# ram_dump_ctrl

--- config.mk ---
export PLATFORM = sky130hd
export DESIGN_NAME = ram_dump_ctrl
export DESIGN_NICKNAME = d
export VERILOG_FILES = /design/src/rtl/ram_dump_ctrl.sv
export SDC_FILE = /design/constraint.sdc
export NUM_CORES = 1
export LEC_CHECK = 0
export ABC_AREA = 1
export CORE_MARGIN = 2
export CORE_UTILIZATION = 46
export CTS_CLUSTER_DIAMETER = 80
export DETAILED_ROUTE_END_ITERATION = 16
export PLACE_DENSITY = 0.8
export SETUP_SLACK_MARGIN = 0.15
export SLEW_MARGIN = 20
export SYNTH_ARGS = -nofsm -noshare
export SYNTH_HDL_FRONTEND = slang
export SYNTH_SLANG_ARGS = --single-unit
--- constraint.sdc ---
create_clock -name clk -period 1.6 [get_ports clk]
set_clock_uncertainty 0.1 [all_clocks]
set_input_delay 0.4 -clock clk [delete_from_list [all_inputs] [get_ports clk]]
set_output_delay 0.4 -clock clk [all_outputs]
set_load 0.01 [all_outputs]
--- src/rtl/ram_dump_ctrl.sv ---
// +----------------------------------------------------------------------------+
// | ram_dump_ctrl : fills a RAM with an address ramp, dumps it to a UART.      |
// | Revision 1.0 - initial release                                             |
// +----------------------------------------------------------------------------+
`default_nettype none

module ram_dump_ctrl #(
  parameter logic [7:0] LAST_ADDR = 8'd255
) (
  input  logic       clk,
  input  logic       rst_n,
  input  logic       i_wr_start,
  input  logic       i_rd_start,
  output logic       o_ram_wren,
  output logic [7:0] o_ram_addr,
  output logic [7:0] o_ram_wdata,
  input  logic [7:0] i_ram_rdata,
  output logic [7:0] o_tx_data,
  output logic       o_tx_send_en,
  input  logic       i_tx_done,
  output logic       o_state_led,
  output logic       o_op_done
);

  typedef enum logic [2:0] {
    S_IDLE     = 3'd0,
    S_WRITE    = 3'd1,
    S_RD_ADDR  = 3'd2,
    S_RD_WAIT  = 3'd3,
    S_TX_START = 3'd4,
    S_TX_WAIT  = 3'd5
  } state_t;

  state_t     r_state,  w_nxt_state;
  logic [7:0] r_addr,   w_nxt_addr;
  logic [7:0] r_wdata,  w_nxt_wdata;
  logic       r_wren,   w_nxt_wren;
  logic [7:0] r_tx_data, w_nxt_tx_data;
  logic       r_send,   w_nxt_send;
  logic       r_led,    w_nxt_led;
  logic       r_op_done, w_nxt_op_done;

  logic       w_at_last;
  logic [7:0] w_addr_inc;

  assign w_at_last  = (r_addr == LAST_ADDR);
  assign w_addr_inc = r_addr + 8'd1;

  // Every output is computed one cycle ahead and registered, so none can glitch.
  always_comb begin
    w_nxt_state   = r_state;
    w_nxt_addr    = r_addr;
    w_nxt_wdata   = r_wdata;
    w_nxt_wren    = 1'b0;
    w_nxt_tx_data = r_tx_data;
    w_nxt_send    = 1'b0;
    w_nxt_op_done = 1'b0;
    case (r_state)
      S_IDLE: begin
        if (i_wr_start) begin
          w_nxt_state = S_WRITE;
          w_nxt_addr  = 8'd0;
          w_nxt_wdata = 8'd0;
          w_nxt_wren  = 1'b1;
        end else if (i_rd_start) begin
          w_nxt_state = S_RD_ADDR;
          w_nxt_addr  = 8'd0;
        end
      end
      S_WRITE: begin
        if (w_at_last) begin
          w_nxt_state   = S_IDLE;
          w_nxt_op_done = 1'b1;
        end else begin
          w_nxt_addr  = w_addr_inc;
          w_nxt_wdata = w_addr_inc;
          w_nxt_wren  = 1'b1;
        end
      end
      S_RD_ADDR: w_nxt_state = S_RD_WAIT;
      S_RD_WAIT: begin
        w_nxt_state   = S_TX_START;
        w_nxt_tx_data = i_ram_rdata;
        w_nxt_send    = 1'b1;
      end
      S_TX_START: w_nxt_state = S_TX_WAIT;
      S_TX_WAIT: begin
        if (i_tx_done) begin
          if (w_at_last) begin
            w_nxt_state   = S_IDLE;
            w_nxt_op_done = 1'b1;
          end else begin
            w_nxt_state = S_RD_ADDR;
            w_nxt_addr  = w_addr_inc;
          end
        end
      end
      default: w_nxt_state = S_IDLE;
    endcase
    w_nxt_led = (w_nxt_state != S_IDLE);
  end

  always_ff @(posedge clk or negedge rst_n) begin
    if (!rst_n) begin
      r_state   <= S_IDLE;
      r_addr    <= 8'd0;
      r_wdata   <= 8'd0;
      r_wren    <= 1'b0;
      r_tx_data <= 8'd0;
      r_send    <= 1'b0;
      r_led     <= 1'b0;
      r_op_done <= 1'b0;
    end else begin
      r_state   <= w_nxt_state;
      r_addr    <= w_nxt_addr;
      r_wdata   <= w_nxt_wdata;
      r_wren    <= w_nxt_wren;
      r_tx_data <= w_nxt_tx_data;
      r_send    <= w_nxt_send;
      r_led     <= w_nxt_led;
      r_op_done <= w_nxt_op_done;
    end
  end

  assign o_ram_wren   = r_wren;
  assign o_ram_addr   = r_addr;
  assign o_ram_wdata  = r_wdata;
  assign o_tx_data    = r_tx_data;
  assign o_tx_send_en = r_send;
  assign o_state_led  = r_led;
  assign o_op_done    = r_op_done;

endmodule

`default_nettype wire

==> ram_dump_ctrl/met2.png <==
Scale: 4 px per µm. Cells faint in the background.
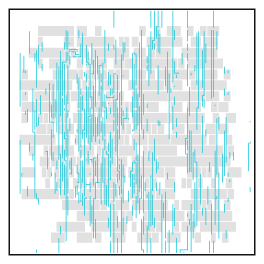
main direction	vertical
longest straight run	24.8 µm
met2 usage: 32.1%
final WL: 3850 µm
Via Count: 1468

==> flow_summary.json <==
{
  "status": "completed",
  "p_per_area_mw_per_mm2": 1610,
  "xor_area_share_pct": 1.17,
  "cts_setup_buffers": 3,
  "crit_type": "reg2reg",
  "grt_antenna_before_repair": 0,
  "diodes": 0,
  "ys_seq_share_pct": 51.9,
  "wire_per_inst_um": 12.9,
  "buffer_area_share_pct": 21.4,
  "comb-cell-share_pct": 36.1,
  "clock_power_uw": 457,
  "warnings": 28,
  "placed_area_mm2": 0.00205,
  "relSlewSlack_pct": 76.6,
  "top_logic_kind": "simple AND/OR/NAND/NOR gates",
  "fp_util_pct": 48.5,
  "drc": 0,
  "reg2reg_slack_ns": 0.14,
  "ys_cells": 187,
  "grt_pass1_wl_um": 5840,
  "sw_frac_of_total_pct": 44.1,
  "htreeDepth": 2,
  "syn_area_per_cell_um2": 7.99,
  "regArea_um2": 782,
  "grt_overflow": 0,
  "die_h_um": 61.0,
  "setup_viol": 0,
  "start_kind": "register",
  "clock_path_buffers": 2,
  "slowest_delay_ns": 0.41,
  "cp.depth": 8,
  "finalSetupTns_ns": 0,
  "yosysMostFrequentCell": "nand2_1",
  "multi_input_comb_cells": 136,
  "hold_viol_final": 0,
  "clock_area_share_pct": 2.50,
  "mux_area_share_pct": 0,
  "arrival_ns": 1.58,
  "crit_start": "o_ram_addr[1]$_DFFE_PN0P_",
  "n_fill_cell": 252,
  "clockBufferCount": 6,
  "track_usage_pct": 21.7,
  "worstPathCellList": "ha_4 -> nand2_4 -> nor2_4 -> nand2_2 -> nand2_4 -> nand2_4 -> nor2_4 -> nand3_1",
  "path_delay_family": "simple AND/OR/NAND/NOR gates",
  "n_sequential_cell": 31,
  "syn_to_final_growth_pct": 50.5,
  "top_cells_by_area": "dfrtp_1, nand2_1, nand3_1",
  "crit_end": "o_state_led$_DFF_PN0_",
  "dr_wl_met2_um": 1920,
  "syn_area_mm2": 0.00149,
  "logic_area_um2": 811,
  "gp_congestion": 0.866,
  "num-nonclk-buffers": 64,
  "ir_worst_vdd_mv": 0.948,
  "synth_chip_area_mm2": 0.00149,
  "comb_power_uw": 1960,
  "grtUsageMet1_pct": 29.0,
  "critPathMaxFanout": 4,
  "first_iter_violations": 75,
  "final_core_util_pct": 73.0,
  "most-common-layout-cells": "nand2_1, dfrtp_1, buf_2",
  "die_w_um": 61.0,
  "postSynthCellCount": 187,
  "cts_root_buf": "clkbuf_4",
  "crit_buf_inv": 0
}

# ika2151_timinggen

==> ika2151_timinggen/pins.png <==
Scale: 8 px per µm. Pins as bars across the die edge, other pins in gray.
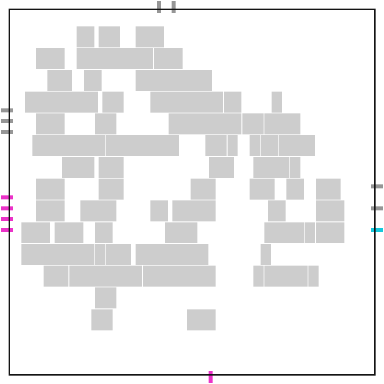
==> ika2151_timinggen/met3.png <==
Scale: 8 px per µm.
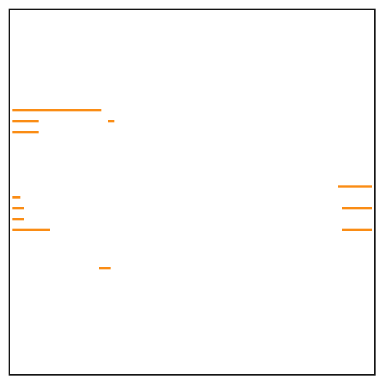
==> ika2151_timinggen/met1.png <==
Scale: 8 px per µm. Supply wires on this layer in gray.
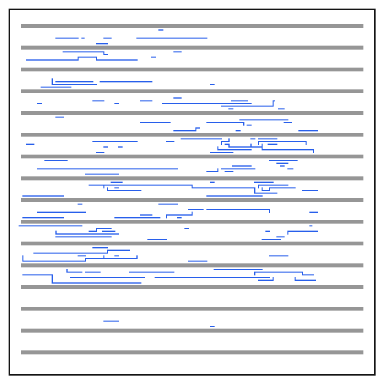
`src/rtl/ika2151_pkg.sv`:
```
// Shared constants and FSM state encoding for the IKA2151 timing generator.
package ika2151_pkg;

  localparam int SLOT_COUNT_DEF = 32;
  localparam int SLOT_W         = $clog2(SLOT_COUNT_DEF);

  typedef logic [1:0] state_t;

  localparam state_t ST_RESET = 2'd0;
  localparam state_t ST_FLUSH = 2'd1;
  localparam state_t ST_RUN   = 2'd2;

endpackage

```
`src/rtl/ika2151_cengen.sv`:
```
// phi1 clock-enable generator: splits the master-clock enable into alternating
// positive/negative edge enable pulses, starting with PCEN after reset.
module ika2151_cengen (
  input  logic i_EMUCLK,
  input  logic i_IC_n,
  input  logic i_phiMCEN_n,
  output logic o_phi1_PCEN_n,
  output logic o_phi1_NCEN_n
);

  logic ph;

  always_ff @(posedge i_EMUCLK or negedge i_IC_n) begin
    if (!i_IC_n) begin
      ph            <= 1'b0;
      o_phi1_PCEN_n <= 1'b1;
      o_phi1_NCEN_n <= 1'b1;
    end else if (!i_phiMCEN_n) begin
      ph            <= ~ph;
      o_phi1_PCEN_n <= ph;
      o_phi1_NCEN_n <= ~ph;
    end else begin
      o_phi1_PCEN_n <= 1'b1;
      o_phi1_NCEN_n <= 1'b1;
    end
  end

endmodule

```
`src/rtl/ika2151_timinggen.sv`:
```
// Master timing controller: phi1 enables, operator slot counter, and the
// reset/flush sequencer that holds the datapath in reset for whole slot cycles.
//
//   state    | meaning
//   ST_RESET | IC asserted; everything cleared, outputs at reset values
//   ST_FLUSH | enables and slots run, datapath held in reset to flush SRs
//   ST_RUN   | normal operation, o_READY high
module ika2151_timinggen
  import ika2151_pkg::*;
#(
  parameter int SLOT_COUNT   = SLOT_COUNT_DEF,
  parameter int FLUSH_CYCLES = 2
) (
  input  logic                          i_EMUCLK,
  input  logic                          i_IC_n,
  input  logic                          i_phiMCEN_n,
  output logic                          o_phi1_PCEN_n,
  output logic                          o_phi1_NCEN_n,
  output logic [$clog2(SLOT_COUNT)-1:0] o_SLOT,
  output logic                          o_CNTRRST,
  output logic                          o_RST,
  output logic                          o_READY
);

  localparam int SW = $clog2(SLOT_COUNT);
  localparam int FW = (FLUSH_CYCLES > 1) ? $clog2(FLUSH_CYCLES) : 1;
  localparam logic [SW-1:0] SLOT_LAST  = SW'(SLOT_COUNT - 1);
  localparam logic [FW-1:0] FLUSH_LAST = FW'(FLUSH_CYCLES - 1);

  state_t        state;
  logic [SW-1:0] slot;
  logic [FW-1:0] flush_cnt;
  logic          slot_wrap;

  ika2151_cengen u_cengen (
    .i_EMUCLK      (i_EMUCLK),
    .i_IC_n        (i_IC_n),
    .i_phiMCEN_n   (i_phiMCEN_n),
    .o_phi1_PCEN_n (o_phi1_PCEN_n),
    .o_phi1_NCEN_n (o_phi1_NCEN_n)
  );

  // A wrap is the edge consuming the PCEN pulse of the last slot.
  assign slot_wrap = !o_phi1_PCEN_n && (slot == SLOT_LAST);

  always_ff @(posedge i_EMUCLK or negedge i_IC_n) begin
    if (!i_IC_n) begin
      slot <= '0;
    end else if (!o_phi1_PCEN_n) begin
      slot <= slot + SW'(1);
    end
  end

  always_ff @(posedge i_EMUCLK or negedge i_IC_n) begin
    if (!i_IC_n) begin
      state     <= ST_RESET;
      flush_cnt <= '0;
    end else begin
      case (state)
        ST_RESET: begin
          state     <= ST_FLUSH;
          flush_cnt <= '0;
        end
        ST_FLUSH: begin
          if (slot_wrap) begin
            if (flush_cnt == FLUSH_LAST) begin
              state     <= ST_RUN;
              flush_cnt <= '0;
            end else begin
              flush_cnt <= flush_cnt + FW'(1);
            end
          end
        end
        ST_RUN: begin
          state <= ST_RUN;
        end
        default: begin
          state     <= ST_RESET;
          flush_cnt <= '0;
        end
      endcase
    end
  end

  assign o_SLOT    = slot;
  assign o_CNTRRST = (state == ST_RESET) || (slot == SLOT_LAST);
  assign o_RST     = (state != ST_RUN);
  assign o_READY   = (state == ST_RUN);

endmodule

```
`config.mk`:
```
export PLATFORM = sky130hd
export DESIGN_NAME = ika2151_timinggen
export DESIGN_NICKNAME = d
export VERILOG_FILES = /design/src/rtl/ika2151_pkg.sv /design/src/rtl/ika2151_cengen.sv /design/src/rtl/ika2151_timinggen.sv
export SDC_FILE = /design/constraint.sdc
export NUM_CORES = 1
export LEC_CHECK = 0
export ABC_AREA = 0
export CAP_MARGIN = 15
export CORE_UTILIZATION = 30
export DETAILED_ROUTE_END_ITERATION = 8
export SETUP_SLACK_MARGIN = 0.3
export SKIP_LAST_GASP = 1
export SYNTH_ARGS = -nofsm -noshare
export SYNTH_HDL_FRONTEND = slang
export SYNTH_HIERARCHICAL = 1
export SYNTH_SLANG_ARGS = --single-unit
```
`constraint.sdc`:
```
create_clock -name i_EMUCLK -period 2.4 [get_ports i_EMUCLK]
set_clock_uncertainty 0.05 [all_clocks]
set_input_delay 0.24 -clock i_EMUCLK [delete_from_list [all_inputs] [get_ports i_EMUCLK]]
set_output_delay 0.24 -clock i_EMUCLK [all_outputs]
set_load 0.005 [all_outputs]
```
==> flow_summary.json <==
{
  "pg_seq_uw": 345,
  "reg2reg_from": "o_SLOT[0]$_DFFE_PN0N_",
  "layout.nets": 73,
  "regArea_um2": 278,
  "comb_power_uw": 429,
  "viasPerCell": 4.35,
  "placed_area_um2": 708,
  "status": "completed",
  "path_delay_family": "adder cells",
  "dp_slack_ns": 0.412,
  "top_logic_kind": "simple AND/OR/NAND/NOR gates",
  "rr_worst_depth": 5,
  "crit_slowest_cell": "dfrtp_1",
  "ir_worst_vdd_mv": 0.542,
  "max_cap_violations": 0,
  "grt_pass1_vias": 363,
  "dpl.hpwl_um": 661,
  "relSlewSlack_pct": 69.4,
  "antenna_left": 0,
  "drive_gt1_share_pct": 17.2,
  "met2_usage_pct": 16.0,
  "num-nonclk-buffers": 14,
  "synthArstFlopShare_pct": 100,
  "fmax_ghz": 0.500,
  "syn_to_final_growth_pct": 32.2,
  "finalPower_uw": 896,
  "top_area_share_pct": 39.6,
  "worst_pin_slew_ns": 0.457,
  "grt_pass1_wl_um": 1610,
  "n_sequential_cell": 11,
  "track_usage_pct": 11.2,
  "postSynthCellCount": 47,
  "ys_sh_adder_pct": 11.0,
  "arrival_ns": 1.71,
  "syn_area_per_cell_um2": 12.1,
  "critPathRequiredTime_ns": 2.11,
  "die-area_mm2": 0.00207,
  "leakage_uw": 0.000320,
  "end_kind": "output port",
  "layoutNonFillerInstCount": 89,
  "whs_ns": 0.238,
  "aoi_share_pct": 5.29,
  "crit_buf_inv": 1,
  "cts_sinks": 11,
  "reg2reg_to": "flush_cnt$_DFFE_PN0P_",
  "crit_start": "o_SLOT[0]$_DFFE_PN0N_",
  "edf_count": 0,
  "power.switching_uw": 286,
  "pwr-share-clk_pct": 13.7
}
## Picture notes: ika2151_timinggen/pins.png
port	color	pins	direction	edge
`o_SLOT`	magenta	5	output	4 left, 1 bottom
`o_READY`	cyan	1	output	right
all pins by edge	7 left, 3 right, 2 top, 1 bottom
Die W: 45.5 µm
vertical die size: 45.5 µm
Port Buf Inserts: 12

## Picture notes: ika2151_timinggen/met3.png
main direction	horizontal
longest straight run	10.8 µm
share of all routed wire	4.0%
final WL: 914 µm
Via Count: 387
met3 usage: 1.19%

## Picture notes: ika2151_timinggen/met1.png
main direction	horizontal
wire length on this layer	429 µm
share of all routed wire	47%
nets with wire on the layer	58
longest straight run	17.5 µm
grt met1 use: 15.9%


# timer_dev

==> timer_dev/met1.png <==
Scale: 3 px per µm. Supply wires on this layer in gray.
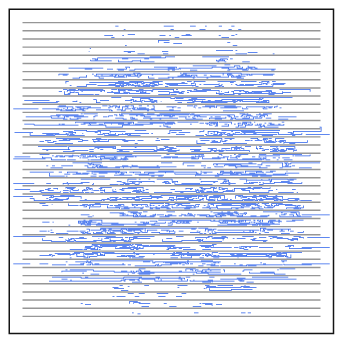
==> timer_dev/met2.png <==
Scale: 2 px per µm. Cells faint in the background.
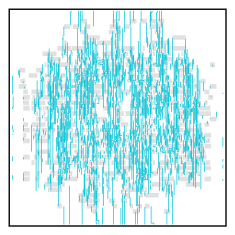
===== config.mk =====
export PLATFORM = sky130hd
export DESIGN_NAME = timer_dev
export DESIGN_NICKNAME = d
export VERILOG_FILES = /design/src/rtl/timer_dev.sv
export SDC_FILE = /design/constraint.sdc
export NUM_CORES = 1
export LEC_CHECK = 0
export ABC_AREA = 1
export CAP_MARGIN = 0
export CORE_MARGIN = 4
export CORE_UTILIZATION = 40
export CTS_CLUSTER_SIZE = 10
export DETAILED_ROUTE_END_ITERATION = 10
export GPL_ROUTABILITY_DRIVEN = 0
export GPL_TIMING_DRIVEN = 0
export MAX_ROUTING_LAYER = met4
export PLACE_DENSITY = 0.75
export SLEW_MARGIN = 20
export SYNTH_ARGS = -nofsm -noshare
export SYNTH_HDL_FRONTEND = slang
export SYNTH_SLANG_ARGS = --single-unit

===== constraint.sdc =====
create_clock -name clk -period 2.5 [get_ports clk]
set_clock_uncertainty 0.2 [all_clocks]
set_input_delay 0.5 -clock clk [delete_from_list [all_inputs] [get_ports clk]]
set_output_delay 0.5 -clock clk [all_outputs]
set_load 0.02 [all_outputs]

===== src/rtl/timer_dev.sv =====
// Memory-mapped countdown timer: CTRL/PRESET/COUNT word registers, one-shot or
// auto-reload expiry, and an interrupt request gated by the CTRL mask bit.
module timer_dev (
    input  logic        clk,
    input  logic        reset,
    input  logic [31:0] addr,
    input  logic        we,
    input  logic [31:0] wdata,
    output logic [31:0] rdata,
    output logic        irq
);

    localparam logic [1:0] S_IDLE = 2'd0;
    localparam logic [1:0] S_LOAD = 2'd1;
    localparam logic [1:0] S_CNT  = 2'd2;
    localparam logic [1:0] S_INT  = 2'd3;

    logic [1:0]  state;
    logic [3:0]  ctrl;      // {IM, Mode[1:0], Enable}
    logic [31:0] preset;
    logic [31:0] count;
    logic        done;

    logic        wr_ctrl;
    logic        wr_preset;
    logic        expire;
    logic        auto_reload;
    logic        unused_bits;

    assign unused_bits = ^{addr[31:4], addr[1:0]};

    always_comb begin
        wr_ctrl     = we && (addr[3:2] == 2'd0);
        wr_preset   = we && (addr[3:2] == 2'd1);
        auto_reload = (ctrl[2:1] == 2'd1);
        expire      = (state == S_CNT) && ctrl[0] && (count <= 32'd1);
    end

    always_ff @(posedge clk) begin
        if (reset) begin
            state  <= S_IDLE;
            ctrl   <= 4'd0;
            preset <= 32'd0;
            count  <= 32'd0;
            done   <= 1'b0;
        end else begin
            case (state)
                S_IDLE: if (ctrl[0]) state <= S_LOAD;
                S_LOAD: begin
                    count <= preset;
                    state <= S_CNT;
                end
                S_CNT: begin
                    if (!ctrl[0]) begin
                        state <= S_IDLE;
                    end else if (count > 32'd1) begin
                        count <= count - 32'd1;
                    end else begin
                        count <= 32'd0;
                        state <= S_INT;
                    end
                end
                default: state <= S_IDLE;
            endcase

            // A CPU write to CTRL overrides the one-shot Enable clear on the same edge.
            if (wr_ctrl)
                ctrl <= wdata[3:0];
            else if (state == S_INT && !auto_reload)
                ctrl[0] <= 1'b0;

            if (wr_preset)
                preset <= wdata;

            // Expiry takes priority over a coincident CPU clear so no event is lost.
            if (expire)
                done <= 1'b1;
            else if (wr_ctrl || wr_preset || (state == S_INT && auto_reload))
                done <= 1'b0;
        end
    end

    always_comb begin
        case (addr[3:2])
            2'd0:    rdata = {28'd0, ctrl};
            2'd1:    rdata = preset;
            2'd2:    rdata = count;
            default: rdata = 32'd0;
        endcase
    end

    assign irq = done & ctrl[3];

endmodule


==> flow_summary.json <==
{
  "worst_pin_slew_ns": 0.573,
  "max_cap_violations": 0,
  "rsz0062_at_grt": "false",
  "diodes": 0,
  "cts_hold_buf": 0,
  "ys_sh_adder_pct": 0.631,
  "rr_worst_depth": 10,
  "cts_sinks": 71,
  "syn_area_mm2": 0.00397,
  "finish.instance_area_mm2": 0.00512,
  "highest-signal-layer": "met4",
  "status": "completed",
  "clockBufferCount": 9,
  "arrival_ns": 1.63,
  "numCtsBuffers": 9,
  "leakage_uw": 0.00210,
  "warnings": 58,
  "intPower_uw": 2020,
  "hold_depth": 2,
  "use_met3_pct": 5.88,
  "hold_path.class": "reg2reg",
  "reg2reg_from": "count[1]$_SDFFE_PP0P_",
  "synthArstFlopShare_pct": 0,
  "grt_antenna_before_repair": 0,
  "largest_class": "multi-input combinational cells",
  "num-nonclk-buffers": 102,
  "ff_type": "dfxtp_1",
  "multi_input_comb_cells": 421,
  "clock_latency_ns": 0.36,
  "synth.cells.most_frequent": "o21ai_0, nand2_1, inv_1, dfxtp_1, a21oi_1",
  "cp.depth": 5,
  "clock_power_uw": 1040
}
Notes on timer_dev/met1.png above:
main direction	horizontal
longest straight run	39.1 µm
Via Count: 4461
grt met1 use: 27.4%

Notes on timer_dev/met2.png above:
main direction	vertical
longest straight run	40.5 µm
final WL: 13000 µm
met2 usage: 37.1%


# decode_arbiter

<file path="src/rtl/decode_arbiter.sv">
// Round-robin arbiter sharing one 2-to-4 decoder among four requesters.
// The owner index is driven on {a,b}. A grant ends on done, on a dropped request, or on a hold-time limit.
module decode_arbiter #(
   parameter int unsigned HOLD_MAX = 8
) (
   input  logic       clk,
   input  logic       rst,
   input  logic [3:0] req,
   input  logic       done,
   output logic       a,
   output logic       b,
   output logic       gnt_valid,
   output logic       tmo
);

   typedef enum logic {
      IDLE  = 1'b0,
      GRANT = 1'b1
   } state_e;

   localparam logic [7:0] HOLD_LIM = 8'(HOLD_MAX);
   localparam bit         TMO_EN   = (HOLD_MAX != 0);

   state_e     state_q;
   logic       a_q;
   logic       b_q;
   logic       gnt_q;
   logic       tmo_q;
   logic [7:0] cnt_q;
   logic [1:0] ptr_q;

   logic [1:0] cand     [4];
   logic [3:0] cand_hit;
   logic [1:0] pick_d;
   logic       pick_any;
   logic [1:0] owner;
   logic       rel_user;
   logic       rel_tmo;
   logic [7:0] cnt_d;

   // Candidate k is ptr+k+1 (mod 4), so the last owner is scanned last.
   genvar gi;
   generate
      for (gi = 0; gi < 4; gi++) begin : g_cand
         assign cand[gi]     = ptr_q + 2'(gi + 1);
         assign cand_hit[gi] = req[cand[gi]];
      end
   endgenerate

   always_comb begin
      pick_d   = ptr_q;
      pick_any = |req;
      for (int k = 3; k >= 0; k--) begin
         if (cand_hit[k]) begin
            pick_d = cand[k];
         end
      end
   end

   assign owner    = {a_q, b_q};
   assign rel_user = done | ~req[owner];
   assign rel_tmo  = TMO_EN && (cnt_q == HOLD_LIM);
   assign cnt_d    = (cnt_q == 8'hFF) ? cnt_q : cnt_q + 8'd1;

   always_ff @(posedge clk) begin
      if (rst) begin
         state_q <= IDLE;
         a_q     <= 1'b0;
         b_q     <= 1'b0;
         gnt_q   <= 1'b0;
         tmo_q   <= 1'b0;
         cnt_q   <= 8'd0;
         ptr_q   <= 2'd3;
      end else begin
         tmo_q <= 1'b0;
         case (state_q)
            IDLE: begin
               if (pick_any) begin
                  {a_q, b_q} <= pick_d;
                  ptr_q      <= pick_d;
                  gnt_q      <= 1'b1;
                  cnt_q      <= 8'd1;
                  state_q    <= GRANT;
               end else begin
                  gnt_q <= 1'b0;
               end
            end
            GRANT: begin
               // done and a dropped request outrank the timeout, so no tmo then.
               if (rel_user || rel_tmo) begin
                  state_q <= IDLE;
                  gnt_q   <= 1'b0;
                  cnt_q   <= 8'd0;
                  tmo_q   <= ~rel_user;
               end else begin
                  cnt_q <= cnt_d;
               end
            end
            default: begin
               state_q <= IDLE;
               gnt_q   <= 1'b0;
               cnt_q   <= 8'd0;
            end
         endcase
      end
   end

   assign a         = a_q;
   assign b         = b_q;
   assign gnt_valid = gnt_q;
   assign tmo       = tmo_q;

endmodule

</file>
<file path="config.mk">
export PLATFORM = sky130hd
export DESIGN_NAME = decode_arbiter
export DESIGN_NICKNAME = d
export VERILOG_FILES = /design/src/rtl/decode_arbiter.sv
export SDC_FILE = /design/constraint.sdc
export NUM_CORES = 1
export LEC_CHECK = 0
export CORE_MARGIN = 2
export CORE_UTILIZATION = 48
export DETAILED_ROUTE_END_ITERATION = 8
export PLACE_DENSITY = 0.83
export SYNTH_ARGS = -nofsm -noshare
export SYNTH_HDL_FRONTEND = slang
export SYNTH_SLANG_ARGS = --single-unit
</file>
<file path="constraint.sdc">
create_clock -name clk -period 2.1 [get_ports clk]
set_input_delay 0.42 -clock clk [delete_from_list [all_inputs] [get_ports clk]]
set_output_delay 0.42 -clock clk [all_outputs]
set_load 0.03 [all_outputs]
</file>
==> decode_arbiter/met1.png <==
Scale: 8 px per µm. Supply wires on this layer in gray.
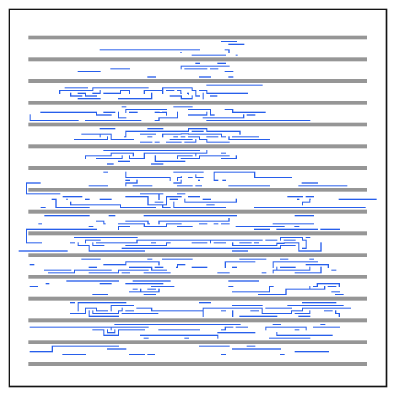
main direction	horizontal
share of all routed wire	47%
nets with wire on the layer	124
longest straight run	19.8 µm
final WL: 2060 µm
grt met1 use: 27.0%
Via Count: 870

==> decode_arbiter/met2.png <==
Scale: 6 px per µm. Cells faint in the background.
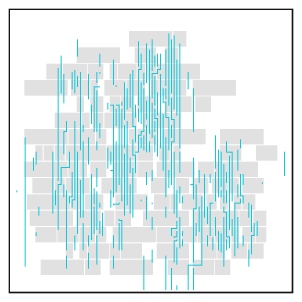
wire length on this layer	964 µm
main direction	vertical
longest straight run	21.4 µm
met2 usage: 32.6%

==> flow_summary.json <==
{
  "dpl.hpwl_um": 1610,
  "fp_util_pct": 51.3,
  "largest_class": "multi-input combinational cells",
  "fmax_ghz": 0.485,
  "worst_pin_slew_ns": 0.386,
  "diodes": 0,
  "synthArstFlopShare_pct": 0,
  "syn_area_um2": 886,
  "logic_area_um2": 572,
  "power.group.top": "sequential cells",
  "cts_setup_buffers": 0,
  "finalSetupTns_ns": 0,
  "status": "completed",
  "layout.nets": 136,
  "top_regs": "cnt_q: 8 flops, ptr_q: 2 flops",
  "top_area_share_pct": 33.9,
  "postSynthNetCount": 108,
  "sw_frac_of_total_pct": 29.0,
  "p_comb_share_pct": 24.7,
  "synthSimpleGateAreaFrac_pct": 32.1,
  "path_delay_family": "buffers and inverters",
  "grt_pass1_vias": 801,
  "setup_viol": 0,
  "final_common_cell": "dfxtp_1",
  "hold_viol_final": 0,
  "num_rows": 15,
  "syn_area_per_cell_um2": 8.95,
  "n_sequential_cell": 15,
  "viasPerCell": 5.76,
  "die_h_um": 47.0,
  "hp-start": "gnt_valid$_SDFFE_PP0P_",
  "yosysMostFrequentCell": "dfxtp_1",
  "taps": 25,
  "met1_length_um": 967,
  "regMostFlops": "cnt_q",
  "dr_wl_met2_um": 963,
  "leakage_uw": 0.000400,
  "placed_area_mm2": 0.00112,
  "whs_ns": 0.503,
  "ys_warn_count": 0,
  "grt_antenna_before_repair": 0,
  "top_logic_kind": "simple AND/OR/NAND/NOR gates",
  "ir_worst_vdd_mv": 0.528,
  "finalPower_uw": 637,
  "relSlewSlack_pct": 74.2,
  "warnings": 27,
  "seqPwrFrac_pct": 50.1,
  "period_needed_ns": 2.06,
  "ys_types": 43,
  "num-nonclk-inverters": 4,
  "xor_area_share_pct": 1.98,
  "intPower_uw": 453,
  "end_kind": "register",
  "fin_ws_ns": 0.0369
}

# peridot_phy_txarb

==> peridot_phy_txarb/met1.png <==
Scale: 4 px per µm. Supply wires on this layer in gray.
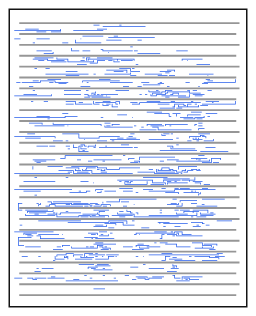
==> peridot_phy_txarb/met2.png <==
Scale: 4 px per µm. Cells faint in the background.
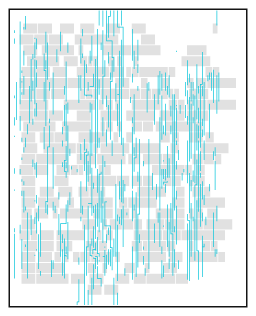
==> peridot_phy_txarb/met3.png <==
Scale: 4 px per µm.
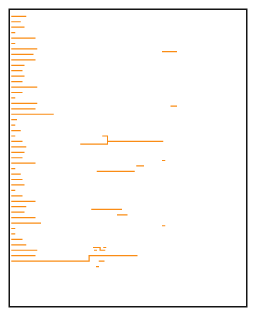
[config.mk]
export PLATFORM = sky130hd
export DESIGN_NAME = peridot_phy_txarb
export DESIGN_NICKNAME = d
export VERILOG_FILES = /design/src/rtl/peridot_phy_txarb.sv
export SDC_FILE = /design/constraint.sdc
export NUM_CORES = 1
export LEC_CHECK = 0
export CAP_MARGIN = 20
export CORE_AREA = 2 2 57 72
export DETAILED_ROUTE_END_ITERATION = 10
export DIE_AREA = 0 0 59 74
export MAX_ROUTING_LAYER = met4
export PLACE_DENSITY_LB_ADDON = 0.2
export RECOVER_POWER = 100
export SLEW_MARGIN = 0
export SYNTH_ARGS = -nofsm -noshare
export SYNTH_HDL_FRONTEND = slang
export SYNTH_SLANG_ARGS = --single-unit
[constraint.sdc]
create_clock -name clk -period 3.6 [get_ports clk]
set_clock_uncertainty 0.2 [all_clocks]
set_input_delay 0.72 -clock clk [delete_from_list [all_inputs] [get_ports clk]]
set_output_delay 0.72 -clock clk [all_outputs]
set_load 0.01 [all_outputs]
[src/rtl/peridot_phy_txarb.sv]
// rtl/peridot_phy_txarb.sv - round-robin arbiter of NUM_CH byte-packet sources onto one UART TX PHY; PERIDOT_TXARB_CHHEADER_EN adds a channel header byte
module peridot_phy_txarb #(
    parameter int NUM_CH       = 4,
    parameter int HOLD_TIMEOUT = 1024
) (
    input  logic                clk,
    input  logic                reset,
    input  logic [NUM_CH-1:0]   in_valid,
    input  logic [8*NUM_CH-1:0] in_data,
    input  logic [NUM_CH-1:0]   in_eop,
    output logic [NUM_CH-1:0]   in_ready,
    output logic                out_valid,
    output logic [7:0]          out_data,
    input  logic                out_ready,
    output logic [2:0]          grant_ch,
    output logic                busy
);

    localparam logic [15:0] TMO_LOAD = 16'(HOLD_TIMEOUT);
    localparam bit          TMO_EN   = (HOLD_TIMEOUT != 0);

    typedef enum logic [1:0] {
        ST_IDLE,
`ifdef PERIDOT_TXARB_CHHEADER_EN
        ST_HEADER,
`endif
        ST_DATA
    } state_t;

    state_t      state;
    state_t      state_nxt;
    logic [2:0]  rr_last;
    logic [15:0] tmo_cnt;
    logic        slot_free;
    logic        cur_valid;
    logic        cur_eop;
    logic [7:0]  cur_data;
    logic        xfer;
    logic        req_found;
    logic [2:0]  req_ch;
    logic        tmo_expire;
    logic        hdr_load;

    // The output register can take a new byte when empty or draining this cycle.
    assign slot_free = !out_valid || out_ready;
    assign busy      = (state != ST_IDLE);

    // Mux the granted channel's request and gate in_ready to that channel only.
    always_comb begin
        cur_valid = 1'b0;
        cur_eop   = 1'b0;
        cur_data  = 8'h00;
        in_ready  = '0;
        for (int i = 0; i < NUM_CH; i++) begin
            if (grant_ch == 3'(i)) begin
                cur_valid   = in_valid[i];
                cur_eop     = in_eop[i];
                cur_data    = in_data[8*i +: 8];
                in_ready[i] = (state == ST_DATA) && slot_free;
            end
        end
    end

    assign xfer       = (state == ST_DATA) && cur_valid && slot_free;
    assign tmo_expire = TMO_EN && (state == ST_DATA) && !xfer && (tmo_cnt <= 16'd1);

`ifdef PERIDOT_TXARB_CHHEADER_EN
    assign hdr_load = (state == ST_HEADER) && slot_free;
`else
    assign hdr_load = 1'b0;
`endif

    // Round-robin scan: first requester after rr_last, wrapping, wins.
    always_comb begin
        req_found = 1'b0;
        req_ch    = 3'd0;
        for (int k = 1; k <= NUM_CH; k++) begin
            for (int j = 0; j < NUM_CH; j++) begin
                if (!req_found && in_valid[j] && (j == (int'(rr_last) + k) % NUM_CH)) begin
                    req_found = 1'b1;
                    req_ch    = 3'(j);
                end
            end
        end
    end

    // Next-state logic: grant, optional header, then data until eop or stall timeout.
    always_comb begin
        state_nxt = state;
        case (state)
            ST_IDLE: begin
                if (req_found) begin
`ifdef PERIDOT_TXARB_CHHEADER_EN
                    state_nxt = ST_HEADER;
`else
                    state_nxt = ST_DATA;
`endif
                end
            end
`ifdef PERIDOT_TXARB_CHHEADER_EN
            ST_HEADER: begin
                if (slot_free) state_nxt = ST_DATA;
            end
`endif
            ST_DATA: begin
                if (xfer && cur_eop) state_nxt = ST_IDLE;
                else if (tmo_expire) state_nxt = ST_IDLE;
            end
            default: state_nxt = ST_IDLE;
        endcase
    end

    // State register.
    always_ff @(posedge clk) begin
        if (reset) state <= ST_IDLE;
        else       state <= state_nxt;
    end

    // Grant ownership, round-robin pointer and stall timeout counter.
    always_ff @(posedge clk) begin
        if (reset) begin
            grant_ch <= 3'd0;
            rr_last  <= 3'(NUM_CH - 1);
            tmo_cnt  <= 16'd0;
        end else if (state == ST_IDLE && req_found) begin
            grant_ch <= req_ch;
            rr_last  <= req_ch;
            tmo_cnt  <= TMO_LOAD;
        end else if (state == ST_DATA) begin
            if (xfer)                            tmo_cnt <= TMO_LOAD;
            else if (TMO_EN && tmo_cnt != 16'd0) tmo_cnt <= tmo_cnt - 16'd1;
        end
    end

    // Single-entry output register toward the PHY.
    always_ff @(posedge clk) begin
        if (reset) begin
            out_valid <= 1'b0;
            out_data  <= 8'h00;
        end else if (xfer) begin
            out_valid <= 1'b1;
            out_data  <= cur_data;
        end else if (hdr_load) begin
            out_valid <= 1'b1;
            out_data  <= 8'hF0 | {5'b00000, grant_ch};
        end else if (out_ready) begin
            out_valid <= 1'b0;
        end
    end

endmodule

==> flow_summary.json <==
{
  "status": "completed",
  "ys_seq_share_pct": 35.3,
  "die-area_mm2": 0.00437,
  "n_sequential_cell": 30,
  "power.switching_uw": 481,
  "n_fill_cell": 333,
  "path_delay_family": "buffers and inverters",
  "syn_area_mm2": 0.00170,
  "die_w_um": 59,
  "crit_end": "in_ready[1]",
  "worstPathCellList": "clkdlybuf4s50_1 -> nand2b_1 -> nand2_1 -> nor3b_1 -> dlygate4sd3_1",
  "track_usage_pct": 21.4,
  "holdPathEnd": "out_data[4]$_SDFFE_PP0P_",
  "wl_met3_um": 240,
  "worst_pin_slew_ns": 0.983,
  "taps": 40,
  "grt_pass1_wl_um": 6890,
  "largest_class": "multi-input combinational cells",
  "cts_root_buf": "clkbuf_8",
  "synthArstFlopShare_pct": 0,
  "fp_util_pct": 46.1,
  "hold_path.class": "reg2reg",
  "htreeDepth": 2,
  "fp.coreArea_mm2": 0.00369,
  "gp_congestion": 0.768,
  "cp.depth": 5,
  "placed_area_mm2": 0.00229,
  "logic_area_um2": 1000,
  "cts_hold_buf": 0,
  "regMostFlops": "tmo_cnt",
  "finalSetupTns_ns": 0,
  "top_area_share_pct": 35.3,
  "num-nonclk-buffers": 63,
  "die_h_um": 74,
  "pg_seq_uw": 439,
  "sh_seq_area_pct": 25.0,
  "ir_worst_vdd_mv": 0.291,
  "ys_warn_count": 0,
  "synthSimpleGateAreaFrac_pct": 25.9,
  "ff_type": "dfxtp_1",
  "grt_pass1_vias": 1627,
  "power.group.top": "combinational cells"
}
Notes on peridot_phy_txarb/met1.png above:
share of all routed wire	42%
longest straight run	17.5 µm
wire length on this layer	1680 µm
main direction	horizontal
Via Count: 1652
final WL: 3970 µm
grt met1 use: 24.6%

Notes on peridot_phy_txarb/met2.png above:
main direction	vertical
nets with wire on the layer	239
wire length on this layer	1980 µm
met2 usage: 35.6%

Notes on peridot_phy_txarb/met3.png above:
share of all routed wire	6.1%
longest straight run	19.3 µm
met3 usage: 4.52%


# rdma_ingress_arb_flat

==> src/rtl/rdma_pkg.sv <==
// Shared definitions for the RDMA ingress arbiter: source encodings,
// arbiter state encoding and default beat width.
package rdma_pkg;

  localparam int DEFAULT_DATA_W = 64;

  localparam logic SRC_HOST = 1'b1;
  localparam logic SRC_RX   = 1'b0;

  typedef enum logic {
    ARB_IDLE = 1'b0,
    ARB_SEND = 1'b1
  } arb_state_e;

endpackage

==> src/rtl/rdma_ingress_arb_if.sv <==
// Beat-stream bundle around the ingress arbiter: two unbackpressured input
// streams, the merged output stream and the drop/truncation pulses.
interface rdma_ingress_arb_if #(
  parameter int DATA_W = rdma_pkg::DEFAULT_DATA_W
);
  logic              host_valid;
  logic [DATA_W-1:0] host_data;
  logic              host_last;
  logic              rx_valid;
  logic [DATA_W-1:0] rx_data;
  logic              rx_last;
  logic              out_valid;
  logic [DATA_W-1:0] out_data;
  logic              out_last;
  logic              out_src;
  logic              drop_host;
  logic              drop_rx;
  logic              trunc;

  modport master (
    output host_valid, host_data, host_last,
    output rx_valid, rx_data, rx_last,
    input  out_valid, out_data, out_last, out_src,
    input  drop_host, drop_rx, trunc
  );

  modport slave (
    input  host_valid, host_data, host_last,
    input  rx_valid, rx_data, rx_last,
    output out_valid, out_data, out_last, out_src,
    output drop_host, drop_rx, trunc
  );
endinterface

==> src/rtl/rdma_pkt_fifo.sv <==
// Per-source packet FIFO with whole-packet admission, truncation of overlong
// packets and a count of complete packets ready for the arbiter.
module rdma_pkt_fifo
  import rdma_pkg::*;
#(
  parameter int DATA_W        = DEFAULT_DATA_W,
  parameter int FIFO_DEPTH    = 16,
  parameter int MAX_PKT_BEATS = 8
) (
  input  logic              clk,
  input  logic              rst,
  input  logic              in_valid_i,
  input  logic [DATA_W-1:0] in_data_i,
  input  logic              in_last_i,
  input  logic              pop_i,
  output logic [DATA_W-1:0] head_data_o,
  output logic              head_last_o,
  output logic              pkt_avail_o,
  output logic              drop_o,
  output logic              trunc_o
);
  localparam int AW = $clog2(FIFO_DEPTH);
  localparam int CW = AW + 1;
  localparam int IW = $clog2(MAX_PKT_BEATS + 1);
  localparam logic [CW-1:0] ONE_C = CW'(1);
  localparam logic [IW-1:0] ONE_I = IW'(1);

  logic [DATA_W-1:0]     data_mem_q [FIFO_DEPTH];
  logic [FIFO_DEPTH-1:0] last_mem_q;
  logic [CW-1:0]         wr_ptr_q, rd_ptr_q, pkt_cnt_q;
  logic                  in_pkt_q, drop_q, drop_pulse_q, trunc_pulse_q;
  logic [IW-1:0]         beat_idx_q;

  logic [CW-1:0] used, free;
  logic [IW-1:0] cur_idx;
  logic          admit, full, empty, wr_en, forced_last, wr_last, do_pop;

  assign used  = wr_ptr_q - rd_ptr_q;
  assign free  = CW'(FIFO_DEPTH) - used;
  assign full  = (wr_ptr_q[AW] != rd_ptr_q[AW]) && (wr_ptr_q[AW-1:0] == rd_ptr_q[AW-1:0]);
  assign empty = (wr_ptr_q == rd_ptr_q);

  // Admission is decided on the first beat only, against the pre-read free count.
  always_comb begin
    admit       = (free >= CW'(MAX_PKT_BEATS));
    cur_idx     = in_pkt_q ? beat_idx_q : '0;
    wr_en       = 1'b0;
    if (in_valid_i) begin
      wr_en = in_pkt_q ? !drop_q : admit;
    end
    wr_en       = wr_en && !full;
    forced_last = wr_en && !in_last_i && (cur_idx == IW'(MAX_PKT_BEATS - 1));
    wr_last     = in_last_i || forced_last;
    do_pop      = pop_i && !empty;
  end

  always_ff @(posedge clk) begin
    if (wr_en) begin
      data_mem_q[wr_ptr_q[AW-1:0]] <= in_data_i;
      last_mem_q[wr_ptr_q[AW-1:0]] <= wr_last;
    end
  end

  always_ff @(posedge clk) begin
    if (rst) begin
      wr_ptr_q      <= '0;
      rd_ptr_q      <= '0;
      pkt_cnt_q     <= '0;
      in_pkt_q      <= 1'b0;
      drop_q        <= 1'b0;
      beat_idx_q    <= '0;
      drop_pulse_q  <= 1'b0;
      trunc_pulse_q <= 1'b0;
    end else begin
      drop_pulse_q  <= in_valid_i && !in_pkt_q && !admit;
      trunc_pulse_q <= forced_last;
      if (wr_en) wr_ptr_q <= wr_ptr_q + ONE_C;
      if (do_pop) rd_ptr_q <= rd_ptr_q + ONE_C;
      unique case ({wr_en && wr_last, do_pop && head_last_o})
        2'b10:   pkt_cnt_q <= pkt_cnt_q + ONE_C;
        2'b01:   pkt_cnt_q <= pkt_cnt_q - ONE_C;
        default: pkt_cnt_q <= pkt_cnt_q;
      endcase
      // A forced last or a rejection discards the rest of the packet.
      if (in_valid_i) begin
        if (in_last_i) begin
          in_pkt_q   <= 1'b0;
          drop_q     <= 1'b0;
          beat_idx_q <= '0;
        end else begin
          in_pkt_q   <= 1'b1;
          drop_q     <= !wr_en || forced_last;
          beat_idx_q <= cur_idx + ONE_I;
        end
      end
    end
  end

  assign head_data_o = data_mem_q[rd_ptr_q[AW-1:0]];
  assign head_last_o = last_mem_q[rd_ptr_q[AW-1:0]];
  assign pkt_avail_o = (pkt_cnt_q != '0);
  assign drop_o      = drop_pulse_q;
  assign trunc_o     = trunc_pulse_q;

endmodule

==> src/rtl/rdma_ingress_arb.sv <==
// Packet-atomic round-robin arbiter merging the host and rx streams into one
// contiguous beat stream for qp_context.
module rdma_ingress_arb
  import rdma_pkg::*;
#(
  parameter int DATA_W        = DEFAULT_DATA_W,
  parameter int FIFO_DEPTH    = 16,
  parameter int MAX_PKT_BEATS = 8
) (
  input logic clk,
  input logic rst,
  rdma_ingress_arb_if.slave bus
);
  logic [DATA_W-1:0] host_head, rx_head, sel_data;
  logic              host_head_last, rx_head_last, sel_last;
  logic              host_avail, rx_avail, host_pop, rx_pop;
  logic              host_drop, rx_drop, host_trunc, rx_trunc;
  logic              pick;

  arb_state_e        state_q;
  logic              last_grant_q;
  logic              out_valid_q, out_last_q, out_src_q;
  logic [DATA_W-1:0] out_data_q;

  assign host_pop = (state_q == ARB_SEND) && (last_grant_q == SRC_HOST);
  assign rx_pop   = (state_q == ARB_SEND) && (last_grant_q == SRC_RX);

  rdma_pkt_fifo #(
    .DATA_W(DATA_W), .FIFO_DEPTH(FIFO_DEPTH), .MAX_PKT_BEATS(MAX_PKT_BEATS)
  ) u_host_fifo (
    .clk(clk), .rst(rst),
    .in_valid_i(bus.host_valid), .in_data_i(bus.host_data), .in_last_i(bus.host_last),
    .pop_i(host_pop), .head_data_o(host_head), .head_last_o(host_head_last),
    .pkt_avail_o(host_avail), .drop_o(host_drop), .trunc_o(host_trunc)
  );

  rdma_pkt_fifo #(
    .DATA_W(DATA_W), .FIFO_DEPTH(FIFO_DEPTH), .MAX_PKT_BEATS(MAX_PKT_BEATS)
  ) u_rx_fifo (
    .clk(clk), .rst(rst),
    .in_valid_i(bus.rx_valid), .in_data_i(bus.rx_data), .in_last_i(bus.rx_last),
    .pop_i(rx_pop), .head_data_o(rx_head), .head_last_o(rx_head_last),
    .pkt_avail_o(rx_avail), .drop_o(rx_drop), .trunc_o(rx_trunc)
  );

  // On a tie the source that did not win last time gets the grant.
  always_comb begin
    pick = SRC_RX;
    if (host_avail && rx_avail) pick = ~last_grant_q;
    else if (host_avail)        pick = SRC_HOST;
    sel_data = (last_grant_q == SRC_HOST) ? host_head : rx_head;
    sel_last = (last_grant_q == SRC_HOST) ? host_head_last : rx_head_last;
  end

  always_ff @(posedge clk) begin
    if (rst) begin
      state_q      <= ARB_IDLE;
      last_grant_q <= SRC_RX;
      out_valid_q  <= 1'b0;
      out_data_q   <= '0;
      out_last_q   <= 1'b0;
      out_src_q    <= 1'b0;
    end else begin
      unique case (state_q)
        ARB_IDLE: begin
          out_valid_q <= 1'b0;
          out_data_q  <= '0;
          out_last_q  <= 1'b0;
          out_src_q   <= 1'b0;
          if (host_avail || rx_avail) begin
            state_q      <= ARB_SEND;
            last_grant_q <= pick;
          end
        end
        ARB_SEND: begin
          out_valid_q <= 1'b1;
          out_data_q  <= sel_data;
          out_last_q  <= sel_last;
          out_src_q   <= last_grant_q;
          if (sel_last) state_q <= ARB_IDLE;
        end
        default: state_q <= ARB_IDLE;
      endcase
    end
  end

  assign bus.out_valid = out_valid_q;
  assign bus.out_data  = out_data_q;
  assign bus.out_last  = out_last_q;
  assign bus.out_src   = out_src_q;
  assign bus.drop_host = host_drop;
  assign bus.drop_rx   = rx_drop;
  assign bus.trunc     = host_trunc || rx_trunc;

endmodule

==> src/flat_wrapper.sv <==
// flat-port wrapper written by rule: the top's interface ports become plain ports
module rdma_ingress_arb_flat import rdma_pkg::*;
#(
  parameter int DATA_W        = DEFAULT_DATA_W,
  parameter int FIFO_DEPTH    = 16,
  parameter int MAX_PKT_BEATS = 8
)
  (clk, rst, bus_host_valid, bus_host_data, bus_host_last, bus_rx_valid, bus_rx_data, bus_rx_last, bus_out_valid, bus_out_data, bus_out_last, bus_out_src, bus_drop_host, bus_drop_rx, bus_trunc);
  rdma_ingress_arb_if #(.DATA_W(DATA_W)) bus_i ();
  input logic clk;
  input logic rst;
  input wire logic [$bits(bus_i.host_valid)-1:0] bus_host_valid;
  input wire logic [$bits(bus_i.host_data)-1:0] bus_host_data;
  input wire logic [$bits(bus_i.host_last)-1:0] bus_host_last;
  input wire logic [$bits(bus_i.rx_valid)-1:0] bus_rx_valid;
  input wire logic [$bits(bus_i.rx_data)-1:0] bus_rx_data;
  input wire logic [$bits(bus_i.rx_last)-1:0] bus_rx_last;
  output wire logic [$bits(bus_i.out_valid)-1:0] bus_out_valid;
  output wire logic [$bits(bus_i.out_data)-1:0] bus_out_data;
  output wire logic [$bits(bus_i.out_last)-1:0] bus_out_last;
  output wire logic [$bits(bus_i.out_src)-1:0] bus_out_src;
  output wire logic [$bits(bus_i.drop_host)-1:0] bus_drop_host;
  output wire logic [$bits(bus_i.drop_rx)-1:0] bus_drop_rx;
  output wire logic [$bits(bus_i.trunc)-1:0] bus_trunc;
  assign bus_i.host_valid = bus_host_valid;
  assign bus_i.host_data = bus_host_data;
  assign bus_i.host_last = bus_host_last;
  assign bus_i.rx_valid = bus_rx_valid;
  assign bus_i.rx_data = bus_rx_data;
  assign bus_i.rx_last = bus_rx_last;
  assign bus_out_valid = bus_i.out_valid;
  assign bus_out_data = bus_i.out_data;
  assign bus_out_last = bus_i.out_last;
  assign bus_out_src = bus_i.out_src;
  assign bus_drop_host = bus_i.drop_host;
  assign bus_drop_rx = bus_i.drop_rx;
  assign bus_trunc = bus_i.trunc;
  rdma_ingress_arb #(.DATA_W(DATA_W), .FIFO_DEPTH(FIFO_DEPTH), .MAX_PKT_BEATS(MAX_PKT_BEATS)) u_core (.clk(clk), .rst(rst), .bus(bus_i));
endmodule
==> config.mk <==
export PLATFORM = sky130hd
export DESIGN_NAME = rdma_ingress_arb_flat
export DESIGN_NICKNAME = d
export VERILOG_FILES = /design/src/rtl/rdma_pkg.sv /design/src/rtl/rdma_ingress_arb_if.sv /design/src/rtl/rdma_pkt_fifo.sv /design/src/rtl/rdma_ingress_arb.sv /design/src/flat_wrapper.sv
export SDC_FILE = /design/constraint.sdc
export NUM_CORES = 2
export LEC_CHECK = 0
export ABC_AREA = 1
export CAP_MARGIN = 20
export CORE_AREA = 3 3 614 494
export DETAILED_ROUTE_END_ITERATION = 8
export DIE_AREA = 0 0 617 497
export GPL_ROUTABILITY_DRIVEN = 0
export PLACE_DENSITY = 0.45
export SETUP_SLACK_MARGIN = 0.3
export SYNTH_ARGS = -nofsm -noshare
export SYNTH_HDL_FRONTEND = slang
export SYNTH_SLANG_ARGS = --single-unit
export TNS_END_PERCENT = 5
==> constraint.sdc <==
create_clock -name clk -period 8.3 [get_ports clk]
set_input_delay 1.66 -clock clk [delete_from_list [all_inputs] [get_ports clk]]
set_output_delay 1.66 -clock clk [all_outputs]
set_load 0.01 [all_outputs]
==> rdma_ingress_arb_flat/met1.png <==
Scale: 1 px per µm. Supply wires on this layer in gray.
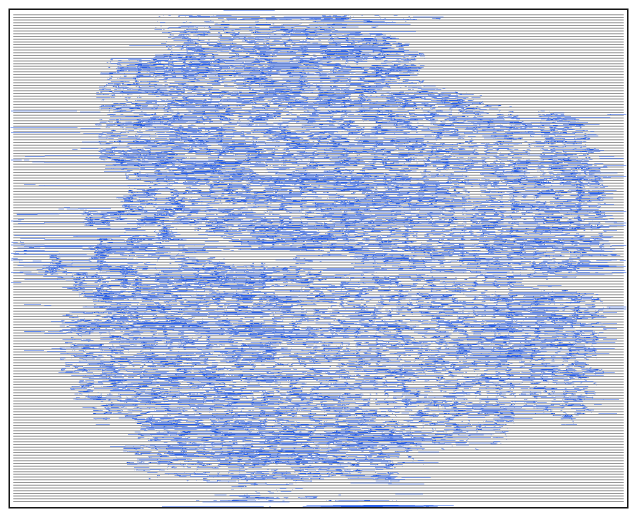
share of all routed wire	47%
main direction	horizontal
wire length on this layer	123 mm
nets with wire on the layer	7096
grt met1 use: 23.9%
Via Count: 55100
final WL: 264000 µm

==> flow_summary.json <==
{
  "dr_wl_met2_um": 121000,
  "top_cells_by_area": "edfxtp_1, nand2_1, a21oi_1",
  "finalPower_uw": 28200,
  "cts_hold_buf": 0,
  "die-area_mm2": 0.307,
  "placed_area_mm2": 0.0947,
  "buffer_area_share_pct": 2.86,
  "status": "completed",
  "crit_type": "reg2reg",
  "largest_class": "flip-flops and latches",
  "synth_chip_area_mm2": 0.0891,
  "n_sequential_cell": 2203,
  "p_comb_share_pct": 15.9,
  "fp.coreArea_mm2": 0.297,
  "grt_antenna_before_repair": 25,
  "ys_cells": 7318,
  "ff_type": "edfxtp_1",
  "antenna_left": 0,
  "path_clk_slew_ns": 0.06,
  "syn_area_per_cell_um2": 12.2,
  "hold_viol_final": 0,
  "dpl.hpwl_um": 154000,
  "crit_buf_inv": 5,
  "warnings": 57,
  "top_area_share_pct": 70.1,
  "die_w_um": 617,
  "reg2reg_to": "u_core.u_host_fifo.data_mem_q[8][40]$_DFFE_PP_",
  "end_kind": "register",
  "relSlewSlack_pct": 22.4,
  "arrival_ns": 5.31,
  "ys_types": 37,
  "yosysMostFrequentCell": "edfxtp_1",
  "holdPathEnd": "u_core.u_host_fifo.drop_q$_SDFFE_PP0P_",
  "clock_latency_ns": 0.90,
  "grt_pass1_vias": 52900,
  "wl_met3_um": 13900,
  "sh_seq_area_pct": 63.4,
  "synth.cells.most_frequent": "edfxtp_1, nand2_1, a21oi_1, nand3_1, inv_1",
  "fp_util_pct": 30.0,
  "hold_depth": 2,
  "sw_frac_of_total_pct": 28.1,
  "layoutNonFillerInstCount": 11600,
  "top_logic_kind": "simple AND/OR/NAND/NOR gates",
  "wire_per_inst_um": 22.7,
  "viasPerCell": 4.75,
  "reg2reg_slack_ns": 3.47,
  "ir_worst_vdd_mv": 0.184,
  "htreeDepth": 4,
  "first_iter_violations": 4923,
  "diodes": 13,
  "edf_count": 2080,
  "clockBufferCount": 286,
  "drc": 0,
  "postSynthCellCount": 7318,
  "setup_viol": 0,
  "reg2reg_from": "u_core.u_host_fifo.rd_ptr_q[0]$_SDFFE_PP0P_",
  "ys_sh_adder_pct": 0.567,
  "finalSetupTns_ns": 0,
  "max_cap_violations": 0,
  "period_needed_ns": 4.83,
  "met1_length_um": 123000,
  "cts_sinks": 2203,
  "num_rows": 179,
  "grt_overflow": 0,
  "critPathMaxFanout": 39,
  "port_buffers": 203,
  "fin_crit_sh_pct": 58.2,
  "cp.depth": 14
}
==> rdma_ingress_arb_flat/met2.png <==
Scale: 1 px per µm. Cells faint in the background.
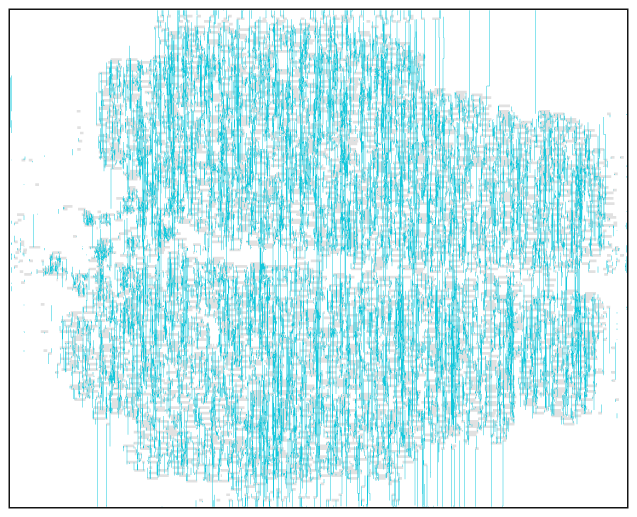
main direction	vertical
share of all routed wire	46%
met2 usage: 26.3%


# fetch_unit_flat

==> fetch_unit_flat/met1.png <==
Scale: 2 px per µm. Supply wires on this layer in gray.
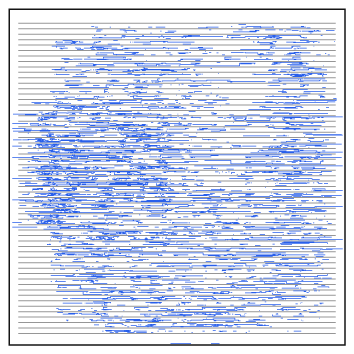
==> fetch_unit_flat/met2.png <==
Scale: 1.5 px per µm. Cells faint in the background.
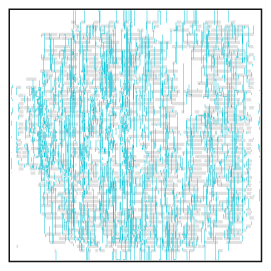
==> src/rtl/fetch_pkg.sv <==
// Shared fetch-stage types and constants.
package fetch_pkg;

  localparam int unsigned INSTR_W    = 32;
  localparam logic [31:0] NOP_INSTR  = 32'h0000_0013;
  localparam int unsigned FETCH_XLEN = 32;

  typedef struct packed {
    logic [INSTR_W-1:0]    instr;
    logic [FETCH_XLEN-1:0] pc;
  } fetch_entry_t;

  localparam int unsigned FETCH_ENTRY_W = $bits(fetch_entry_t);

  // Entry width for a core whose PC width differs from FETCH_XLEN.
  function automatic int unsigned entry_width(input int unsigned xlen);
    return INSTR_W + xlen;
  endfunction

endpackage

==> src/rtl/fetch_if.sv <==
// Fetch bus: instruction-memory read port, decode handshake and redirect.
interface fetch_if import fetch_pkg::*; #(
  parameter int unsigned XLEN    = 32,
  parameter int unsigned IMEM_AW = 8
) ();

  logic               o_imem_req;
  logic [IMEM_AW-1:0] o_imem_addr;
  logic [INSTR_W-1:0] i_imem_data;
  logic               o_valid;
  logic               i_ready;
  logic [INSTR_W-1:0] o_instr;
  logic [XLEN-1:0]    o_pc;
  logic               i_redirect;
  logic [XLEN-1:0]    i_redirect_pc;

  modport master (
    output o_imem_req, o_imem_addr, o_valid, o_instr, o_pc,
    input  i_imem_data, i_ready, i_redirect, i_redirect_pc
  );

  modport slave (
    input  o_imem_req, o_imem_addr, o_valid, o_instr, o_pc,
    output i_imem_data, i_ready, i_redirect, i_redirect_pc
  );

endinterface

==> src/rtl/fetch_fifo.sv <==
// Synchronous prefetch FIFO: head is read before the same-edge write, so
// push+pop is legal even when full. Flush beats push and pop.
module fetch_fifo #(
  parameter int unsigned WIDTH = 64,
  parameter int unsigned DEPTH = 4,
  localparam int unsigned AW   = $clog2(DEPTH),
  localparam int unsigned CW   = AW + 1
) (
  input  logic             i_clk,
  input  logic             i_reset,
  input  logic             i_push,
  input  logic [WIDTH-1:0] i_data,
  input  logic             i_pop,
  input  logic             i_flush,
  output logic [WIDTH-1:0] o_data,
  output logic [CW-1:0]    o_count,
  output logic             o_full,
  output logic             o_empty
);

  logic [WIDTH-1:0] mem_r [DEPTH];
  logic [AW-1:0]    wr_ptr_r;
  logic [AW-1:0]    rd_ptr_r;
  logic [CW-1:0]    count_r;
  logic             do_push_s;
  logic             do_pop_s;

  // Qualified push/pop and status flags.
  always_comb begin
    o_empty   = (count_r == {CW{1'b0}});
    o_full    = (count_r == CW'(DEPTH));
    do_pop_s  = i_pop && !o_empty;
    do_push_s = i_push && (!o_full || do_pop_s);
    o_count   = count_r;
    if (o_empty) begin
      o_data = {WIDTH{1'b0}};
    end else begin
      o_data = mem_r[rd_ptr_r];
    end
  end

  // Storage write; contents need no reset because count gates the read side.
  always_ff @(posedge i_clk) begin
    if (do_push_s && !i_flush && !i_reset) begin
      mem_r[wr_ptr_r] <= i_data;
    end
  end

  // Pointer and occupancy update.
  always_ff @(posedge i_clk) begin
    if (i_reset || i_flush) begin
      wr_ptr_r <= {AW{1'b0}};
      rd_ptr_r <= {AW{1'b0}};
      count_r  <= {CW{1'b0}};
    end else begin
      if (do_push_s) wr_ptr_r <= wr_ptr_r + AW'(1);
      if (do_pop_s)  rd_ptr_r <= rd_ptr_r + AW'(1);
      count_r <= count_r + {{(CW-1){1'b0}}, do_push_s} - {{(CW-1){1'b0}}, do_pop_s};
    end
  end

  fetch_fifo_chk u_chk (
    .i_clk   (i_clk),
    .i_reset (i_reset),
    .i_push  (i_push),
    .i_pop   (i_pop),
    .i_flush (i_flush),
    .i_full  (o_full),
    .i_empty (o_empty)
  );

endmodule

// Protocol checks for fetch_fifo.
module fetch_fifo_chk (
  input logic i_clk,
  input logic i_reset,
  input logic i_push,
  input logic i_pop,
  input logic i_flush,
  input logic i_full,
  input logic i_empty
);

  a_no_overflow: assert property (@(posedge i_clk) disable iff (i_reset || i_flush)
    !(i_push && i_full && !i_pop));

  a_no_underflow: assert property (@(posedge i_clk) disable iff (i_reset || i_flush)
    !(i_pop && i_empty));

endmodule

==> src/rtl/fetch_unit.sv <==
// Instruction fetch stage: PC, 1-cycle imem request, prefetch FIFO, redirect.
// Define FETCH_PERF_EN to add o_fetch_count / o_flush_count.
module fetch_unit import fetch_pkg::*; #(
  parameter int unsigned    XLEN       = 32,
  parameter int unsigned    IMEM_AW    = 8,
  parameter int unsigned    FIFO_DEPTH = 4,
  parameter logic [XLEN-1:0] RESET_PC  = {XLEN{1'b0}}
) (
  input  logic       i_clk,
  input  logic       i_reset,
  fetch_if.master    bus
`ifdef FETCH_PERF_EN
  ,
  output logic [31:0] o_fetch_count,
  output logic [31:0] o_flush_count
`endif
);

  localparam int unsigned CW      = $clog2(FIFO_DEPTH) + 1;
  localparam int unsigned ENTRY_W = entry_width(XLEN);
  localparam logic [CW:0] DEPTH_C = (CW+1)'(FIFO_DEPTH);

  typedef struct packed {
    logic [INSTR_W-1:0] instr;
    logic [XLEN-1:0]    pc;
  } entry_t;

  logic [XLEN-1:0] pc_r;
  logic [XLEN-1:0] inflight_pc_r;
  logic            inflight_vld_r;

  entry_t          push_entry_s;
  entry_t          head_entry_s;
  logic [CW-1:0]   fifo_count_s;
  logic            fifo_full_s;
  logic            fifo_empty_s;
  logic            pop_s;
  logic            issue_s;
  logic [CW:0]     occ_s;
  logic [XLEN-1:0] redirect_pc_s;

  // Issue control: a request may only go out if its word is guaranteed a slot.
  always_comb begin
    pop_s         = !fifo_empty_s && bus.i_ready;
    occ_s         = {1'b0, fifo_count_s} + {{CW{1'b0}}, inflight_vld_r};
    redirect_pc_s = bus.i_redirect_pc & ~XLEN'(32'd3);
    push_entry_s  = '{instr: bus.i_imem_data, pc: inflight_pc_r};
    if (!i_reset && !bus.i_redirect && (occ_s < DEPTH_C + {{CW{1'b0}}, pop_s})) begin
      issue_s = 1'b1;
    end else begin
      issue_s = 1'b0;
    end
  end

  assign bus.o_imem_req  = issue_s;
  assign bus.o_imem_addr = pc_r[IMEM_AW+1:2];
  assign bus.o_valid     = !fifo_empty_s;
  assign bus.o_instr     = head_entry_s.instr;
  assign bus.o_pc        = head_entry_s.pc;

  // PC and in-flight tracking; redirect drops the word returning next cycle.
  always_ff @(posedge i_clk) begin
    if (i_reset) begin
      pc_r           <= RESET_PC;
      inflight_pc_r  <= {XLEN{1'b0}};
      inflight_vld_r <= 1'b0;
    end else if (bus.i_redirect) begin
      pc_r           <= redirect_pc_s;
      inflight_vld_r <= 1'b0;
    end else if (issue_s) begin
      inflight_pc_r  <= pc_r;
      inflight_vld_r <= 1'b1;
      pc_r           <= pc_r + XLEN'(32'd4);
    end else begin
      inflight_vld_r <= 1'b0;
    end
  end

  fetch_fifo #(
    .WIDTH (ENTRY_W),
    .DEPTH (FIFO_DEPTH)
  ) u_fifo (
    .i_clk   (i_clk),
    .i_reset (i_reset),
    .i_push  (inflight_vld_r),
    .i_data  (push_entry_s),
    .i_pop   (pop_s),
    .i_flush (bus.i_redirect),
    .o_data  (head_entry_s),
    .o_count (fifo_count_s),
    .o_full  (fifo_full_s),
    .o_empty (fifo_empty_s)
  );

`ifdef FETCH_PERF_EN
  // Accepted-word and redirect counters, wrapping at 2^32.
  always_ff @(posedge i_clk) begin
    if (i_reset) begin
      o_fetch_count <= 32'd0;
      o_flush_count <= 32'd0;
    end else begin
      if (pop_s)          o_fetch_count <= o_fetch_count + 32'd1;
      if (bus.i_redirect) o_flush_count <= o_flush_count + 32'd1;
    end
  end
`endif

endmodule
==> src/flat_wrapper.sv <==
// flat-port wrapper written by rule: the top's interface ports become plain ports
module fetch_unit_flat import fetch_pkg::*;
#(
  parameter int unsigned    XLEN       = 32,
  parameter int unsigned    IMEM_AW    = 8,
  parameter int unsigned    FIFO_DEPTH = 4,
  parameter logic [XLEN-1:0] RESET_PC  = {XLEN{1'b0}}
)
  (i_clk, i_reset, bus_o_imem_req, bus_o_imem_addr, bus_o_valid, bus_o_instr, bus_o_pc, bus_i_imem_data, bus_i_ready, bus_i_redirect, bus_i_redirect_pc);
  fetch_if #(.XLEN(XLEN), .IMEM_AW(IMEM_AW)) bus_i ();
  input  logic i_clk;
  input  logic i_reset;
  output wire logic [$bits(bus_i.o_imem_req)-1:0] bus_o_imem_req;
  output wire logic [$bits(bus_i.o_imem_addr)-1:0] bus_o_imem_addr;
  output wire logic [$bits(bus_i.o_valid)-1:0] bus_o_valid;
  output wire logic [$bits(bus_i.o_instr)-1:0] bus_o_instr;
  output wire logic [$bits(bus_i.o_pc)-1:0] bus_o_pc;
  input wire logic [$bits(bus_i.i_imem_data)-1:0] bus_i_imem_data;
  input wire logic [$bits(bus_i.i_ready)-1:0] bus_i_ready;
  input wire logic [$bits(bus_i.i_redirect)-1:0] bus_i_redirect;
  input wire logic [$bits(bus_i.i_redirect_pc)-1:0] bus_i_redirect_pc;
  assign bus_o_imem_req = bus_i.o_imem_req;
  assign bus_o_imem_addr = bus_i.o_imem_addr;
  assign bus_o_valid = bus_i.o_valid;
  assign bus_o_instr = bus_i.o_instr;
  assign bus_o_pc = bus_i.o_pc;
  assign bus_i.i_imem_data = bus_i_imem_data;
  assign bus_i.i_ready = bus_i_ready;
  assign bus_i.i_redirect = bus_i_redirect;
  assign bus_i.i_redirect_pc = bus_i_redirect_pc;
  fetch_unit #(.XLEN(XLEN), .IMEM_AW(IMEM_AW), .FIFO_DEPTH(FIFO_DEPTH), .RESET_PC(RESET_PC)) u_core (.i_clk(i_clk), .i_reset(i_reset), .bus(bus_i));
endmodule
==> config.mk <==
export PLATFORM = sky130hd
export DESIGN_NAME = fetch_unit_flat
export DESIGN_NICKNAME = d
export VERILOG_FILES = /design/src/rtl/fetch_pkg.sv /design/src/rtl/fetch_if.sv /design/src/rtl/fetch_fifo.sv /design/src/rtl/fetch_unit.sv /design/src/flat_wrapper.sv
export SDC_FILE = /design/constraint.sdc
export NUM_CORES = 1
export LEC_CHECK = 0
export CAP_MARGIN = 10
export CORE_MARGIN = 4
export CORE_UTILIZATION = 50
export CTS_CLUSTER_DIAMETER = 50
export DETAILED_ROUTE_END_ITERATION = 8
export MAX_ROUTING_LAYER = met4
export PLACE_DENSITY = 0.73
export SYNTH_ARGS = -nofsm -noshare
export SYNTH_HDL_FRONTEND = slang
export SYNTH_SLANG_ARGS = --single-unit
export TNS_END_PERCENT = 20
==> constraint.sdc <==
create_clock -name i_clk -period 6.77 [get_ports i_clk]
set_input_delay 1.354 -clock i_clk [delete_from_list [all_inputs] [get_ports i_clk]]
set_output_delay 1.354 -clock i_clk [all_outputs]
set_load 0.005 [all_outputs]
==> flow_summary.json <==
{
  "status": "completed",
  "drc": 0,
  "seqPwrFrac_pct": 51.6,
  "layout.nets": 1014,
  "start_kind": "input pin",
  "gp_congestion": 0.774,
  "syn_area_mm2": 0.0127,
  "drv_slew": 0,
  "grt_pass1_wl_um": 40400,
  "arrival_ns": 3.56,
  "xor_area_share_pct": 0.415,
  "dpl.hpwl_um": 15000,
  "top_usage_layer": "met2",
  "hp-start": "u_core.pc_r[29]$_SDFFE_PP0P_",
  "logic_area_mm2": 0.00351,
  "comb-cell-share_pct": 22.9,
  "use_met3_pct": 3.21,
  "fin_skew_ns": 0.0169,
  "drive_gt1_share_pct": 13.9,
  "fp.coreArea_mm2": 0.0246,
  "relSlewSlack_pct": 29.7,
  "grt_overflow": 0,
  "mux_area_share_pct": 11.1,
  "fp_util_pct": 51.5,
  "period_needed_ns": 4.91,
  "p_comb_share_pct": 6.3,
  "top_area_cell": "edfxtp_1",
  "sh_seq_area_pct": 57.8,
  "ys_cells": 811,
  "crit_start": "bus_i_redirect",
  "grt_pass1_vias": 7318,
  "htreeDepth": 2,
  "regArea_mm2": 0.00885,
  "ff_type": "edfxtp_1",
  "fmax_ghz": 0.204,
  "cts_setup_buffers": 0,
  "grt_max_degree": 64,
  "num-nonclk-buffers": 144
}
About fetch_unit_flat/met1.png:
nets with wire on the layer	924
wire length on this layer	10900 µm
grt met1 use: 25.3%
Via Count: 7243

About fetch_unit_flat/met2.png:
main direction	vertical
nets with wire on the layer	871
wire length on this layer	12700 µm
share of all routed wire	50%
longest straight run	70.7 µm
final WL: 25500 µm
met2 usage: 30.4%


# tx_fifo_drain

==> tx_fifo_drain/met1.png <==
Scale: 1.5 px per µm. Supply wires on this layer in gray.
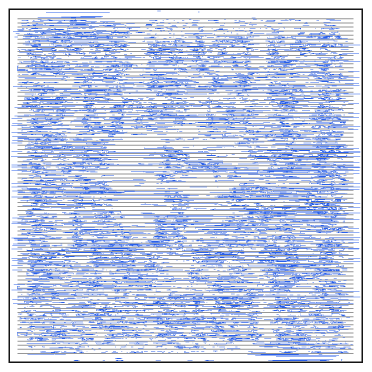
--- config.mk ---
export PLATFORM = sky130hd
export DESIGN_NAME = tx_fifo_drain
export DESIGN_NICKNAME = d
export VERILOG_FILES = /design/src/rtl/tx_fifo_drain.sv
export SDC_FILE = /design/constraint.sdc
export NUM_CORES = 1
export LEC_CHECK = 0
export CAP_MARGIN = 0
export CORE_MARGIN = 5
export CORE_UTILIZATION = 45
export CTS_BUF_LIST = sky130_fd_sc_hd__clkbuf_8
export DETAILED_ROUTE_END_ITERATION = 6
export GPL_TIMING_DRIVEN = 0
export HOLD_SLACK_MARGIN = 0.1
export PLACE_DENSITY_LB_ADDON = 0.08
export SETUP_SLACK_MARGIN = 0.15
export SLEW_MARGIN = 20
export SYNTH_ARGS = -nofsm -noshare
export SYNTH_HDL_FRONTEND = slang
export SYNTH_SLANG_ARGS = --single-unit
--- constraint.sdc ---
create_clock -name clockCore -period 2.7 [get_ports clockCore]
set_input_delay 0.54 -clock clockCore [delete_from_list [all_inputs] [get_ports clockCore]]
set_output_delay 0.54 -clock clockCore [all_outputs]
set_load 0.05 [all_outputs]
--- src/rtl/tx_fifo_drain.sv ---
// tx_fifo_drain: read side of the TX register FIFO. Pops beats, polices
// SOP/EOP framing and hands beats to the PCIe TX stream through a 2-entry
// skid buffer so fifoPop never depends combinationally on txReady.
//
// state   | meaning
// --------+------------------------------------------------------------
// ST_IDLE | between packets; only a SOP word may start a packet
// ST_XFER | inside a packet; every head word is forwarded until EOP
module tx_fifo_drain #(
    parameter int DATA_W = 256,
    parameter int KEEP_W = 8,
    parameter int CNT_W  = 16
) (
    input  logic                           clockCore,
    input  logic                           resetCore,
    input  logic                           enable,
    input  logic                           fifoEmpty,
    input  logic [DATA_W+KEEP_W+2:0]       fifoDataOut,
    output logic                           fifoPop,
    output logic                           txValid,
    input  logic                           txReady,
    output logic [DATA_W-1:0]              txData,
    output logic [KEEP_W-1:0]              txKeep,
    output logic                           txSop,
    output logic                           txEop,
    output logic                           txErr,
    output logic                           framingError,
    output logic [CNT_W-1:0]               pktCount,
    output logic                           idle
);

    localparam int WORD_W = DATA_W + KEEP_W + 3;
    localparam int SOP_B  = DATA_W + KEEP_W;
    localparam int EOP_B  = SOP_B + 1;
    localparam int ERR_B  = SOP_B + 2;

    typedef enum logic {
        ST_IDLE = 1'b0,
        ST_XFER = 1'b1
    } state_t;

    state_t              r_state;
    state_t              w_state_nxt;

    logic [WORD_W-1:0]   r_ent0;
    logic [WORD_W-1:0]   r_ent1;
    logic [1:0]          r_occ;
    logic [1:0]          w_occ_nxt;
    logic                r_idle;
    logic [CNT_W-1:0]    r_pkt_cnt;

    logic                w_head_sop;
    logic                w_head_eop;
    logic                w_has_room;
    logic                w_drop;
    logic                w_accept;
    logic                w_restart;
    logic                w_wr;
    logic                w_rd;
    logic [WORD_W-1:0]   w_new;

    assign w_head_sop = fifoDataOut[SOP_B];
    assign w_head_eop = fifoDataOut[EOP_B];
    assign w_has_room = (r_occ < 2'd2);

    // A SOP arriving while a packet is still open is forwarded as poisoned.
    assign w_new = {fifoDataOut[ERR_B] | w_restart, fifoDataOut[EOP_B:0]};

    // Input FSM state register.
    always_ff @(posedge clockCore) begin
        if (!resetCore) begin
            r_state <= ST_IDLE;
        end else begin
            r_state <= w_state_nxt;
        end
    end

    // Input FSM next-state: only words actually written to the buffer move the FSM.
    always_comb begin
        w_state_nxt = r_state;
        case (r_state)
            ST_IDLE: if (w_accept && !w_head_eop) w_state_nxt = ST_XFER;
            ST_XFER: if (w_accept && w_head_eop)  w_state_nxt = ST_IDLE;
            default: w_state_nxt = ST_IDLE;
        endcase
    end

    // Input FSM outputs: drop stray non-SOP words in IDLE, otherwise pop only into free buffer space.
    always_comb begin
        w_drop    = 1'b0;
        w_accept  = 1'b0;
        w_restart = 1'b0;
        if (!fifoEmpty) begin
            case (r_state)
                ST_IDLE: begin
                    if (!w_head_sop) begin
                        w_drop = 1'b1;
                    end else if (enable && w_has_room) begin
                        w_accept = 1'b1;
                    end
                end
                ST_XFER: begin
                    if (w_has_room) begin
                        w_accept  = 1'b1;
                        w_restart = w_head_sop;
                    end
                end
                default: begin
                    w_accept = 1'b0;
                end
            endcase
        end
    end

    assign fifoPop      = resetCore & (w_drop | w_accept);
    assign framingError = resetCore & (w_drop | w_restart);

    assign w_wr = w_accept;
    assign w_rd = (r_occ != 2'd0) && txReady;

    // Occupancy after this edge; simultaneous write and read cancel.
    always_comb begin
        w_occ_nxt = r_occ;
        case ({w_wr, w_rd})
            2'b10:   w_occ_nxt = r_occ + 2'd1;
            2'b01:   w_occ_nxt = r_occ - 2'd1;
            default: w_occ_nxt = r_occ;
        endcase
    end

    // Skid buffer: entry 0 is always the head that drives the tx* outputs.
    always_ff @(posedge clockCore) begin
        if (!resetCore) begin
            r_ent0 <= '0;
            r_ent1 <= '0;
            r_occ  <= 2'd0;
        end else begin
            r_occ <= w_occ_nxt;
            if (w_rd) begin
                if (w_wr && (r_occ == 2'd1)) begin
                    r_ent0 <= w_new;
                end else begin
                    r_ent0 <= r_ent1;
                end
                if (w_wr && (r_occ == 2'd2)) begin
                    r_ent1 <= w_new;
                end
            end else if (w_wr) begin
                if (r_occ == 2'd0) begin
                    r_ent0 <= w_new;
                end else begin
                    r_ent1 <= w_new;
                end
            end
        end
    end

    // Registered idle flag reflecting FSM and buffer state after the edge.
    always_ff @(posedge clockCore) begin
        if (!resetCore) begin
            r_idle <= 1'b1;
        end else begin
            r_idle <= (w_state_nxt == ST_IDLE) && (w_occ_nxt == 2'd0);
        end
    end

    // Completed-packet counter, advanced when an EOP beat leaves the buffer.
    always_ff @(posedge clockCore) begin
        if (!resetCore) begin
            r_pkt_cnt <= '0;
        end else if (w_rd && r_ent0[EOP_B]) begin
            r_pkt_cnt <= r_pkt_cnt + 1'b1;
        end
    end

    assign txValid  = (r_occ != 2'd0);
    assign txData   = r_ent0[DATA_W-1:0];
    assign txKeep   = r_ent0[SOP_B-1:DATA_W];
    assign txSop    = r_ent0[SOP_B];
    assign txEop    = r_ent0[EOP_B];
    assign txErr    = r_ent0[ERR_B];
    assign pktCount = r_pkt_cnt;
    assign idle     = r_idle;

endmodule

==> flow_summary.json <==
{
  "hp-start": "fifoDataOut[197]",
  "aoi_share_pct": 14.0,
  "slowest_delay_ns": 0.60,
  "power.group.top": "sequential cells",
  "diodes": 15,
  "cts_tree": "yes",
  "ys_seq_share_pct": 49.0,
  "warnings": 32,
  "crit_start": "fifoDataOut[264]",
  "rr_worst_depth": 9,
  "max_cap_violations": 0,
  "power.switching_uw": 8130,
  "syn_area_mm2": 0.0227,
  "postSynthNetCount": 3048,
  "crit_end": "fifoPop",
  "syn_to_final_growth_pct": 37.7,
  "sw_frac_of_total_pct": 34.9,
  "worst_pin_slew_ns": 0.897,
  "status": "completed",
  "critPathMaxFanout": 8,
  "p_comb_share_pct": 27.3,
  "holdPathEnd": "r_ent1[197]$_SDFFE_PN0P_"
}
## Picture notes: tx_fifo_drain/met1.png
nets with wire on the layer	3447
share of all routed wire	40%
wire length on this layer	32.3 mm
longest straight run	92.0 µm
main direction	horizontal
grt met1 use: 33.9%
final WL: 81700 µm
Via Count: 22300


# f_issue_flat

==> f_issue_flat/met1.png <==
Scale: 2 px per µm. Supply wires on this layer in gray.
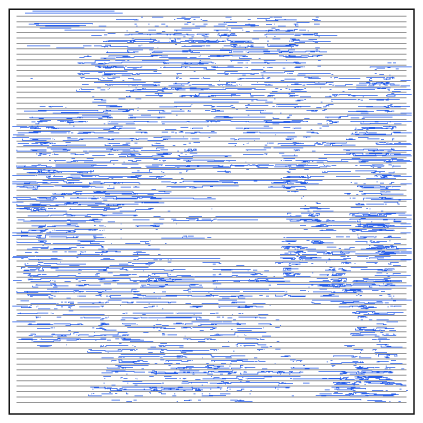
==> f_issue_flat/met2.png <==
Scale: 1.5 px per µm. Cells faint in the background.
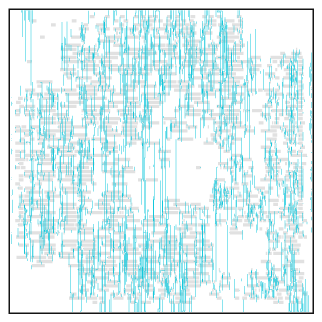
`config.mk`:
```
export PLATFORM = sky130hd
export DESIGN_NAME = f_issue_flat
export DESIGN_NICKNAME = d
export VERILOG_FILES = /design/src/rtl/f_issue_if.sv /design/src/rtl/f_issue.sv /design/src/flat_wrapper.sv
export SDC_FILE = /design/constraint.sdc
export NUM_CORES = 1
export LEC_CHECK = 0
export ABC_CLOCK_PERIOD_IN_PS = 3600
export CORE_MARGIN = 3
export CORE_UTILIZATION = 37
export CTS_CLUSTER_SIZE = 12
export DETAILED_ROUTE_END_ITERATION = 10
export PLACE_DENSITY = 0.59
export SLEW_MARGIN = 10
export SYNTH_ARGS = -nofsm -noshare
export SYNTH_HDL_FRONTEND = slang
export SYNTH_SLANG_ARGS = --single-unit
```
`constraint.sdc`:
```
create_clock -name clk -period 3.6 [get_ports clk]
set_input_delay 0.36 -clock clk [delete_from_list [all_inputs] [get_ports clk]]
set_output_delay 0.36 -clock clk [all_outputs]
set_load 0.02 [all_outputs]
```
`src/rtl/f_issue_if.sv`:
```
// Operand/result streams and core-side signals for the f_issue sequencer.
// The slave modport is the f_issue view; master is the environment (producer, consumer, core).
interface f_issue_if #(
    parameter int WIDTH = 32
);
    logic             in_valid;
    logic             in_ready;
    logic [WIDTH-1:0] in_a;
    logic [WIDTH-1:0] in_b;
    logic             out_valid;
    logic             out_ready;
    logic [WIDTH-1:0] out_data;
    logic             f_start;
    logic [WIDTH-1:0] f_a;
    logic [WIDTH-1:0] f_b;
    logic [WIDTH-1:0] f_result;
    logic             f_done;

    modport slave (
        input  in_valid, in_a, in_b, out_ready, f_result, f_done,
        output in_ready, out_valid, out_data, f_start, f_a, f_b
    );

    modport master (
        output in_valid, in_a, in_b, out_ready, f_result, f_done,
        input  in_ready, out_valid, out_data, f_start, f_a, f_b
    );
endinterface

```
`src/rtl/f_issue.sv`:
```
// Operand sequencer for the f core: FIFO-buffered (a,b) pairs, one-cycle start,
// done clear-then-set tracking, held result output and a timeout watchdog.
module f_issue #(
    parameter int WIDTH   = 32,
    parameter int DEPTH   = 4,
    parameter int TIMEOUT = 15
) (
    input  logic        clk,
    input  logic        reset,
    f_issue_if.slave    bus,
    output logic        busy,
    output logic        err,
    output logic [15:0] op_count
);
    localparam int AW = $clog2(DEPTH);
    localparam int TW = $clog2(TIMEOUT + 1);

    localparam logic [1:0] IDLE     = 2'd0;
    localparam logic [1:0] WAIT_CLR = 2'd1;
    localparam logic [1:0] WAIT_SET = 2'd2;
    localparam logic [1:0] OUT      = 2'd3;

    logic [WIDTH-1:0] mem_a [DEPTH];
    logic [WIDTH-1:0] mem_b [DEPTH];
    logic [AW-1:0]    wr_ptr, rd_ptr;
    logic [AW:0]      count;
    logic [1:0]       state;
    logic [TW-1:0]    timer;
    logic             push, pop, expired;

    assign bus.in_ready = (count != (AW+1)'(DEPTH));
    assign push         = bus.in_valid && bus.in_ready;
    assign pop          = (state == IDLE) && (count != '0);
    assign expired      = (timer == TW'(TIMEOUT - 1));
    assign busy         = (state != IDLE) || (count != '0);

    // Storage needs no reset; validity is tracked by count.
    always_ff @(posedge clk) begin
        if (push) begin
            mem_a[wr_ptr] <= bus.in_a;
            mem_b[wr_ptr] <= bus.in_b;
        end
    end

    always_ff @(posedge clk) begin
        if (reset) begin
            wr_ptr <= '0;
            rd_ptr <= '0;
            count  <= '0;
        end else begin
            if (push) wr_ptr <= wr_ptr + 1'b1;
            if (pop)  rd_ptr <= rd_ptr + 1'b1;
            if (push && !pop)      count <= count + 1'b1;
            else if (!push && pop) count <= count - 1'b1;
        end
    end

    always_ff @(posedge clk) begin
        if (reset) begin
            state         <= IDLE;
            timer         <= '0;
            bus.f_start   <= 1'b0;
            bus.f_a       <= '0;
            bus.f_b       <= '0;
            bus.out_valid <= 1'b0;
            bus.out_data  <= '0;
            err           <= 1'b0;
            op_count      <= '0;
        end else begin
            case (state)
                IDLE: if (pop) begin
                    bus.f_a     <= mem_a[rd_ptr];
                    bus.f_b     <= mem_b[rd_ptr];
                    bus.f_start <= 1'b1;
                    timer       <= '0;
                    state       <= WAIT_CLR;
                end
                WAIT_CLR: begin
                    bus.f_start <= 1'b0;
                    timer       <= timer + 1'b1;
                    // Only a clean 0 counts as the core acknowledging; X after reset waits.
                    if (bus.f_done == 1'b0) begin
                        state <= WAIT_SET;
                    end else if (expired) begin
                        err   <= 1'b1;
                        state <= IDLE;
                    end
                end
                WAIT_SET: begin
                    timer <= timer + 1'b1;
                    if (bus.f_done == 1'b1) begin
                        bus.out_data  <= bus.f_result;
                        bus.out_valid <= 1'b1;
                        state         <= OUT;
                    end else if (expired) begin
                        err   <= 1'b1;
                        state <= IDLE;
                    end
                end
                OUT: if (bus.out_ready) begin
                    bus.out_valid <= 1'b0;
                    op_count      <= op_count + 1'b1;
                    state         <= IDLE;
                end
                default: state <= IDLE;
            endcase
        end
    end
endmodule
```
`src/flat_wrapper.sv`:
```
// flat-port wrapper written by rule: the top's interface ports become plain ports
module f_issue_flat 
#(
    parameter int WIDTH   = 32,
    parameter int DEPTH   = 4,
    parameter int TIMEOUT = 15
)
  (clk, reset, busy, err, op_count, bus_in_valid, bus_in_a, bus_in_b, bus_out_ready, bus_f_result, bus_f_done, bus_in_ready, bus_out_valid, bus_out_data, bus_f_start, bus_f_a, bus_f_b);
  f_issue_if #(.WIDTH(WIDTH)) bus_i ();
  input  logic clk;
  input  logic reset;
  output logic busy;
  output logic err;
  output logic [15:0] op_count;
  input wire logic [$bits(bus_i.in_valid)-1:0] bus_in_valid;
  input wire logic [$bits(bus_i.in_a)-1:0] bus_in_a;
  input wire logic [$bits(bus_i.in_b)-1:0] bus_in_b;
  input wire logic [$bits(bus_i.out_ready)-1:0] bus_out_ready;
  input wire logic [$bits(bus_i.f_result)-1:0] bus_f_result;
  input wire logic [$bits(bus_i.f_done)-1:0] bus_f_done;
  output wire logic [$bits(bus_i.in_ready)-1:0] bus_in_ready;
  output wire logic [$bits(bus_i.out_valid)-1:0] bus_out_valid;
  output wire logic [$bits(bus_i.out_data)-1:0] bus_out_data;
  output wire logic [$bits(bus_i.f_start)-1:0] bus_f_start;
  output wire logic [$bits(bus_i.f_a)-1:0] bus_f_a;
  output wire logic [$bits(bus_i.f_b)-1:0] bus_f_b;
  assign bus_i.in_valid = bus_in_valid;
  assign bus_i.in_a = bus_in_a;
  assign bus_i.in_b = bus_in_b;
  assign bus_i.out_ready = bus_out_ready;
  assign bus_i.f_result = bus_f_result;
  assign bus_i.f_done = bus_f_done;
  assign bus_in_ready = bus_i.in_ready;
  assign bus_out_valid = bus_i.out_valid;
  assign bus_out_data = bus_i.out_data;
  assign bus_f_start = bus_i.f_start;
  assign bus_f_a = bus_i.f_a;
  assign bus_f_b = bus_i.f_b;
  f_issue #(.WIDTH(WIDTH), .DEPTH(DEPTH), .TIMEOUT(TIMEOUT)) u_core (.clk(clk), .reset(reset), .bus(bus_i), .busy(busy), .err(err), .op_count(op_count));
endmodule
```
==> flow_summary.json <==
{
  "pwr-share-clk_pct": 30.9,
  "synthSimpleGateAreaFrac_pct": 7.98,
  "ys_seq_share_pct": 72.4,
  "placed_area_mm2": 0.0169,
  "postSynthNetCount": 1052,
  "max_cap_violations": 0,
  "period_needed_ns": 2.77,
  "finish.instance_area_mm2": 0.0182,
  "clock_latency_ns": 0.54,
  "final_core_util_pct": 48.3,
  "numCtsBuffers": 42,
  "status": "completed",
  "grt_pass1_wl_um": 48000,
  "ys_sh_adder_pct": 1.29,
  "rsz0062_at_grt": "false",
  "clockBufferCount": 63,
  "n_sequential_cell": 384,
  "path_delay_family": "buffers and inverters",
  "syn_to_final_growth_pct": 28.5,
  "most-common-layout-cells": "edfxtp_1, clkdlybuf4s50_1, nand2_1",
  "first_iter_violations": 436,
  "wl_met3_um": 1890,
  "crit_end": "busy",
  "layout.nets": 1275,
  "wire_per_inst_um": 18.0,
  "drv_slew": 0,
  "die-area_mm2": 0.0407,
  "seqPwrFrac_pct": 44.1,
  "p_comb_share_pct": 24.9,
  "worstPathCellList": "inv_1 -> ha_1 -> or4b_4 -> clkdlybuf4s50_1",
  "ys_warn_count": 0,
  "n_fill_cell": 3322,
  "holdPathEnd": "u_core.bus.out_data[25]$_SDFFE_PP0P_",
  "fin_skew_ns": 0.0242,
  "die_w_um": 202,
  "finalPower_uw": 13000,
  "critPathMaxFanout": 11,
  "intPower_uw": 9260,
  "fin_ws_ns": 0.830,
  "reg2reg_to": "u_core.count[2]$_SDFFE_PP0P_",
  "cts_hold_buf": 0,
  "rr_worst_depth": 8,
  "aoi_share_pct": 4.75,
  "synth_flops": 384,
  "clock_path_buffers": 3,
  "cp.depth": 4,
  "firstDrtPassIters": 4,
  "power.group.top": "sequential cells",
  "highest-signal-layer": "met5",
  "regArea_mm2": 0.0103,
  "finalSetupTns_ns": 0,
  "antenna_left": 0,
  "fin_crit_sh_pct": 77.0,
  "comb_power_uw": 3250,
  "top_cells_by_area": "edfxtp_1, dfxtp_1, mux4_2",
  "logic_area_mm2": 0.00362,
  "sw_frac_of_total_pct": 29.0,
  "postSynthCellCount": 937,
  "track_usage_pct": 15.1,
  "dp_slack_ns": 1.07,
  "clock_power_uw": 4040,
  "end_kind": "output port",
  "path_clk_slew_ns": 0.06,
  "cts_setup_buffers": 0,
  "num_rows": 71,
  "syn_area_mm2": 0.0142,
  "largest_class": "flip-flops and latches"
}
About f_issue_flat/met1.png:
share of all routed wire	45%
wire length on this layer	13800 µm
grt met1 use: 20.7%
final WL: 30700 µm
Via Count: 8193

About f_issue_flat/met2.png:
main direction	vertical
longest straight run	58.8 µm
share of all routed wire	47%
wire length on this layer	14500 µm
nets with wire on the layer	1069
met2 usage: 24.2%


# prime_picker

==> prime_picker/pins.png <==
Scale: 3 px per µm. Pins as bars across the die edge, other pins in gray.
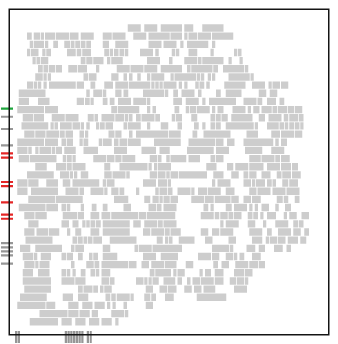
==> prime_picker/final_placement.png <==
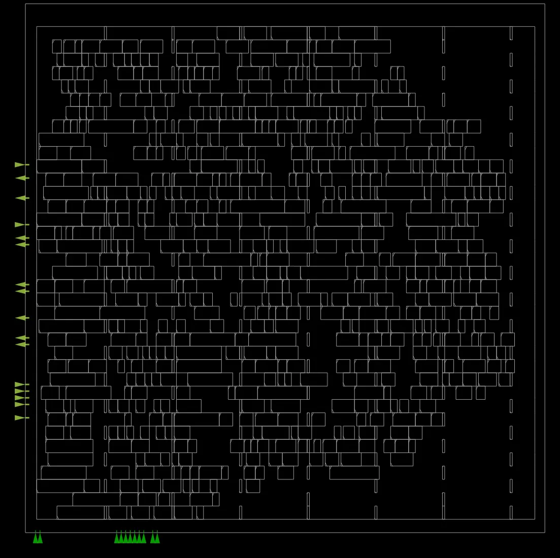
==> prime_picker/met3.png <==
Scale: 3 px per µm.
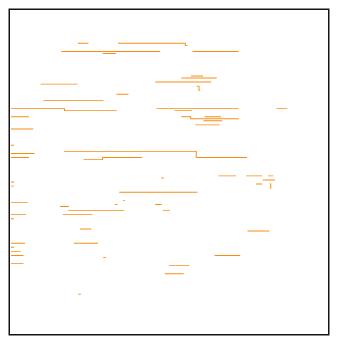
<file path="src/rtl/prime_pkg.sv">
// Shared types and helpers for the prime picker: FSM state encoding, Galois LFSR
// tap masks for widths 3..16, and the score-to-candidate-mask mapping.
package prime_pkg;

    typedef enum logic [1:0] {IDLE, CHECK, TEST, NEXT} state_t;

    // Right-shifting Galois feedback masks for maximal-length sequences.
    function automatic logic [15:0] lfsr_taps(input int unsigned w);
        case (w)
            3:       lfsr_taps = 16'h0006;
            4:       lfsr_taps = 16'h000C;
            5:       lfsr_taps = 16'h0014;
            6:       lfsr_taps = 16'h0030;
            7:       lfsr_taps = 16'h0060;
            8:       lfsr_taps = 16'h00B8;
            9:       lfsr_taps = 16'h0110;
            10:      lfsr_taps = 16'h0240;
            11:      lfsr_taps = 16'h0500;
            12:      lfsr_taps = 16'h0829;
            13:      lfsr_taps = 16'h100D;
            14:      lfsr_taps = 16'h2015;
            15:      lfsr_taps = 16'h6000;
            16:      lfsr_taps = 16'hD008;
            default: lfsr_taps = 16'h0006;
        endcase
    endfunction

    function automatic logic [31:0] level_mask(input logic [31:0] score,
                                               input int unsigned shift,
                                               input int unsigned levels,
                                               input int unsigned min_bits,
                                               input int unsigned width);
        int unsigned lvl;
        int unsigned bits;
        lvl = score >> shift;
        if (lvl > levels - 1) lvl = levels - 1;
        bits = min_bits + lvl;
        if (bits > width) bits = width;
        level_mask = (32'd1 << bits) - 32'd1;
    endfunction

endpackage

</file>
<file path="src/rtl/lfsr_galois.sv">
// Free-running Galois LFSR; a zero seed would lock up, so it is replaced by 1.
module lfsr_galois
    import prime_pkg::*;
#(
    parameter int unsigned      WIDTH = 7,
    parameter logic [WIDTH-1:0] SEED  = WIDTH'(1)
) (
    input  logic             clk,
    input  logic             rst,
    output logic [WIDTH-1:0] state
);

    localparam logic [WIDTH-1:0] TAPS = WIDTH'(lfsr_taps(WIDTH));
    localparam logic [WIDTH-1:0] INIT = (SEED == '0) ? WIDTH'(1) : SEED;

    always_ff @(posedge clk or posedge rst) begin
        if (rst) state <= INIT;
        else     state <= (state >> 1) ^ (state[0] ? TAPS : '0);
    end

endmodule

</file>
<file path="src/rtl/prime_picker.sv">
// Finds the first prime at or above a masked start candidate by trial division,
// wrapping the search from the top of the WIDTH range back to 2.
module prime_picker
    import prime_pkg::*;
#(
    parameter int unsigned      WIDTH       = 7,
    parameter int unsigned      SCORE_W     = 7,
    parameter int unsigned      LEVELS      = 4,
    parameter int unsigned      LEVEL_SHIFT = 2,
    parameter int unsigned      MIN_BITS    = 4,
    parameter logic [WIDTH-1:0] SEED        = WIDTH'(7'h5A)
) (
    input  logic               clk,
    input  logic               rst,
    input  logic               req,
    input  logic               mode,
    input  logic [WIDTH-1:0]   cand_in,
    input  logic [SCORE_W-1:0] score,
    output logic [WIDTH-1:0]   prime_out,
    output logic               valid,
    output logic               busy
);

    state_t                 state;
    logic [WIDTH-1:0]       n;
    logic [WIDTH-1:0]       d;
    logic [WIDTH-1:0]       lfsr_state;
    logic [WIDTH-1:0]       cand;
    logic [WIDTH-1:0]       n_mod_d;
    logic [2*WIDTH-1:0]     d_sq;

    lfsr_galois #(
        .WIDTH (WIDTH),
        .SEED  (SEED)
    ) u_lfsr (
        .clk   (clk),
        .rst   (rst),
        .state (lfsr_state)
    );

    assign cand    = (mode ? cand_in : lfsr_state)
                   & WIDTH'(level_mask(32'(score), LEVEL_SHIFT, LEVELS, MIN_BITS, WIDTH));
    assign d_sq    = {{WIDTH{1'b0}}, d} * {{WIDTH{1'b0}}, d};
    assign n_mod_d = n % d;

    always_ff @(posedge clk or posedge rst) begin
        if (rst) begin
            state     <= IDLE;
            n         <= '0;
            d         <= WIDTH'(3);
            prime_out <= '0;
            valid     <= 1'b0;
            busy      <= 1'b0;
        end else begin
            valid <= 1'b0;
            case (state)
                IDLE: begin
                    if (req) begin
                        n     <= cand;
                        busy  <= 1'b1;
                        state <= CHECK;
                    end
                end
                CHECK: begin
                    if (n < WIDTH'(2)) begin
                        n         <= WIDTH'(2);
                        prime_out <= WIDTH'(2);
                        valid     <= 1'b1;
                        busy      <= 1'b0;
                        state     <= IDLE;
                    end else if (n == WIDTH'(2) || n == WIDTH'(3)) begin
                        prime_out <= n;
                        valid     <= 1'b1;
                        busy      <= 1'b0;
                        state     <= IDLE;
                    end else if (!n[0]) begin
                        state <= NEXT;
                    end else begin
                        d     <= WIDTH'(3);
                        state <= TEST;
                    end
                end
                TEST: begin
                    // Divisor past sqrt(n) without a hit means n is prime.
                    if (d_sq > {{WIDTH{1'b0}}, n}) begin
                        prime_out <= n;
                        valid     <= 1'b1;
                        busy      <= 1'b0;
                        state     <= IDLE;
                    end else if (n_mod_d == '0) begin
                        state <= NEXT;
                    end else begin
                        d <= d + WIDTH'(2);
                    end
                end
                NEXT: begin
                    n     <= (n == '1) ? WIDTH'(2) : n + WIDTH'(1);
                    state <= CHECK;
                end
                default: state <= IDLE;
            endcase
        end
    end

endmodule

</file>
<file path="config.mk">
export PLATFORM = sky130hd
export DESIGN_NAME = prime_picker
export DESIGN_NICKNAME = d
export VERILOG_FILES = /design/src/rtl/prime_pkg.sv /design/src/rtl/lfsr_galois.sv /design/src/rtl/prime_picker.sv
export SDC_FILE = /design/constraint.sdc
export NUM_CORES = 1
export LEC_CHECK = 0
export CELL_PAD_IN_SITES_DETAIL_PLACEMENT = 0
export CELL_PAD_IN_SITES_GLOBAL_PLACEMENT = 1
export CORE_AREA = 2 2 104 106
export CTS_BUF_LIST = sky130_fd_sc_hd__clkbuf_4 sky130_fd_sc_hd__clkbuf_8
export DETAILED_ROUTE_END_ITERATION = 8
export DIE_AREA = 0 0 106 108
export PLACE_DENSITY = 0.84
export SYNTH_ARGS = -nofsm -noshare
export SYNTH_HDL_FRONTEND = slang
export SYNTH_HIERARCHICAL = 1
export SYNTH_SLANG_ARGS = --single-unit
export TNS_END_PERCENT = 1
</file>
<file path="constraint.sdc">
create_clock -name clk -period 11.3 [get_ports clk]
set_clock_uncertainty 0.05 [all_clocks]
set_input_delay 1.695 -clock clk [delete_from_list [all_inputs] [get_ports clk]]
set_output_delay 1.695 -clock clk [all_outputs]
set_load 0.05 [all_outputs]
</file>
==> flow_summary.json <==
{
  "fin_crit_sh_pct": 96.8,
  "slowest_delay_ns": 0.69,
  "worst_pin_slew_ns": 0.946,
  "largest_class": "multi-input combinational cells",
  "most-common-layout-cells": "ha_1, inv_1, nor2_1, nand2_1, buf_4",
  "fp_util_pct": 47.8,
  "hp-start": "u_lfsr/state[4]$_DFF_PP1_",
  "path_delay_family": "AND-OR/OR-AND gates",
  "drv_slew": 0,
  "wl_met3_um": 517,
  "mux_area_share_pct": 5.07,
  "regArea_um2": 808,
  "clock_latency_ns": 0.29,
  "finish.instance_area_mm2": 0.00567,
  "hold_viol_final": 0,
  "period_needed_ns": 10.94,
  "hold_path.class": "reg2reg",
  "holdPathEnd": "u_lfsr/state[3]$_DFF_PP1_",
  "relSlewSlack_pct": 36.9,
  "multi_input_comb_cells": 485,
  "final_common_cell": "ha_1",
  "crit_slowest_cell": "or4b_2",
  "xor_area_share_pct": 3.22,
  "fmax_ghz": 0.0914,
  "track_usage_pct": 22.3,
  "dpl.hpwl_um": 10000,
  "grt_overflow": 0,
  "num-nonclk-buffers": 53,
  "cts_hold_buf": 0,
  "reg2reg_to": "d[1]$_DFFE_PP1P_",
  "layoutNonFillerInstCount": 764,
  "path_clk_slew_ns": 0.07,
  "grtUsageMet1_pct": 30.5,
  "crit_buf_inv": 0,
  "top_usage_layer": "met2",
  "top_area_share_pct": 18.7,
  "postCtsResizedCells": 0,
  "syn_area_mm2": 0.00489,
  "grt_pass1_wl_um": 20700,
  "synthArstFlopShare_pct": 100,
  "warnings": 39,
  "status": "completed",
  "clockBufferCount": 5,
  "final_core_util_pct": 55.4,
  "setup_viol": 0,
  "first_iter_violations": 227,
  "num-nonclk-inverters": 50,
  "clock_path_buffers": 2
}
## Picture notes: prime_picker/pins.png
port	color	pins	direction	edge
`prime_out`	red	7	output	left
`clk`	green	1	input	left
all pins by edge	16 left, 11 bottom
Port Buf Inserts: 24
Die W: 106 µm
vertical die size: 108 µm

## Picture notes: prime_picker/final_placement.png
row count: 37
Flops: 32

## Picture notes: prime_picker/met3.png
nets with wire on the layer	54
share of all routed wire	4.0%
longest straight run	43.9 µm
wire length on this layer	518 µm
Via Count: 4561
met3 usage: 3.19%


# dpll_stim_gen

<file path="src/rtl/dpll_pkg.sv">
// Shared definitions for the DPLL reference stimulus generator: FSM states and
// the frequency-control code values presented to the DPLL under test.
package dpll_pkg;

    localparam int FREQ_W = 2;

    typedef enum logic [1:0] {
        IDLE = 2'd0,
        RUN  = 2'd1,
        DONE = 2'd2
    } state_t;

    localparam logic [FREQ_W-1:0] CODE_00 = 2'b00;
    localparam logic [FREQ_W-1:0] CODE_01 = 2'b01;
    localparam logic [FREQ_W-1:0] CODE_10 = 2'b10;
    localparam logic [FREQ_W-1:0] CODE_11 = 2'b11;

endpackage

</file>
<file path="src/rtl/dpll_half_period_div.sv">
// Half-period down-counter: reloads with H-1 where H = (div_base+1) << code and
// flags the last cycle of each half period so the top can toggle the reference.
module dpll_half_period_div
    import dpll_pkg::*;
#(
    parameter int DIV_W = 8
) (
    input  logic              clk,
    input  logic              rst,
    input  logic              load,
    input  logic              run,
    input  logic [DIV_W-1:0]  div_base,
    input  logic [FREQ_W-1:0] code,
    output logic              toggle
);

    localparam int HW = DIV_W + 3;

    logic [HW-1:0] cnt;
    logic [HW-1:0] reload;

    // H-1 built as {div_base, code ones}, which never exceeds HW bits.
    always_comb begin
        reload = (HW'(div_base) << code) | ((HW'(1) << code) - HW'(1));
    end

    assign toggle = run && (cnt == '0);

    always_ff @(posedge clk or posedge rst) begin
        if (rst) begin
            cnt <= '0;
        end else if (load) begin
            cnt <= reload;
        end else if (run) begin
            cnt <= toggle ? reload : cnt - HW'(1);
        end
    end

endmodule

</file>
<file path="src/rtl/dpll_stim_gen.sv">
// Reference clock stimulus generator stepping freq_ctl through 00..11.
// Optional macro DPLL_STIM_LOOP_EN: wrap 11->00 continuously until start_i stops it.
module dpll_stim_gen
    import dpll_pkg::*;
#(
    parameter int DIV_W   = 8,
    parameter int DWELL_W = 16
) (
    input  logic               wb_clk_i,
    input  logic               wb_rst_i,
    input  logic               start_i,
    input  logic [DIV_W-1:0]   div_base_i,
    input  logic [DWELL_W-1:0] dwell_i,
    output logic               ref_o,
    output logic [FREQ_W-1:0]  freq_ctl_o,
    output logic               busy_o,
    output logic               step_o,
    output logic               done_o,
    output logic [1:0]         state_o
);

    // Handshake: start_i is a single-cycle request sampled only in IDLE
    // (and, in the loop build, in RUN as a stop request); outputs are registered.

    state_t              state, next_state;
    logic                ref_q, ref_n;
    logic [FREQ_W-1:0]   code_q, code_n;
    logic [DWELL_W-1:0]  per_cnt, per_n;
    logic [DIV_W-1:0]    base_q, base_n;
    logic [DWELL_W-1:0]  dwell_q, dwell_n;
    logic                step_n, done_n, busy_q, busy_n;
    logic                load, run, toggle, stop_now;

`ifdef DPLL_STIM_LOOP_EN
    logic stop_q, stop_n;
    assign stop_now = stop_q;
`else
    assign stop_now = 1'b0;
`endif

    dpll_half_period_div #(
        .DIV_W (DIV_W)
    ) u_div (
        .clk      (wb_clk_i),
        .rst      (wb_rst_i),
        .load     (load),
        .run      (run),
        .div_base (base_n),
        .code     (code_n),
        .toggle   (toggle)
    );

    always_ff @(posedge wb_clk_i or posedge wb_rst_i) begin
        if (wb_rst_i) begin
            state <= IDLE;
        end else begin
            state <= next_state;
        end
    end

    always_comb begin
        next_state = state;
        ref_n      = ref_q;
        code_n     = code_q;
        per_n      = per_cnt;
        base_n     = base_q;
        dwell_n    = dwell_q;
        step_n     = 1'b0;
        done_n     = 1'b0;
        load       = 1'b0;
        run        = 1'b0;
`ifdef DPLL_STIM_LOOP_EN
        stop_n     = stop_q;
`endif
        case (state)
            IDLE: begin
                if (start_i) begin
                    next_state = RUN;
                    base_n     = div_base_i;
                    dwell_n    = (dwell_i == '0) ? DWELL_W'(1) : dwell_i;
                    code_n     = CODE_00;
                    ref_n      = 1'b0;
                    per_n      = '0;
                    load       = 1'b1;
`ifdef DPLL_STIM_LOOP_EN
                    stop_n     = 1'b0;
`endif
                end
            end
            RUN: begin
                run = 1'b1;
`ifdef DPLL_STIM_LOOP_EN
                if (start_i) begin
                    stop_n = 1'b1;
                end
`endif
                if (toggle) begin
                    ref_n = ~ref_q;
                    // A high-to-low toggle closes one reference period.
                    if (ref_q) begin
                        if (stop_now) begin
                            next_state = DONE;
                            done_n     = 1'b1;
                        end else if (per_cnt == dwell_q - DWELL_W'(1)) begin
                            per_n = '0;
                            if (code_q == CODE_11) begin
`ifdef DPLL_STIM_LOOP_EN
                                code_n = CODE_00;
                                step_n = 1'b1;
                                done_n = 1'b1;
`else
                                next_state = DONE;
                                done_n     = 1'b1;
`endif
                            end else begin
                                code_n = code_q + 2'd1;
                                step_n = 1'b1;
                            end
                        end else begin
                            per_n = per_cnt + DWELL_W'(1);
                        end
                    end
                end
            end
            DONE: begin
                next_state = IDLE;
`ifdef DPLL_STIM_LOOP_EN
                stop_n     = 1'b0;
`endif
            end
            default: next_state = IDLE;
        endcase
        busy_n = (next_state != IDLE);
    end

    always_ff @(posedge wb_clk_i or posedge wb_rst_i) begin
        if (wb_rst_i) begin
            ref_q   <= 1'b0;
            code_q  <= CODE_00;
            per_cnt <= '0;
            base_q  <= '0;
            dwell_q <= '0;
            step_o  <= 1'b0;
            done_o  <= 1'b0;
            busy_q  <= 1'b0;
`ifdef DPLL_STIM_LOOP_EN
            stop_q  <= 1'b0;
`endif
        end else begin
            ref_q   <= ref_n;
            code_q  <= code_n;
            per_cnt <= per_n;
            base_q  <= base_n;
            dwell_q <= dwell_n;
            step_o  <= step_n;
            done_o  <= done_n;
            busy_q  <= busy_n;
`ifdef DPLL_STIM_LOOP_EN
            stop_q  <= stop_n;
`endif
        end
    end

    assign ref_o      = ref_q;
    assign freq_ctl_o = code_q;
    assign busy_o     = busy_q;
    assign state_o    = state;

endmodule
</file>
<file path="config.mk">
export PLATFORM = sky130hd
export DESIGN_NAME = dpll_stim_gen
export DESIGN_NICKNAME = d
export VERILOG_FILES = /design/src/rtl/dpll_pkg.sv /design/src/rtl/dpll_half_period_div.sv /design/src/rtl/dpll_stim_gen.sv
export SDC_FILE = /design/constraint.sdc
export NUM_CORES = 1
export LEC_CHECK = 0
export CAP_MARGIN = 20
export CORE_MARGIN = 2
export CORE_UTILIZATION = 40
export CTS_BUF_LIST = sky130_fd_sc_hd__clkbuf_4
export DETAILED_ROUTE_END_ITERATION = 16
export PLACE_DENSITY = 0.65
export SLEW_MARGIN = 20
export SYNTH_ARGS = -nofsm -noshare
export SYNTH_HDL_FRONTEND = slang
export SYNTH_SLANG_ARGS = --single-unit
</file>
<file path="constraint.sdc">
create_clock -name wb_clk_i -period 4.6 [get_ports wb_clk_i]
set_input_delay 0.92 -clock wb_clk_i [delete_from_list [all_inputs] [get_ports wb_clk_i]]
set_output_delay 0.92 -clock wb_clk_i [all_outputs]
set_load 0.02 [all_outputs]
</file>
==> dpll_stim_gen/met1.png <==
Scale: 4 px per µm. Supply wires on this layer in gray.
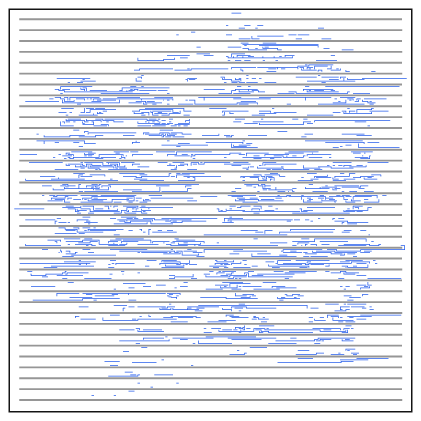
share of all routed wire	43%
longest straight run	27.1 µm
nets with wire on the layer	457
main direction	horizontal
Via Count: 3308
grt met1 use: 23.3%

==> flow_summary.json <==
{
  "status": "completed",
  "dpl.cell_count": 563,
  "edf_count": 0,
  "sh_seq_area_pct": 34.9,
  "dp_slack_ns": 0.629,
  "p_per_area_mw_per_mm2": 403,
  "num_rows": 35,
  "drc": 0,
  "top_cells_by_area": "dfrtp_1, nand2_1, o21ai_0",
  "postSynthCellCount": 435,
  "reg2reg_from": "dwell_q[2]$_DFFE_PP0P_",
  "cts_sinks": 59,
  "yosysMostFrequentCell": "nand2_1",
  "use_met3_pct": 3.97,
  "ys_types": 63,
  "synth_chip_area_mm2": 0.00370,
  "cts_tree": "yes",
  "crit_end": "u_div.cnt[7]$_DFFE_PP0P_",
  "drive_gt1_share_pct": 8.33,
  "final_common_cell": "nand2_1",
  "multi_input_comb_cells": 335,
  "comb_power_uw": 536,
  "cts_hold_buf": 0,
  "arrival_ns": 4.35,
  "slowest_delay_ns": 0.65,
  "fmax_ghz": 0.246
}
==> dpll_stim_gen/met2.png <==
Scale: 3 px per µm. Cells faint in the background.
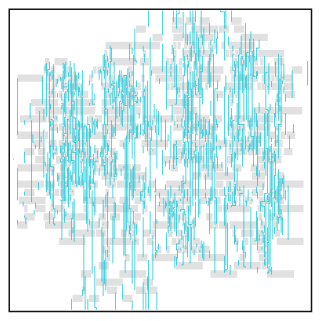
nets with wire on the layer	420
main direction	vertical
met2 usage: 34.8%
final WL: 9230 µm


# sram_req_master

==> sram_req_master/met1.png <==
Scale: 4 px per µm. Supply wires on this layer in gray.
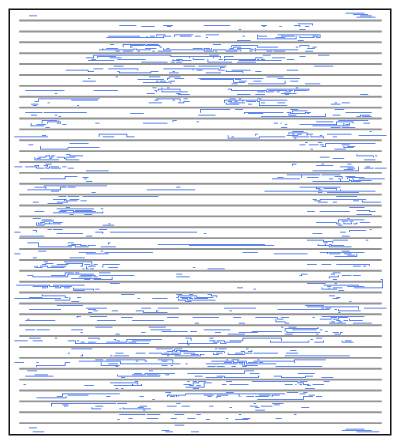
==> src/rtl/sram_req_master.sv <==
// Request/response front end for the single-port byte-masked SRAM macro.
// Converts a valid/ready request stream into SRAM strobes and returns responses in order.
module sram_req_master #(
    parameter int ADDR_WIDTH = 10,
    parameter int DATA_WIDTH = 32,
    parameter int MASK_WIDTH = 4
) (
    input  logic                  clk,
    input  logic                  rst,
    input  logic                  req_valid,
    output logic                  req_ready,
    input  logic                  req_we,
    input  logic [ADDR_WIDTH-1:0] req_addr,
    input  logic [DATA_WIDTH-1:0] req_wdata,
    input  logic [MASK_WIDTH-1:0] req_mask,
    output logic                  resp_valid,
    input  logic                  resp_ready,
    output logic                  resp_we,
    output logic [DATA_WIDTH-1:0] resp_rdata,
    output logic                  sram_cs,
    output logic                  sram_we,
    output logic [ADDR_WIDTH-1:0] sram_addr,
    output logic [DATA_WIDTH-1:0] sram_wdata,
    output logic [MASK_WIDTH-1:0] sram_mask,
    input  logic [DATA_WIDTH-1:0] sram_rdata
);

    logic                       pending;
    logic                       pending_we;
    logic [1:0]                 count;
    logic                       wr_ptr;
    logic                       rd_ptr;
    logic [1:0]                 fifo_we;
    logic [1:0][DATA_WIDTH-1:0] fifo_data;

    logic       accept;
    logic       push;
    logic       pop;
    logic [2:0] credit;

    assign resp_valid = (count != 2'd0);
    assign pop        = resp_valid & resp_ready;
    assign push       = pending;

    // Outstanding work (buffered + in flight) less what drains this cycle must leave a free slot.
    assign credit    = {1'b0, count} + {2'b00, pending} - {2'b00, pop};
    assign req_ready = ~rst & (credit < 3'd2);
    assign accept    = req_valid & req_ready;

    assign sram_cs    = accept;
    assign sram_we    = accept & req_we;
    assign sram_addr  = req_addr;
    assign sram_wdata = req_wdata;
    assign sram_mask  = (accept & req_we) ? req_mask : '0;

    assign resp_we    = fifo_we[rd_ptr];
    assign resp_rdata = fifo_data[rd_ptr];

    always_ff @(posedge clk or posedge rst) begin
        if (rst) begin
            pending    <= 1'b0;
            pending_we <= 1'b0;
            count      <= 2'd0;
            wr_ptr     <= 1'b0;
            rd_ptr     <= 1'b0;
            fifo_we    <= '0;
            fifo_data  <= '0;
        end else begin
            pending <= accept;
            if (accept) begin
                pending_we <= req_we;
            end
            // SRAM read register is only valid in the cycle right after the access.
            if (push) begin
                fifo_we[wr_ptr]   <= pending_we;
                fifo_data[wr_ptr] <= pending_we ? '0 : sram_rdata;
                wr_ptr            <= ~wr_ptr;
            end
            if (pop) begin
                rd_ptr <= ~rd_ptr;
            end
            count <= count + {1'b0, push} - {1'b0, pop};
        end
    end

    // Credit check guarantees the buffer always has room for the in-flight response.
    always @(posedge clk) begin
        if (!rst && push) begin
            assert (count != 2'd2);
        end
    end

endmodule

==> config.mk <==
export PLATFORM = sky130hd
export DESIGN_NAME = sram_req_master
export DESIGN_NICKNAME = d
export VERILOG_FILES = /design/src/rtl/sram_req_master.sv
export SDC_FILE = /design/constraint.sdc
export NUM_CORES = 1
export LEC_CHECK = 0
export CAP_MARGIN = 20
export CORE_AREA = 2 2 93 104
export DETAILED_ROUTE_END_ITERATION = 6
export DIE_AREA = 0 0 95 106
export PLACE_DENSITY = 0.83
export SLEW_MARGIN = 20
export SYNTH_ARGS = -nofsm -noshare
export SYNTH_HDL_FRONTEND = slang
export SYNTH_SLANG_ARGS = --single-unit
==> constraint.sdc <==
create_clock -name clk -period 3.5 [get_ports clk]
set_input_delay 0.525 -clock clk [delete_from_list [all_inputs] [get_ports clk]]
set_output_delay 0.525 -clock clk [all_outputs]
set_load 0.1 [all_outputs]
==> flow_summary.json <==
{
  "status": "completed",
  "top_usage_layer": "met2",
  "ys_cells": 354,
  "fin_skew_ns": 0.0102,
  "buffer_area_share_pct": 19.6,
  "n_sequential_cell": 72,
  "viasPerCell": 4.89,
  "cts_setup_buffers": 1,
  "clockBufferCount": 9,
  "holdPathEnd": "fifo_data[49]$_DFFE_PP0P_",
  "dr_wl_met2_um": 3730,
  "clock_area_share_pct": 4.39,
  "grt_overflow": 0,
  "critPathMaxFanout": 5,
  "diodes": 0,
  "edf_count": 0,
  "syn_to_final_growth_pct": 23.9,
  "wl_met3_um": 351,
  "slowest_delay_ns": 0.56,
  "fp_util_pct": 39.4,
  "largest_class": "flip-flops and latches",
  "whs_ns": 0.484,
  "xor_area_share_pct": 0.941,
  "postSynthCellCount": 354,
  "synth.cells.most_frequent": "dfrtp_1, nand2_1, buf_4, o21ai_1, nand2b_1",
  "htreeDepth": 3,
  "use_met3_pct": 5.10,
  "fp.coreArea_mm2": 0.00912,
  "path_delay_family": "adder cells",
  "postSynthNetCount": 440,
  "drv_slew": 0,
  "worstPathCellList": "clkdlybuf4s50_1 -> and2_4 -> ha_4 -> inv_2 -> ha_4 -> inv_2 -> fa_2 -> inv_6 -> nor4_4 -> and2_4 -> buf_12",
  "hold_depth": 2,
  "layoutNonFillerInstCount": 513,
  "ios": 166,
  "num-nonclk-inverters": 5,
  "firstDrtPassIters": 4,
  "synthSimpleGateAreaFrac_pct": 15.1,
  "die-area_mm2": 0.0101,
  "ys_sh_adder_pct": 1.25,
  "die_h_um": 106,
  "grt_pass1_vias": 2704,
  "finish.instance_area_mm2": 0.00445,
  "syn_area_mm2": 0.00359,
  "regArea_mm2": 0.00180,
  "finalSetupTns_ns": 0,
  "top_regs": "fifo_data: 64 flops, count: 2 flops, fifo_we: 2 flops",
  "fmax_ghz": 0.296,
  "critPathRequiredTime_ns": 2.97,
  "wire_per_inst_um": 13.9,
  "most-common-layout-cells": "dfrtp_1, nand2_1, clkdlybuf4s50_1",
  "comb-cell-share_pct": 31.7,
  "dpl.cell_count": 494,
  "synth_flops": 72,
  "crit_type": "in2out",
  "reg2reg_slack_ns": 0.78,
  "warnings": 28,
  "crit_end": "sram_mask[1]",
  "layout.nets": 477,
  "grt_antenna_before_repair": 0,
  "ys_seq_share_pct": 50.2
}
Notes on sram_req_master/met1.png above:
share of all routed wire	42%
wire length on this layer	3020 µm
nets with wire on the layer	401
main direction	horizontal
longest straight run	27.6 µm
final WL: 7120 µm
grt met1 use: 17.6%
Via Count: 2511


# distributor14_flat

File: src/rtl/distributor14_if.sv
// rtl/distributor14_if.sv - Producer/consumer bus bundle for the 1-to-4 result distributor
interface distributor14_if #(
  parameter int WIDTH = 32
);
  logic             iValid;
  logic [1:0]       iS;
  logic [WIDTH-1:0] iD;
  logic             oReady;
  logic [3:0]       iAck;
  logic [WIDTH-1:0] oZ0;
  logic [WIDTH-1:0] oZ1;
  logic [WIDTH-1:0] oZ2;
  logic [WIDTH-1:0] oZ3;
  logic [3:0]       oV;
  logic [2:0]       oCount;
  logic             oErr;

  // Producer and consumers together drive the offer and ack side
  modport master (
    output iValid, iS, iD, iAck,
    input  oReady, oZ0, oZ1, oZ2, oZ3, oV, oCount, oErr
  );

  // The distributor owns the slots and the ready/status side
  modport slave (
    input  iValid, iS, iD, iAck,
    output oReady, oZ0, oZ1, oZ2, oZ3, oV, oCount, oErr
  );
endinterface

File: src/rtl/distributor14.sv
// rtl/distributor14.sv - Registered 1-to-4 result distributor with per-slot valid/ack
module distributor14 #(
  parameter int WIDTH = 32
) (
  input  logic            clk,
  input  logic            rst,
  distributor14_if.slave  bus
);
  logic [WIDTH-1:0] z_q [4];
  logic [WIDTH-1:0] z_d [4];
  logic [3:0]       v_q, v_d;
  logic [2:0]       count_q, count_d;
  logic             err_q, err_d;
  logic             ready;
  logic             accept;
  logic [3:0]       acked;
  logic [2:0]       n_acked;

  // Next-state: acks drain held slots, an accept (re)fills the selected slot and wins over its ack
  always_comb begin
    ready   = ~v_q[bus.iS] | bus.iAck[bus.iS];
    accept  = bus.iValid & ready;
    acked   = bus.iAck & v_q;
    n_acked = 3'd0;
    v_d     = v_q & ~acked;
    for (int k = 0; k < 4; k++) begin
      z_d[k]  = z_q[k];
      n_acked = n_acked + {2'b00, acked[k]};
      if (accept && (bus.iS == k[1:0])) begin
        z_d[k] = bus.iD;
        v_d[k] = 1'b1;
      end
    end
    count_d = count_q + {2'b00, accept} - n_acked;
    // An ack naming an empty slot is a consumer protocol violation; it is latched until reset
    err_d   = err_q | (|(bus.iAck & ~v_q));
  end

  // Slot, valid, count and error registers; reset overrides any same-cycle offer or ack
  always_ff @(posedge clk) begin
    if (rst) begin
      for (int k = 0; k < 4; k++) z_q[k] <= '0;
      v_q     <= 4'b0000;
      count_q <= 3'd0;
      err_q   <= 1'b0;
    end else begin
      for (int k = 0; k < 4; k++) z_q[k] <= z_d[k];
      v_q     <= v_d;
      count_q <= count_d;
      err_q   <= err_d;
    end
  end

  assign bus.oReady = ready;
  assign bus.oZ0    = z_q[0];
  assign bus.oZ1    = z_q[1];
  assign bus.oZ2    = z_q[2];
  assign bus.oZ3    = z_q[3];
  assign bus.oV     = v_q;
  assign bus.oCount = count_q;
  assign bus.oErr   = err_q;
endmodule

File: src/flat_wrapper.sv
// flat-port wrapper written by rule: the top's interface ports become plain ports
module distributor14_flat 
#(
  parameter int WIDTH = 32
)
  (clk, rst, bus_iValid, bus_iS, bus_iD, bus_iAck, bus_oReady, bus_oZ0, bus_oZ1, bus_oZ2, bus_oZ3, bus_oV, bus_oCount, bus_oErr);
  distributor14_if #(.WIDTH(WIDTH)) bus_i ();
  input  logic clk;
  input  logic rst;
  input wire logic [$bits(bus_i.iValid)-1:0] bus_iValid;
  input wire logic [$bits(bus_i.iS)-1:0] bus_iS;
  input wire logic [$bits(bus_i.iD)-1:0] bus_iD;
  input wire logic [$bits(bus_i.iAck)-1:0] bus_iAck;
  output wire logic [$bits(bus_i.oReady)-1:0] bus_oReady;
  output wire logic [$bits(bus_i.oZ0)-1:0] bus_oZ0;
  output wire logic [$bits(bus_i.oZ1)-1:0] bus_oZ1;
  output wire logic [$bits(bus_i.oZ2)-1:0] bus_oZ2;
  output wire logic [$bits(bus_i.oZ3)-1:0] bus_oZ3;
  output wire logic [$bits(bus_i.oV)-1:0] bus_oV;
  output wire logic [$bits(bus_i.oCount)-1:0] bus_oCount;
  output wire logic [$bits(bus_i.oErr)-1:0] bus_oErr;
  assign bus_i.iValid = bus_iValid;
  assign bus_i.iS = bus_iS;
  assign bus_i.iD = bus_iD;
  assign bus_i.iAck = bus_iAck;
  assign bus_oReady = bus_i.oReady;
  assign bus_oZ0 = bus_i.oZ0;
  assign bus_oZ1 = bus_i.oZ1;
  assign bus_oZ2 = bus_i.oZ2;
  assign bus_oZ3 = bus_i.oZ3;
  assign bus_oV = bus_i.oV;
  assign bus_oCount = bus_i.oCount;
  assign bus_oErr = bus_i.oErr;
  distributor14 #(.WIDTH(WIDTH)) u_core (.clk(clk), .rst(rst), .bus(bus_i));
endmodule
File: config.mk
export PLATFORM = sky130hd
export DESIGN_NAME = distributor14_flat
export DESIGN_NICKNAME = d
export VERILOG_FILES = /design/src/rtl/distributor14_if.sv /design/src/rtl/distributor14.sv /design/src/flat_wrapper.sv
export SDC_FILE = /design/constraint.sdc
export NUM_CORES = 1
export LEC_CHECK = 0
export CORE_ASPECT_RATIO = 0.7
export CORE_UTILIZATION = 50
export CTS_CLUSTER_SIZE = 8
export DETAILED_ROUTE_END_ITERATION = 6
export GPL_TIMING_DRIVEN = 0
export PLACE_DENSITY = 0.86
export SYNTH_ARGS = -nofsm -noshare
export SYNTH_HDL_FRONTEND = slang
export SYNTH_SLANG_ARGS = --single-unit
File: constraint.sdc
create_clock -name clk -period 8.1 [get_ports clk]
set_clock_uncertainty 0.15 [all_clocks]
set_input_delay 2.025 -clock clk [delete_from_list [all_inputs] [get_ports clk]]
set_output_delay 2.025 -clock clk [all_outputs]
set_load 0.02 [all_outputs]
==> distributor14_flat/met1.png <==
Scale: 3 px per µm. Supply wires on this layer in gray.
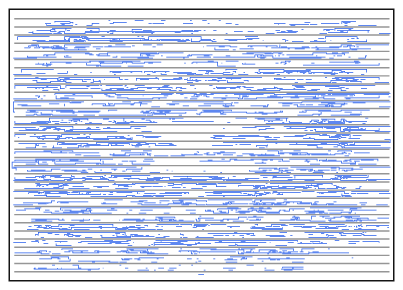
share of all routed wire	44%
main direction	horizontal
nets with wire on the layer	665
final WL: 15100 µm
Via Count: 4324
grt met1 use: 34.3%

==> distributor14_flat/met2.png <==
Scale: 2 px per µm. Cells faint in the background.
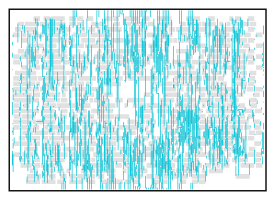
nets with wire on the layer	683
longest straight run	46.2 µm
main direction	vertical
share of all routed wire	46%
wire length on this layer	6990 µm
met2 usage: 43.8%

==> distributor14_flat/met3.png <==
Scale: 3 px per µm.
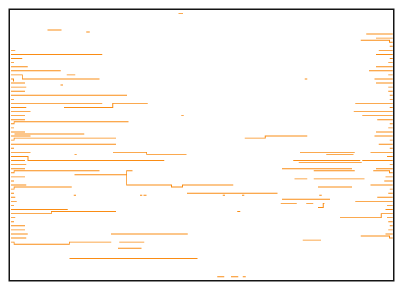
longest straight run	45.3 µm
nets with wire on the layer	121
met3 usage: 8.04%

==> flow_summary.json <==
{
  "largest_reg_flops": 128,
  "reg2reg_from": "u_core.bus.oV[1]$_SDFF_PP0_",
  "edf_count": 0,
  "ys_cells": 504,
  "rr_worst_depth": 9,
  "ys_types": 25,
  "port_buffers": 176,
  "finish.instance_area_mm2": 0.00805,
  "viasPerCell": 5.03,
  "grt_pass1_wl_um": 23600,
  "dpl.cell_count": 828,
  "postSynthNetCount": 553,
  "sw_frac_of_total_pct": 23.9,
  "top_usage_layer": "met2",
  "drc": 0,
  "xor_area_share_pct": 0.475,
  "clock_path_buffers": 2,
  "dr_wl_met2_um": 6990,
  "worst_pin_slew_ns": 0.513,
  "antenna_left": 0,
  "final_common_cell": "clkdlybuf4s50_1",
  "sh_seq_area_pct": 33.8,
  "status": "completed",
  "wl_met3_um": 1240,
  "syn_to_final_growth_pct": 45.7,
  "grt_pass1_vias": 4501,
  "period_needed_ns": 6.01,
  "hold_depth": 2,
  "crit_end": "bus_oReady"
}


==> notes/layouts.md <==
Pictures saved along the way, in no particular order.

The metal 3 layer.
image #1
Scale: 1.5 px per µm.
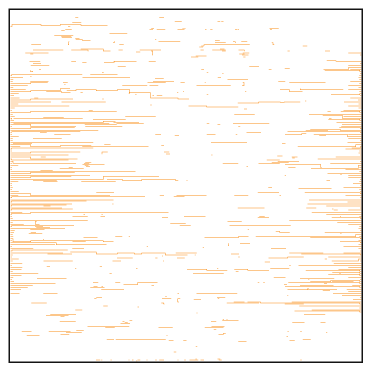
image #2
Scale: 2 px per µm.
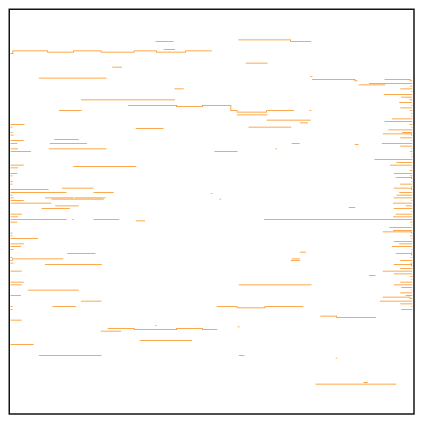
image #3
Scale: 2 px per µm.
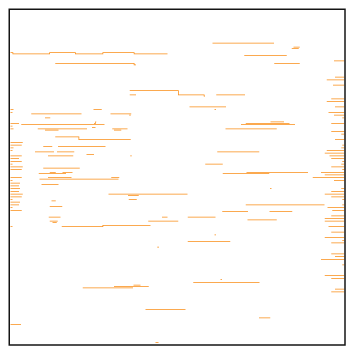
image #4
Scale: 1 px per µm.
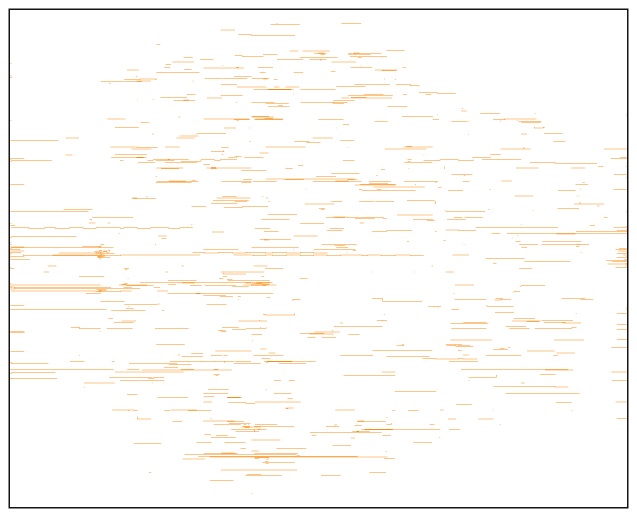
image #5
Scale: 4 px per µm.
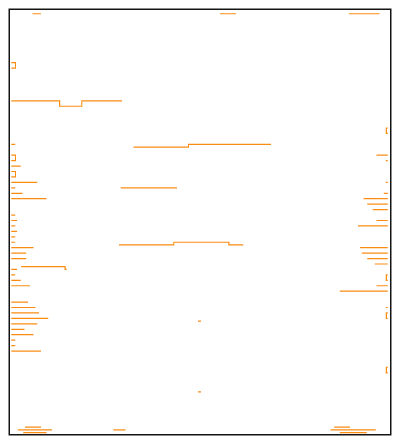
image #6
Scale: 3 px per µm.
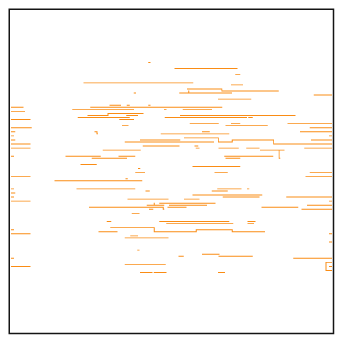
| picture | from |
|---|---|
| image #6 | timer_dev |
| image #5 | sram_req_master |
| image #3 | fetch_unit_flat |
| image #1 | tx_fifo_drain |
| image #2 | f_issue_flat |
| image #4 | rdma_ingress_arb_flat |
- largest die: image #4

Key to image #1:
nets with wire on the layer	432
main direction	horizontal
longest straight run	91.8 µm


==> screenshots <==
Pin placement.
Plate I
Scale: 8 px per µm. Pins as bars across the die edge, other pins in gray.
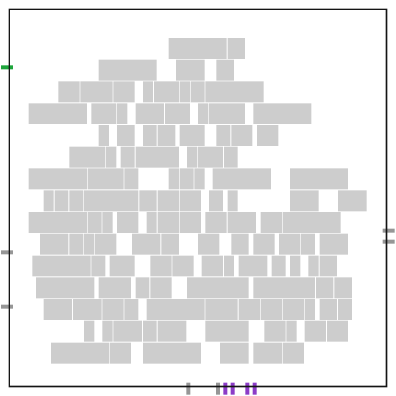
Plate II
Scale: 4 px per µm. Pins as bars across the die edge, other pins in gray.
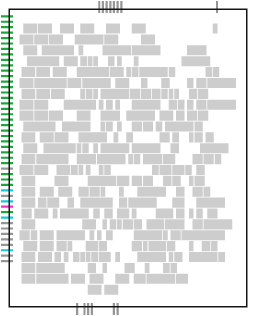
Plate III
Scale: 4 px per µm. Pins as bars across the die edge, other pins in gray.
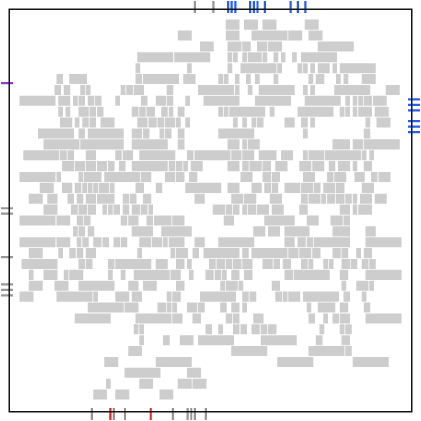
Plate IV
Scale: 6 px per µm. Pins as bars across the die edge, other pins in gray.
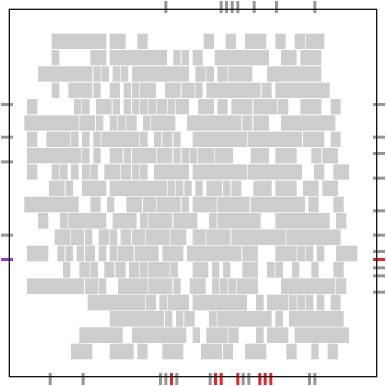
Plate V
Scale: 4 px per µm. Pins as bars across the die edge, other pins in gray.
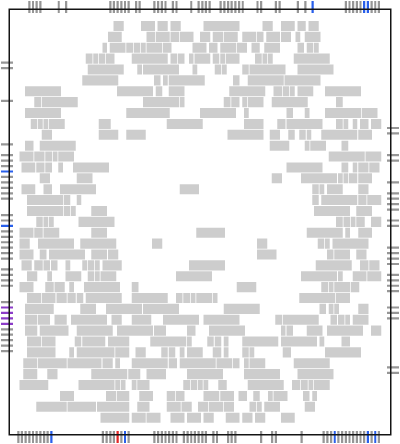
decode_arbiter is Plate I.
peridot_phy_txarb is Plate II.
sram_req_master is Plate V.
dpll_stim_gen is Plate III.
ram_dump_ctrl is Plate IV.
- most pins: Plate V
- smallest die: Plate I

Key to Plate V:
port	color	pins	direction	edge
`sram_addr`	blue	10	output	5 bottom, 3 top, 2 left
`sram_cs`	red	1	output	bottom
`sram_mask`	purple	4	output	left

Power figures rest on the tool's default switching activity, not on a simulated workload.
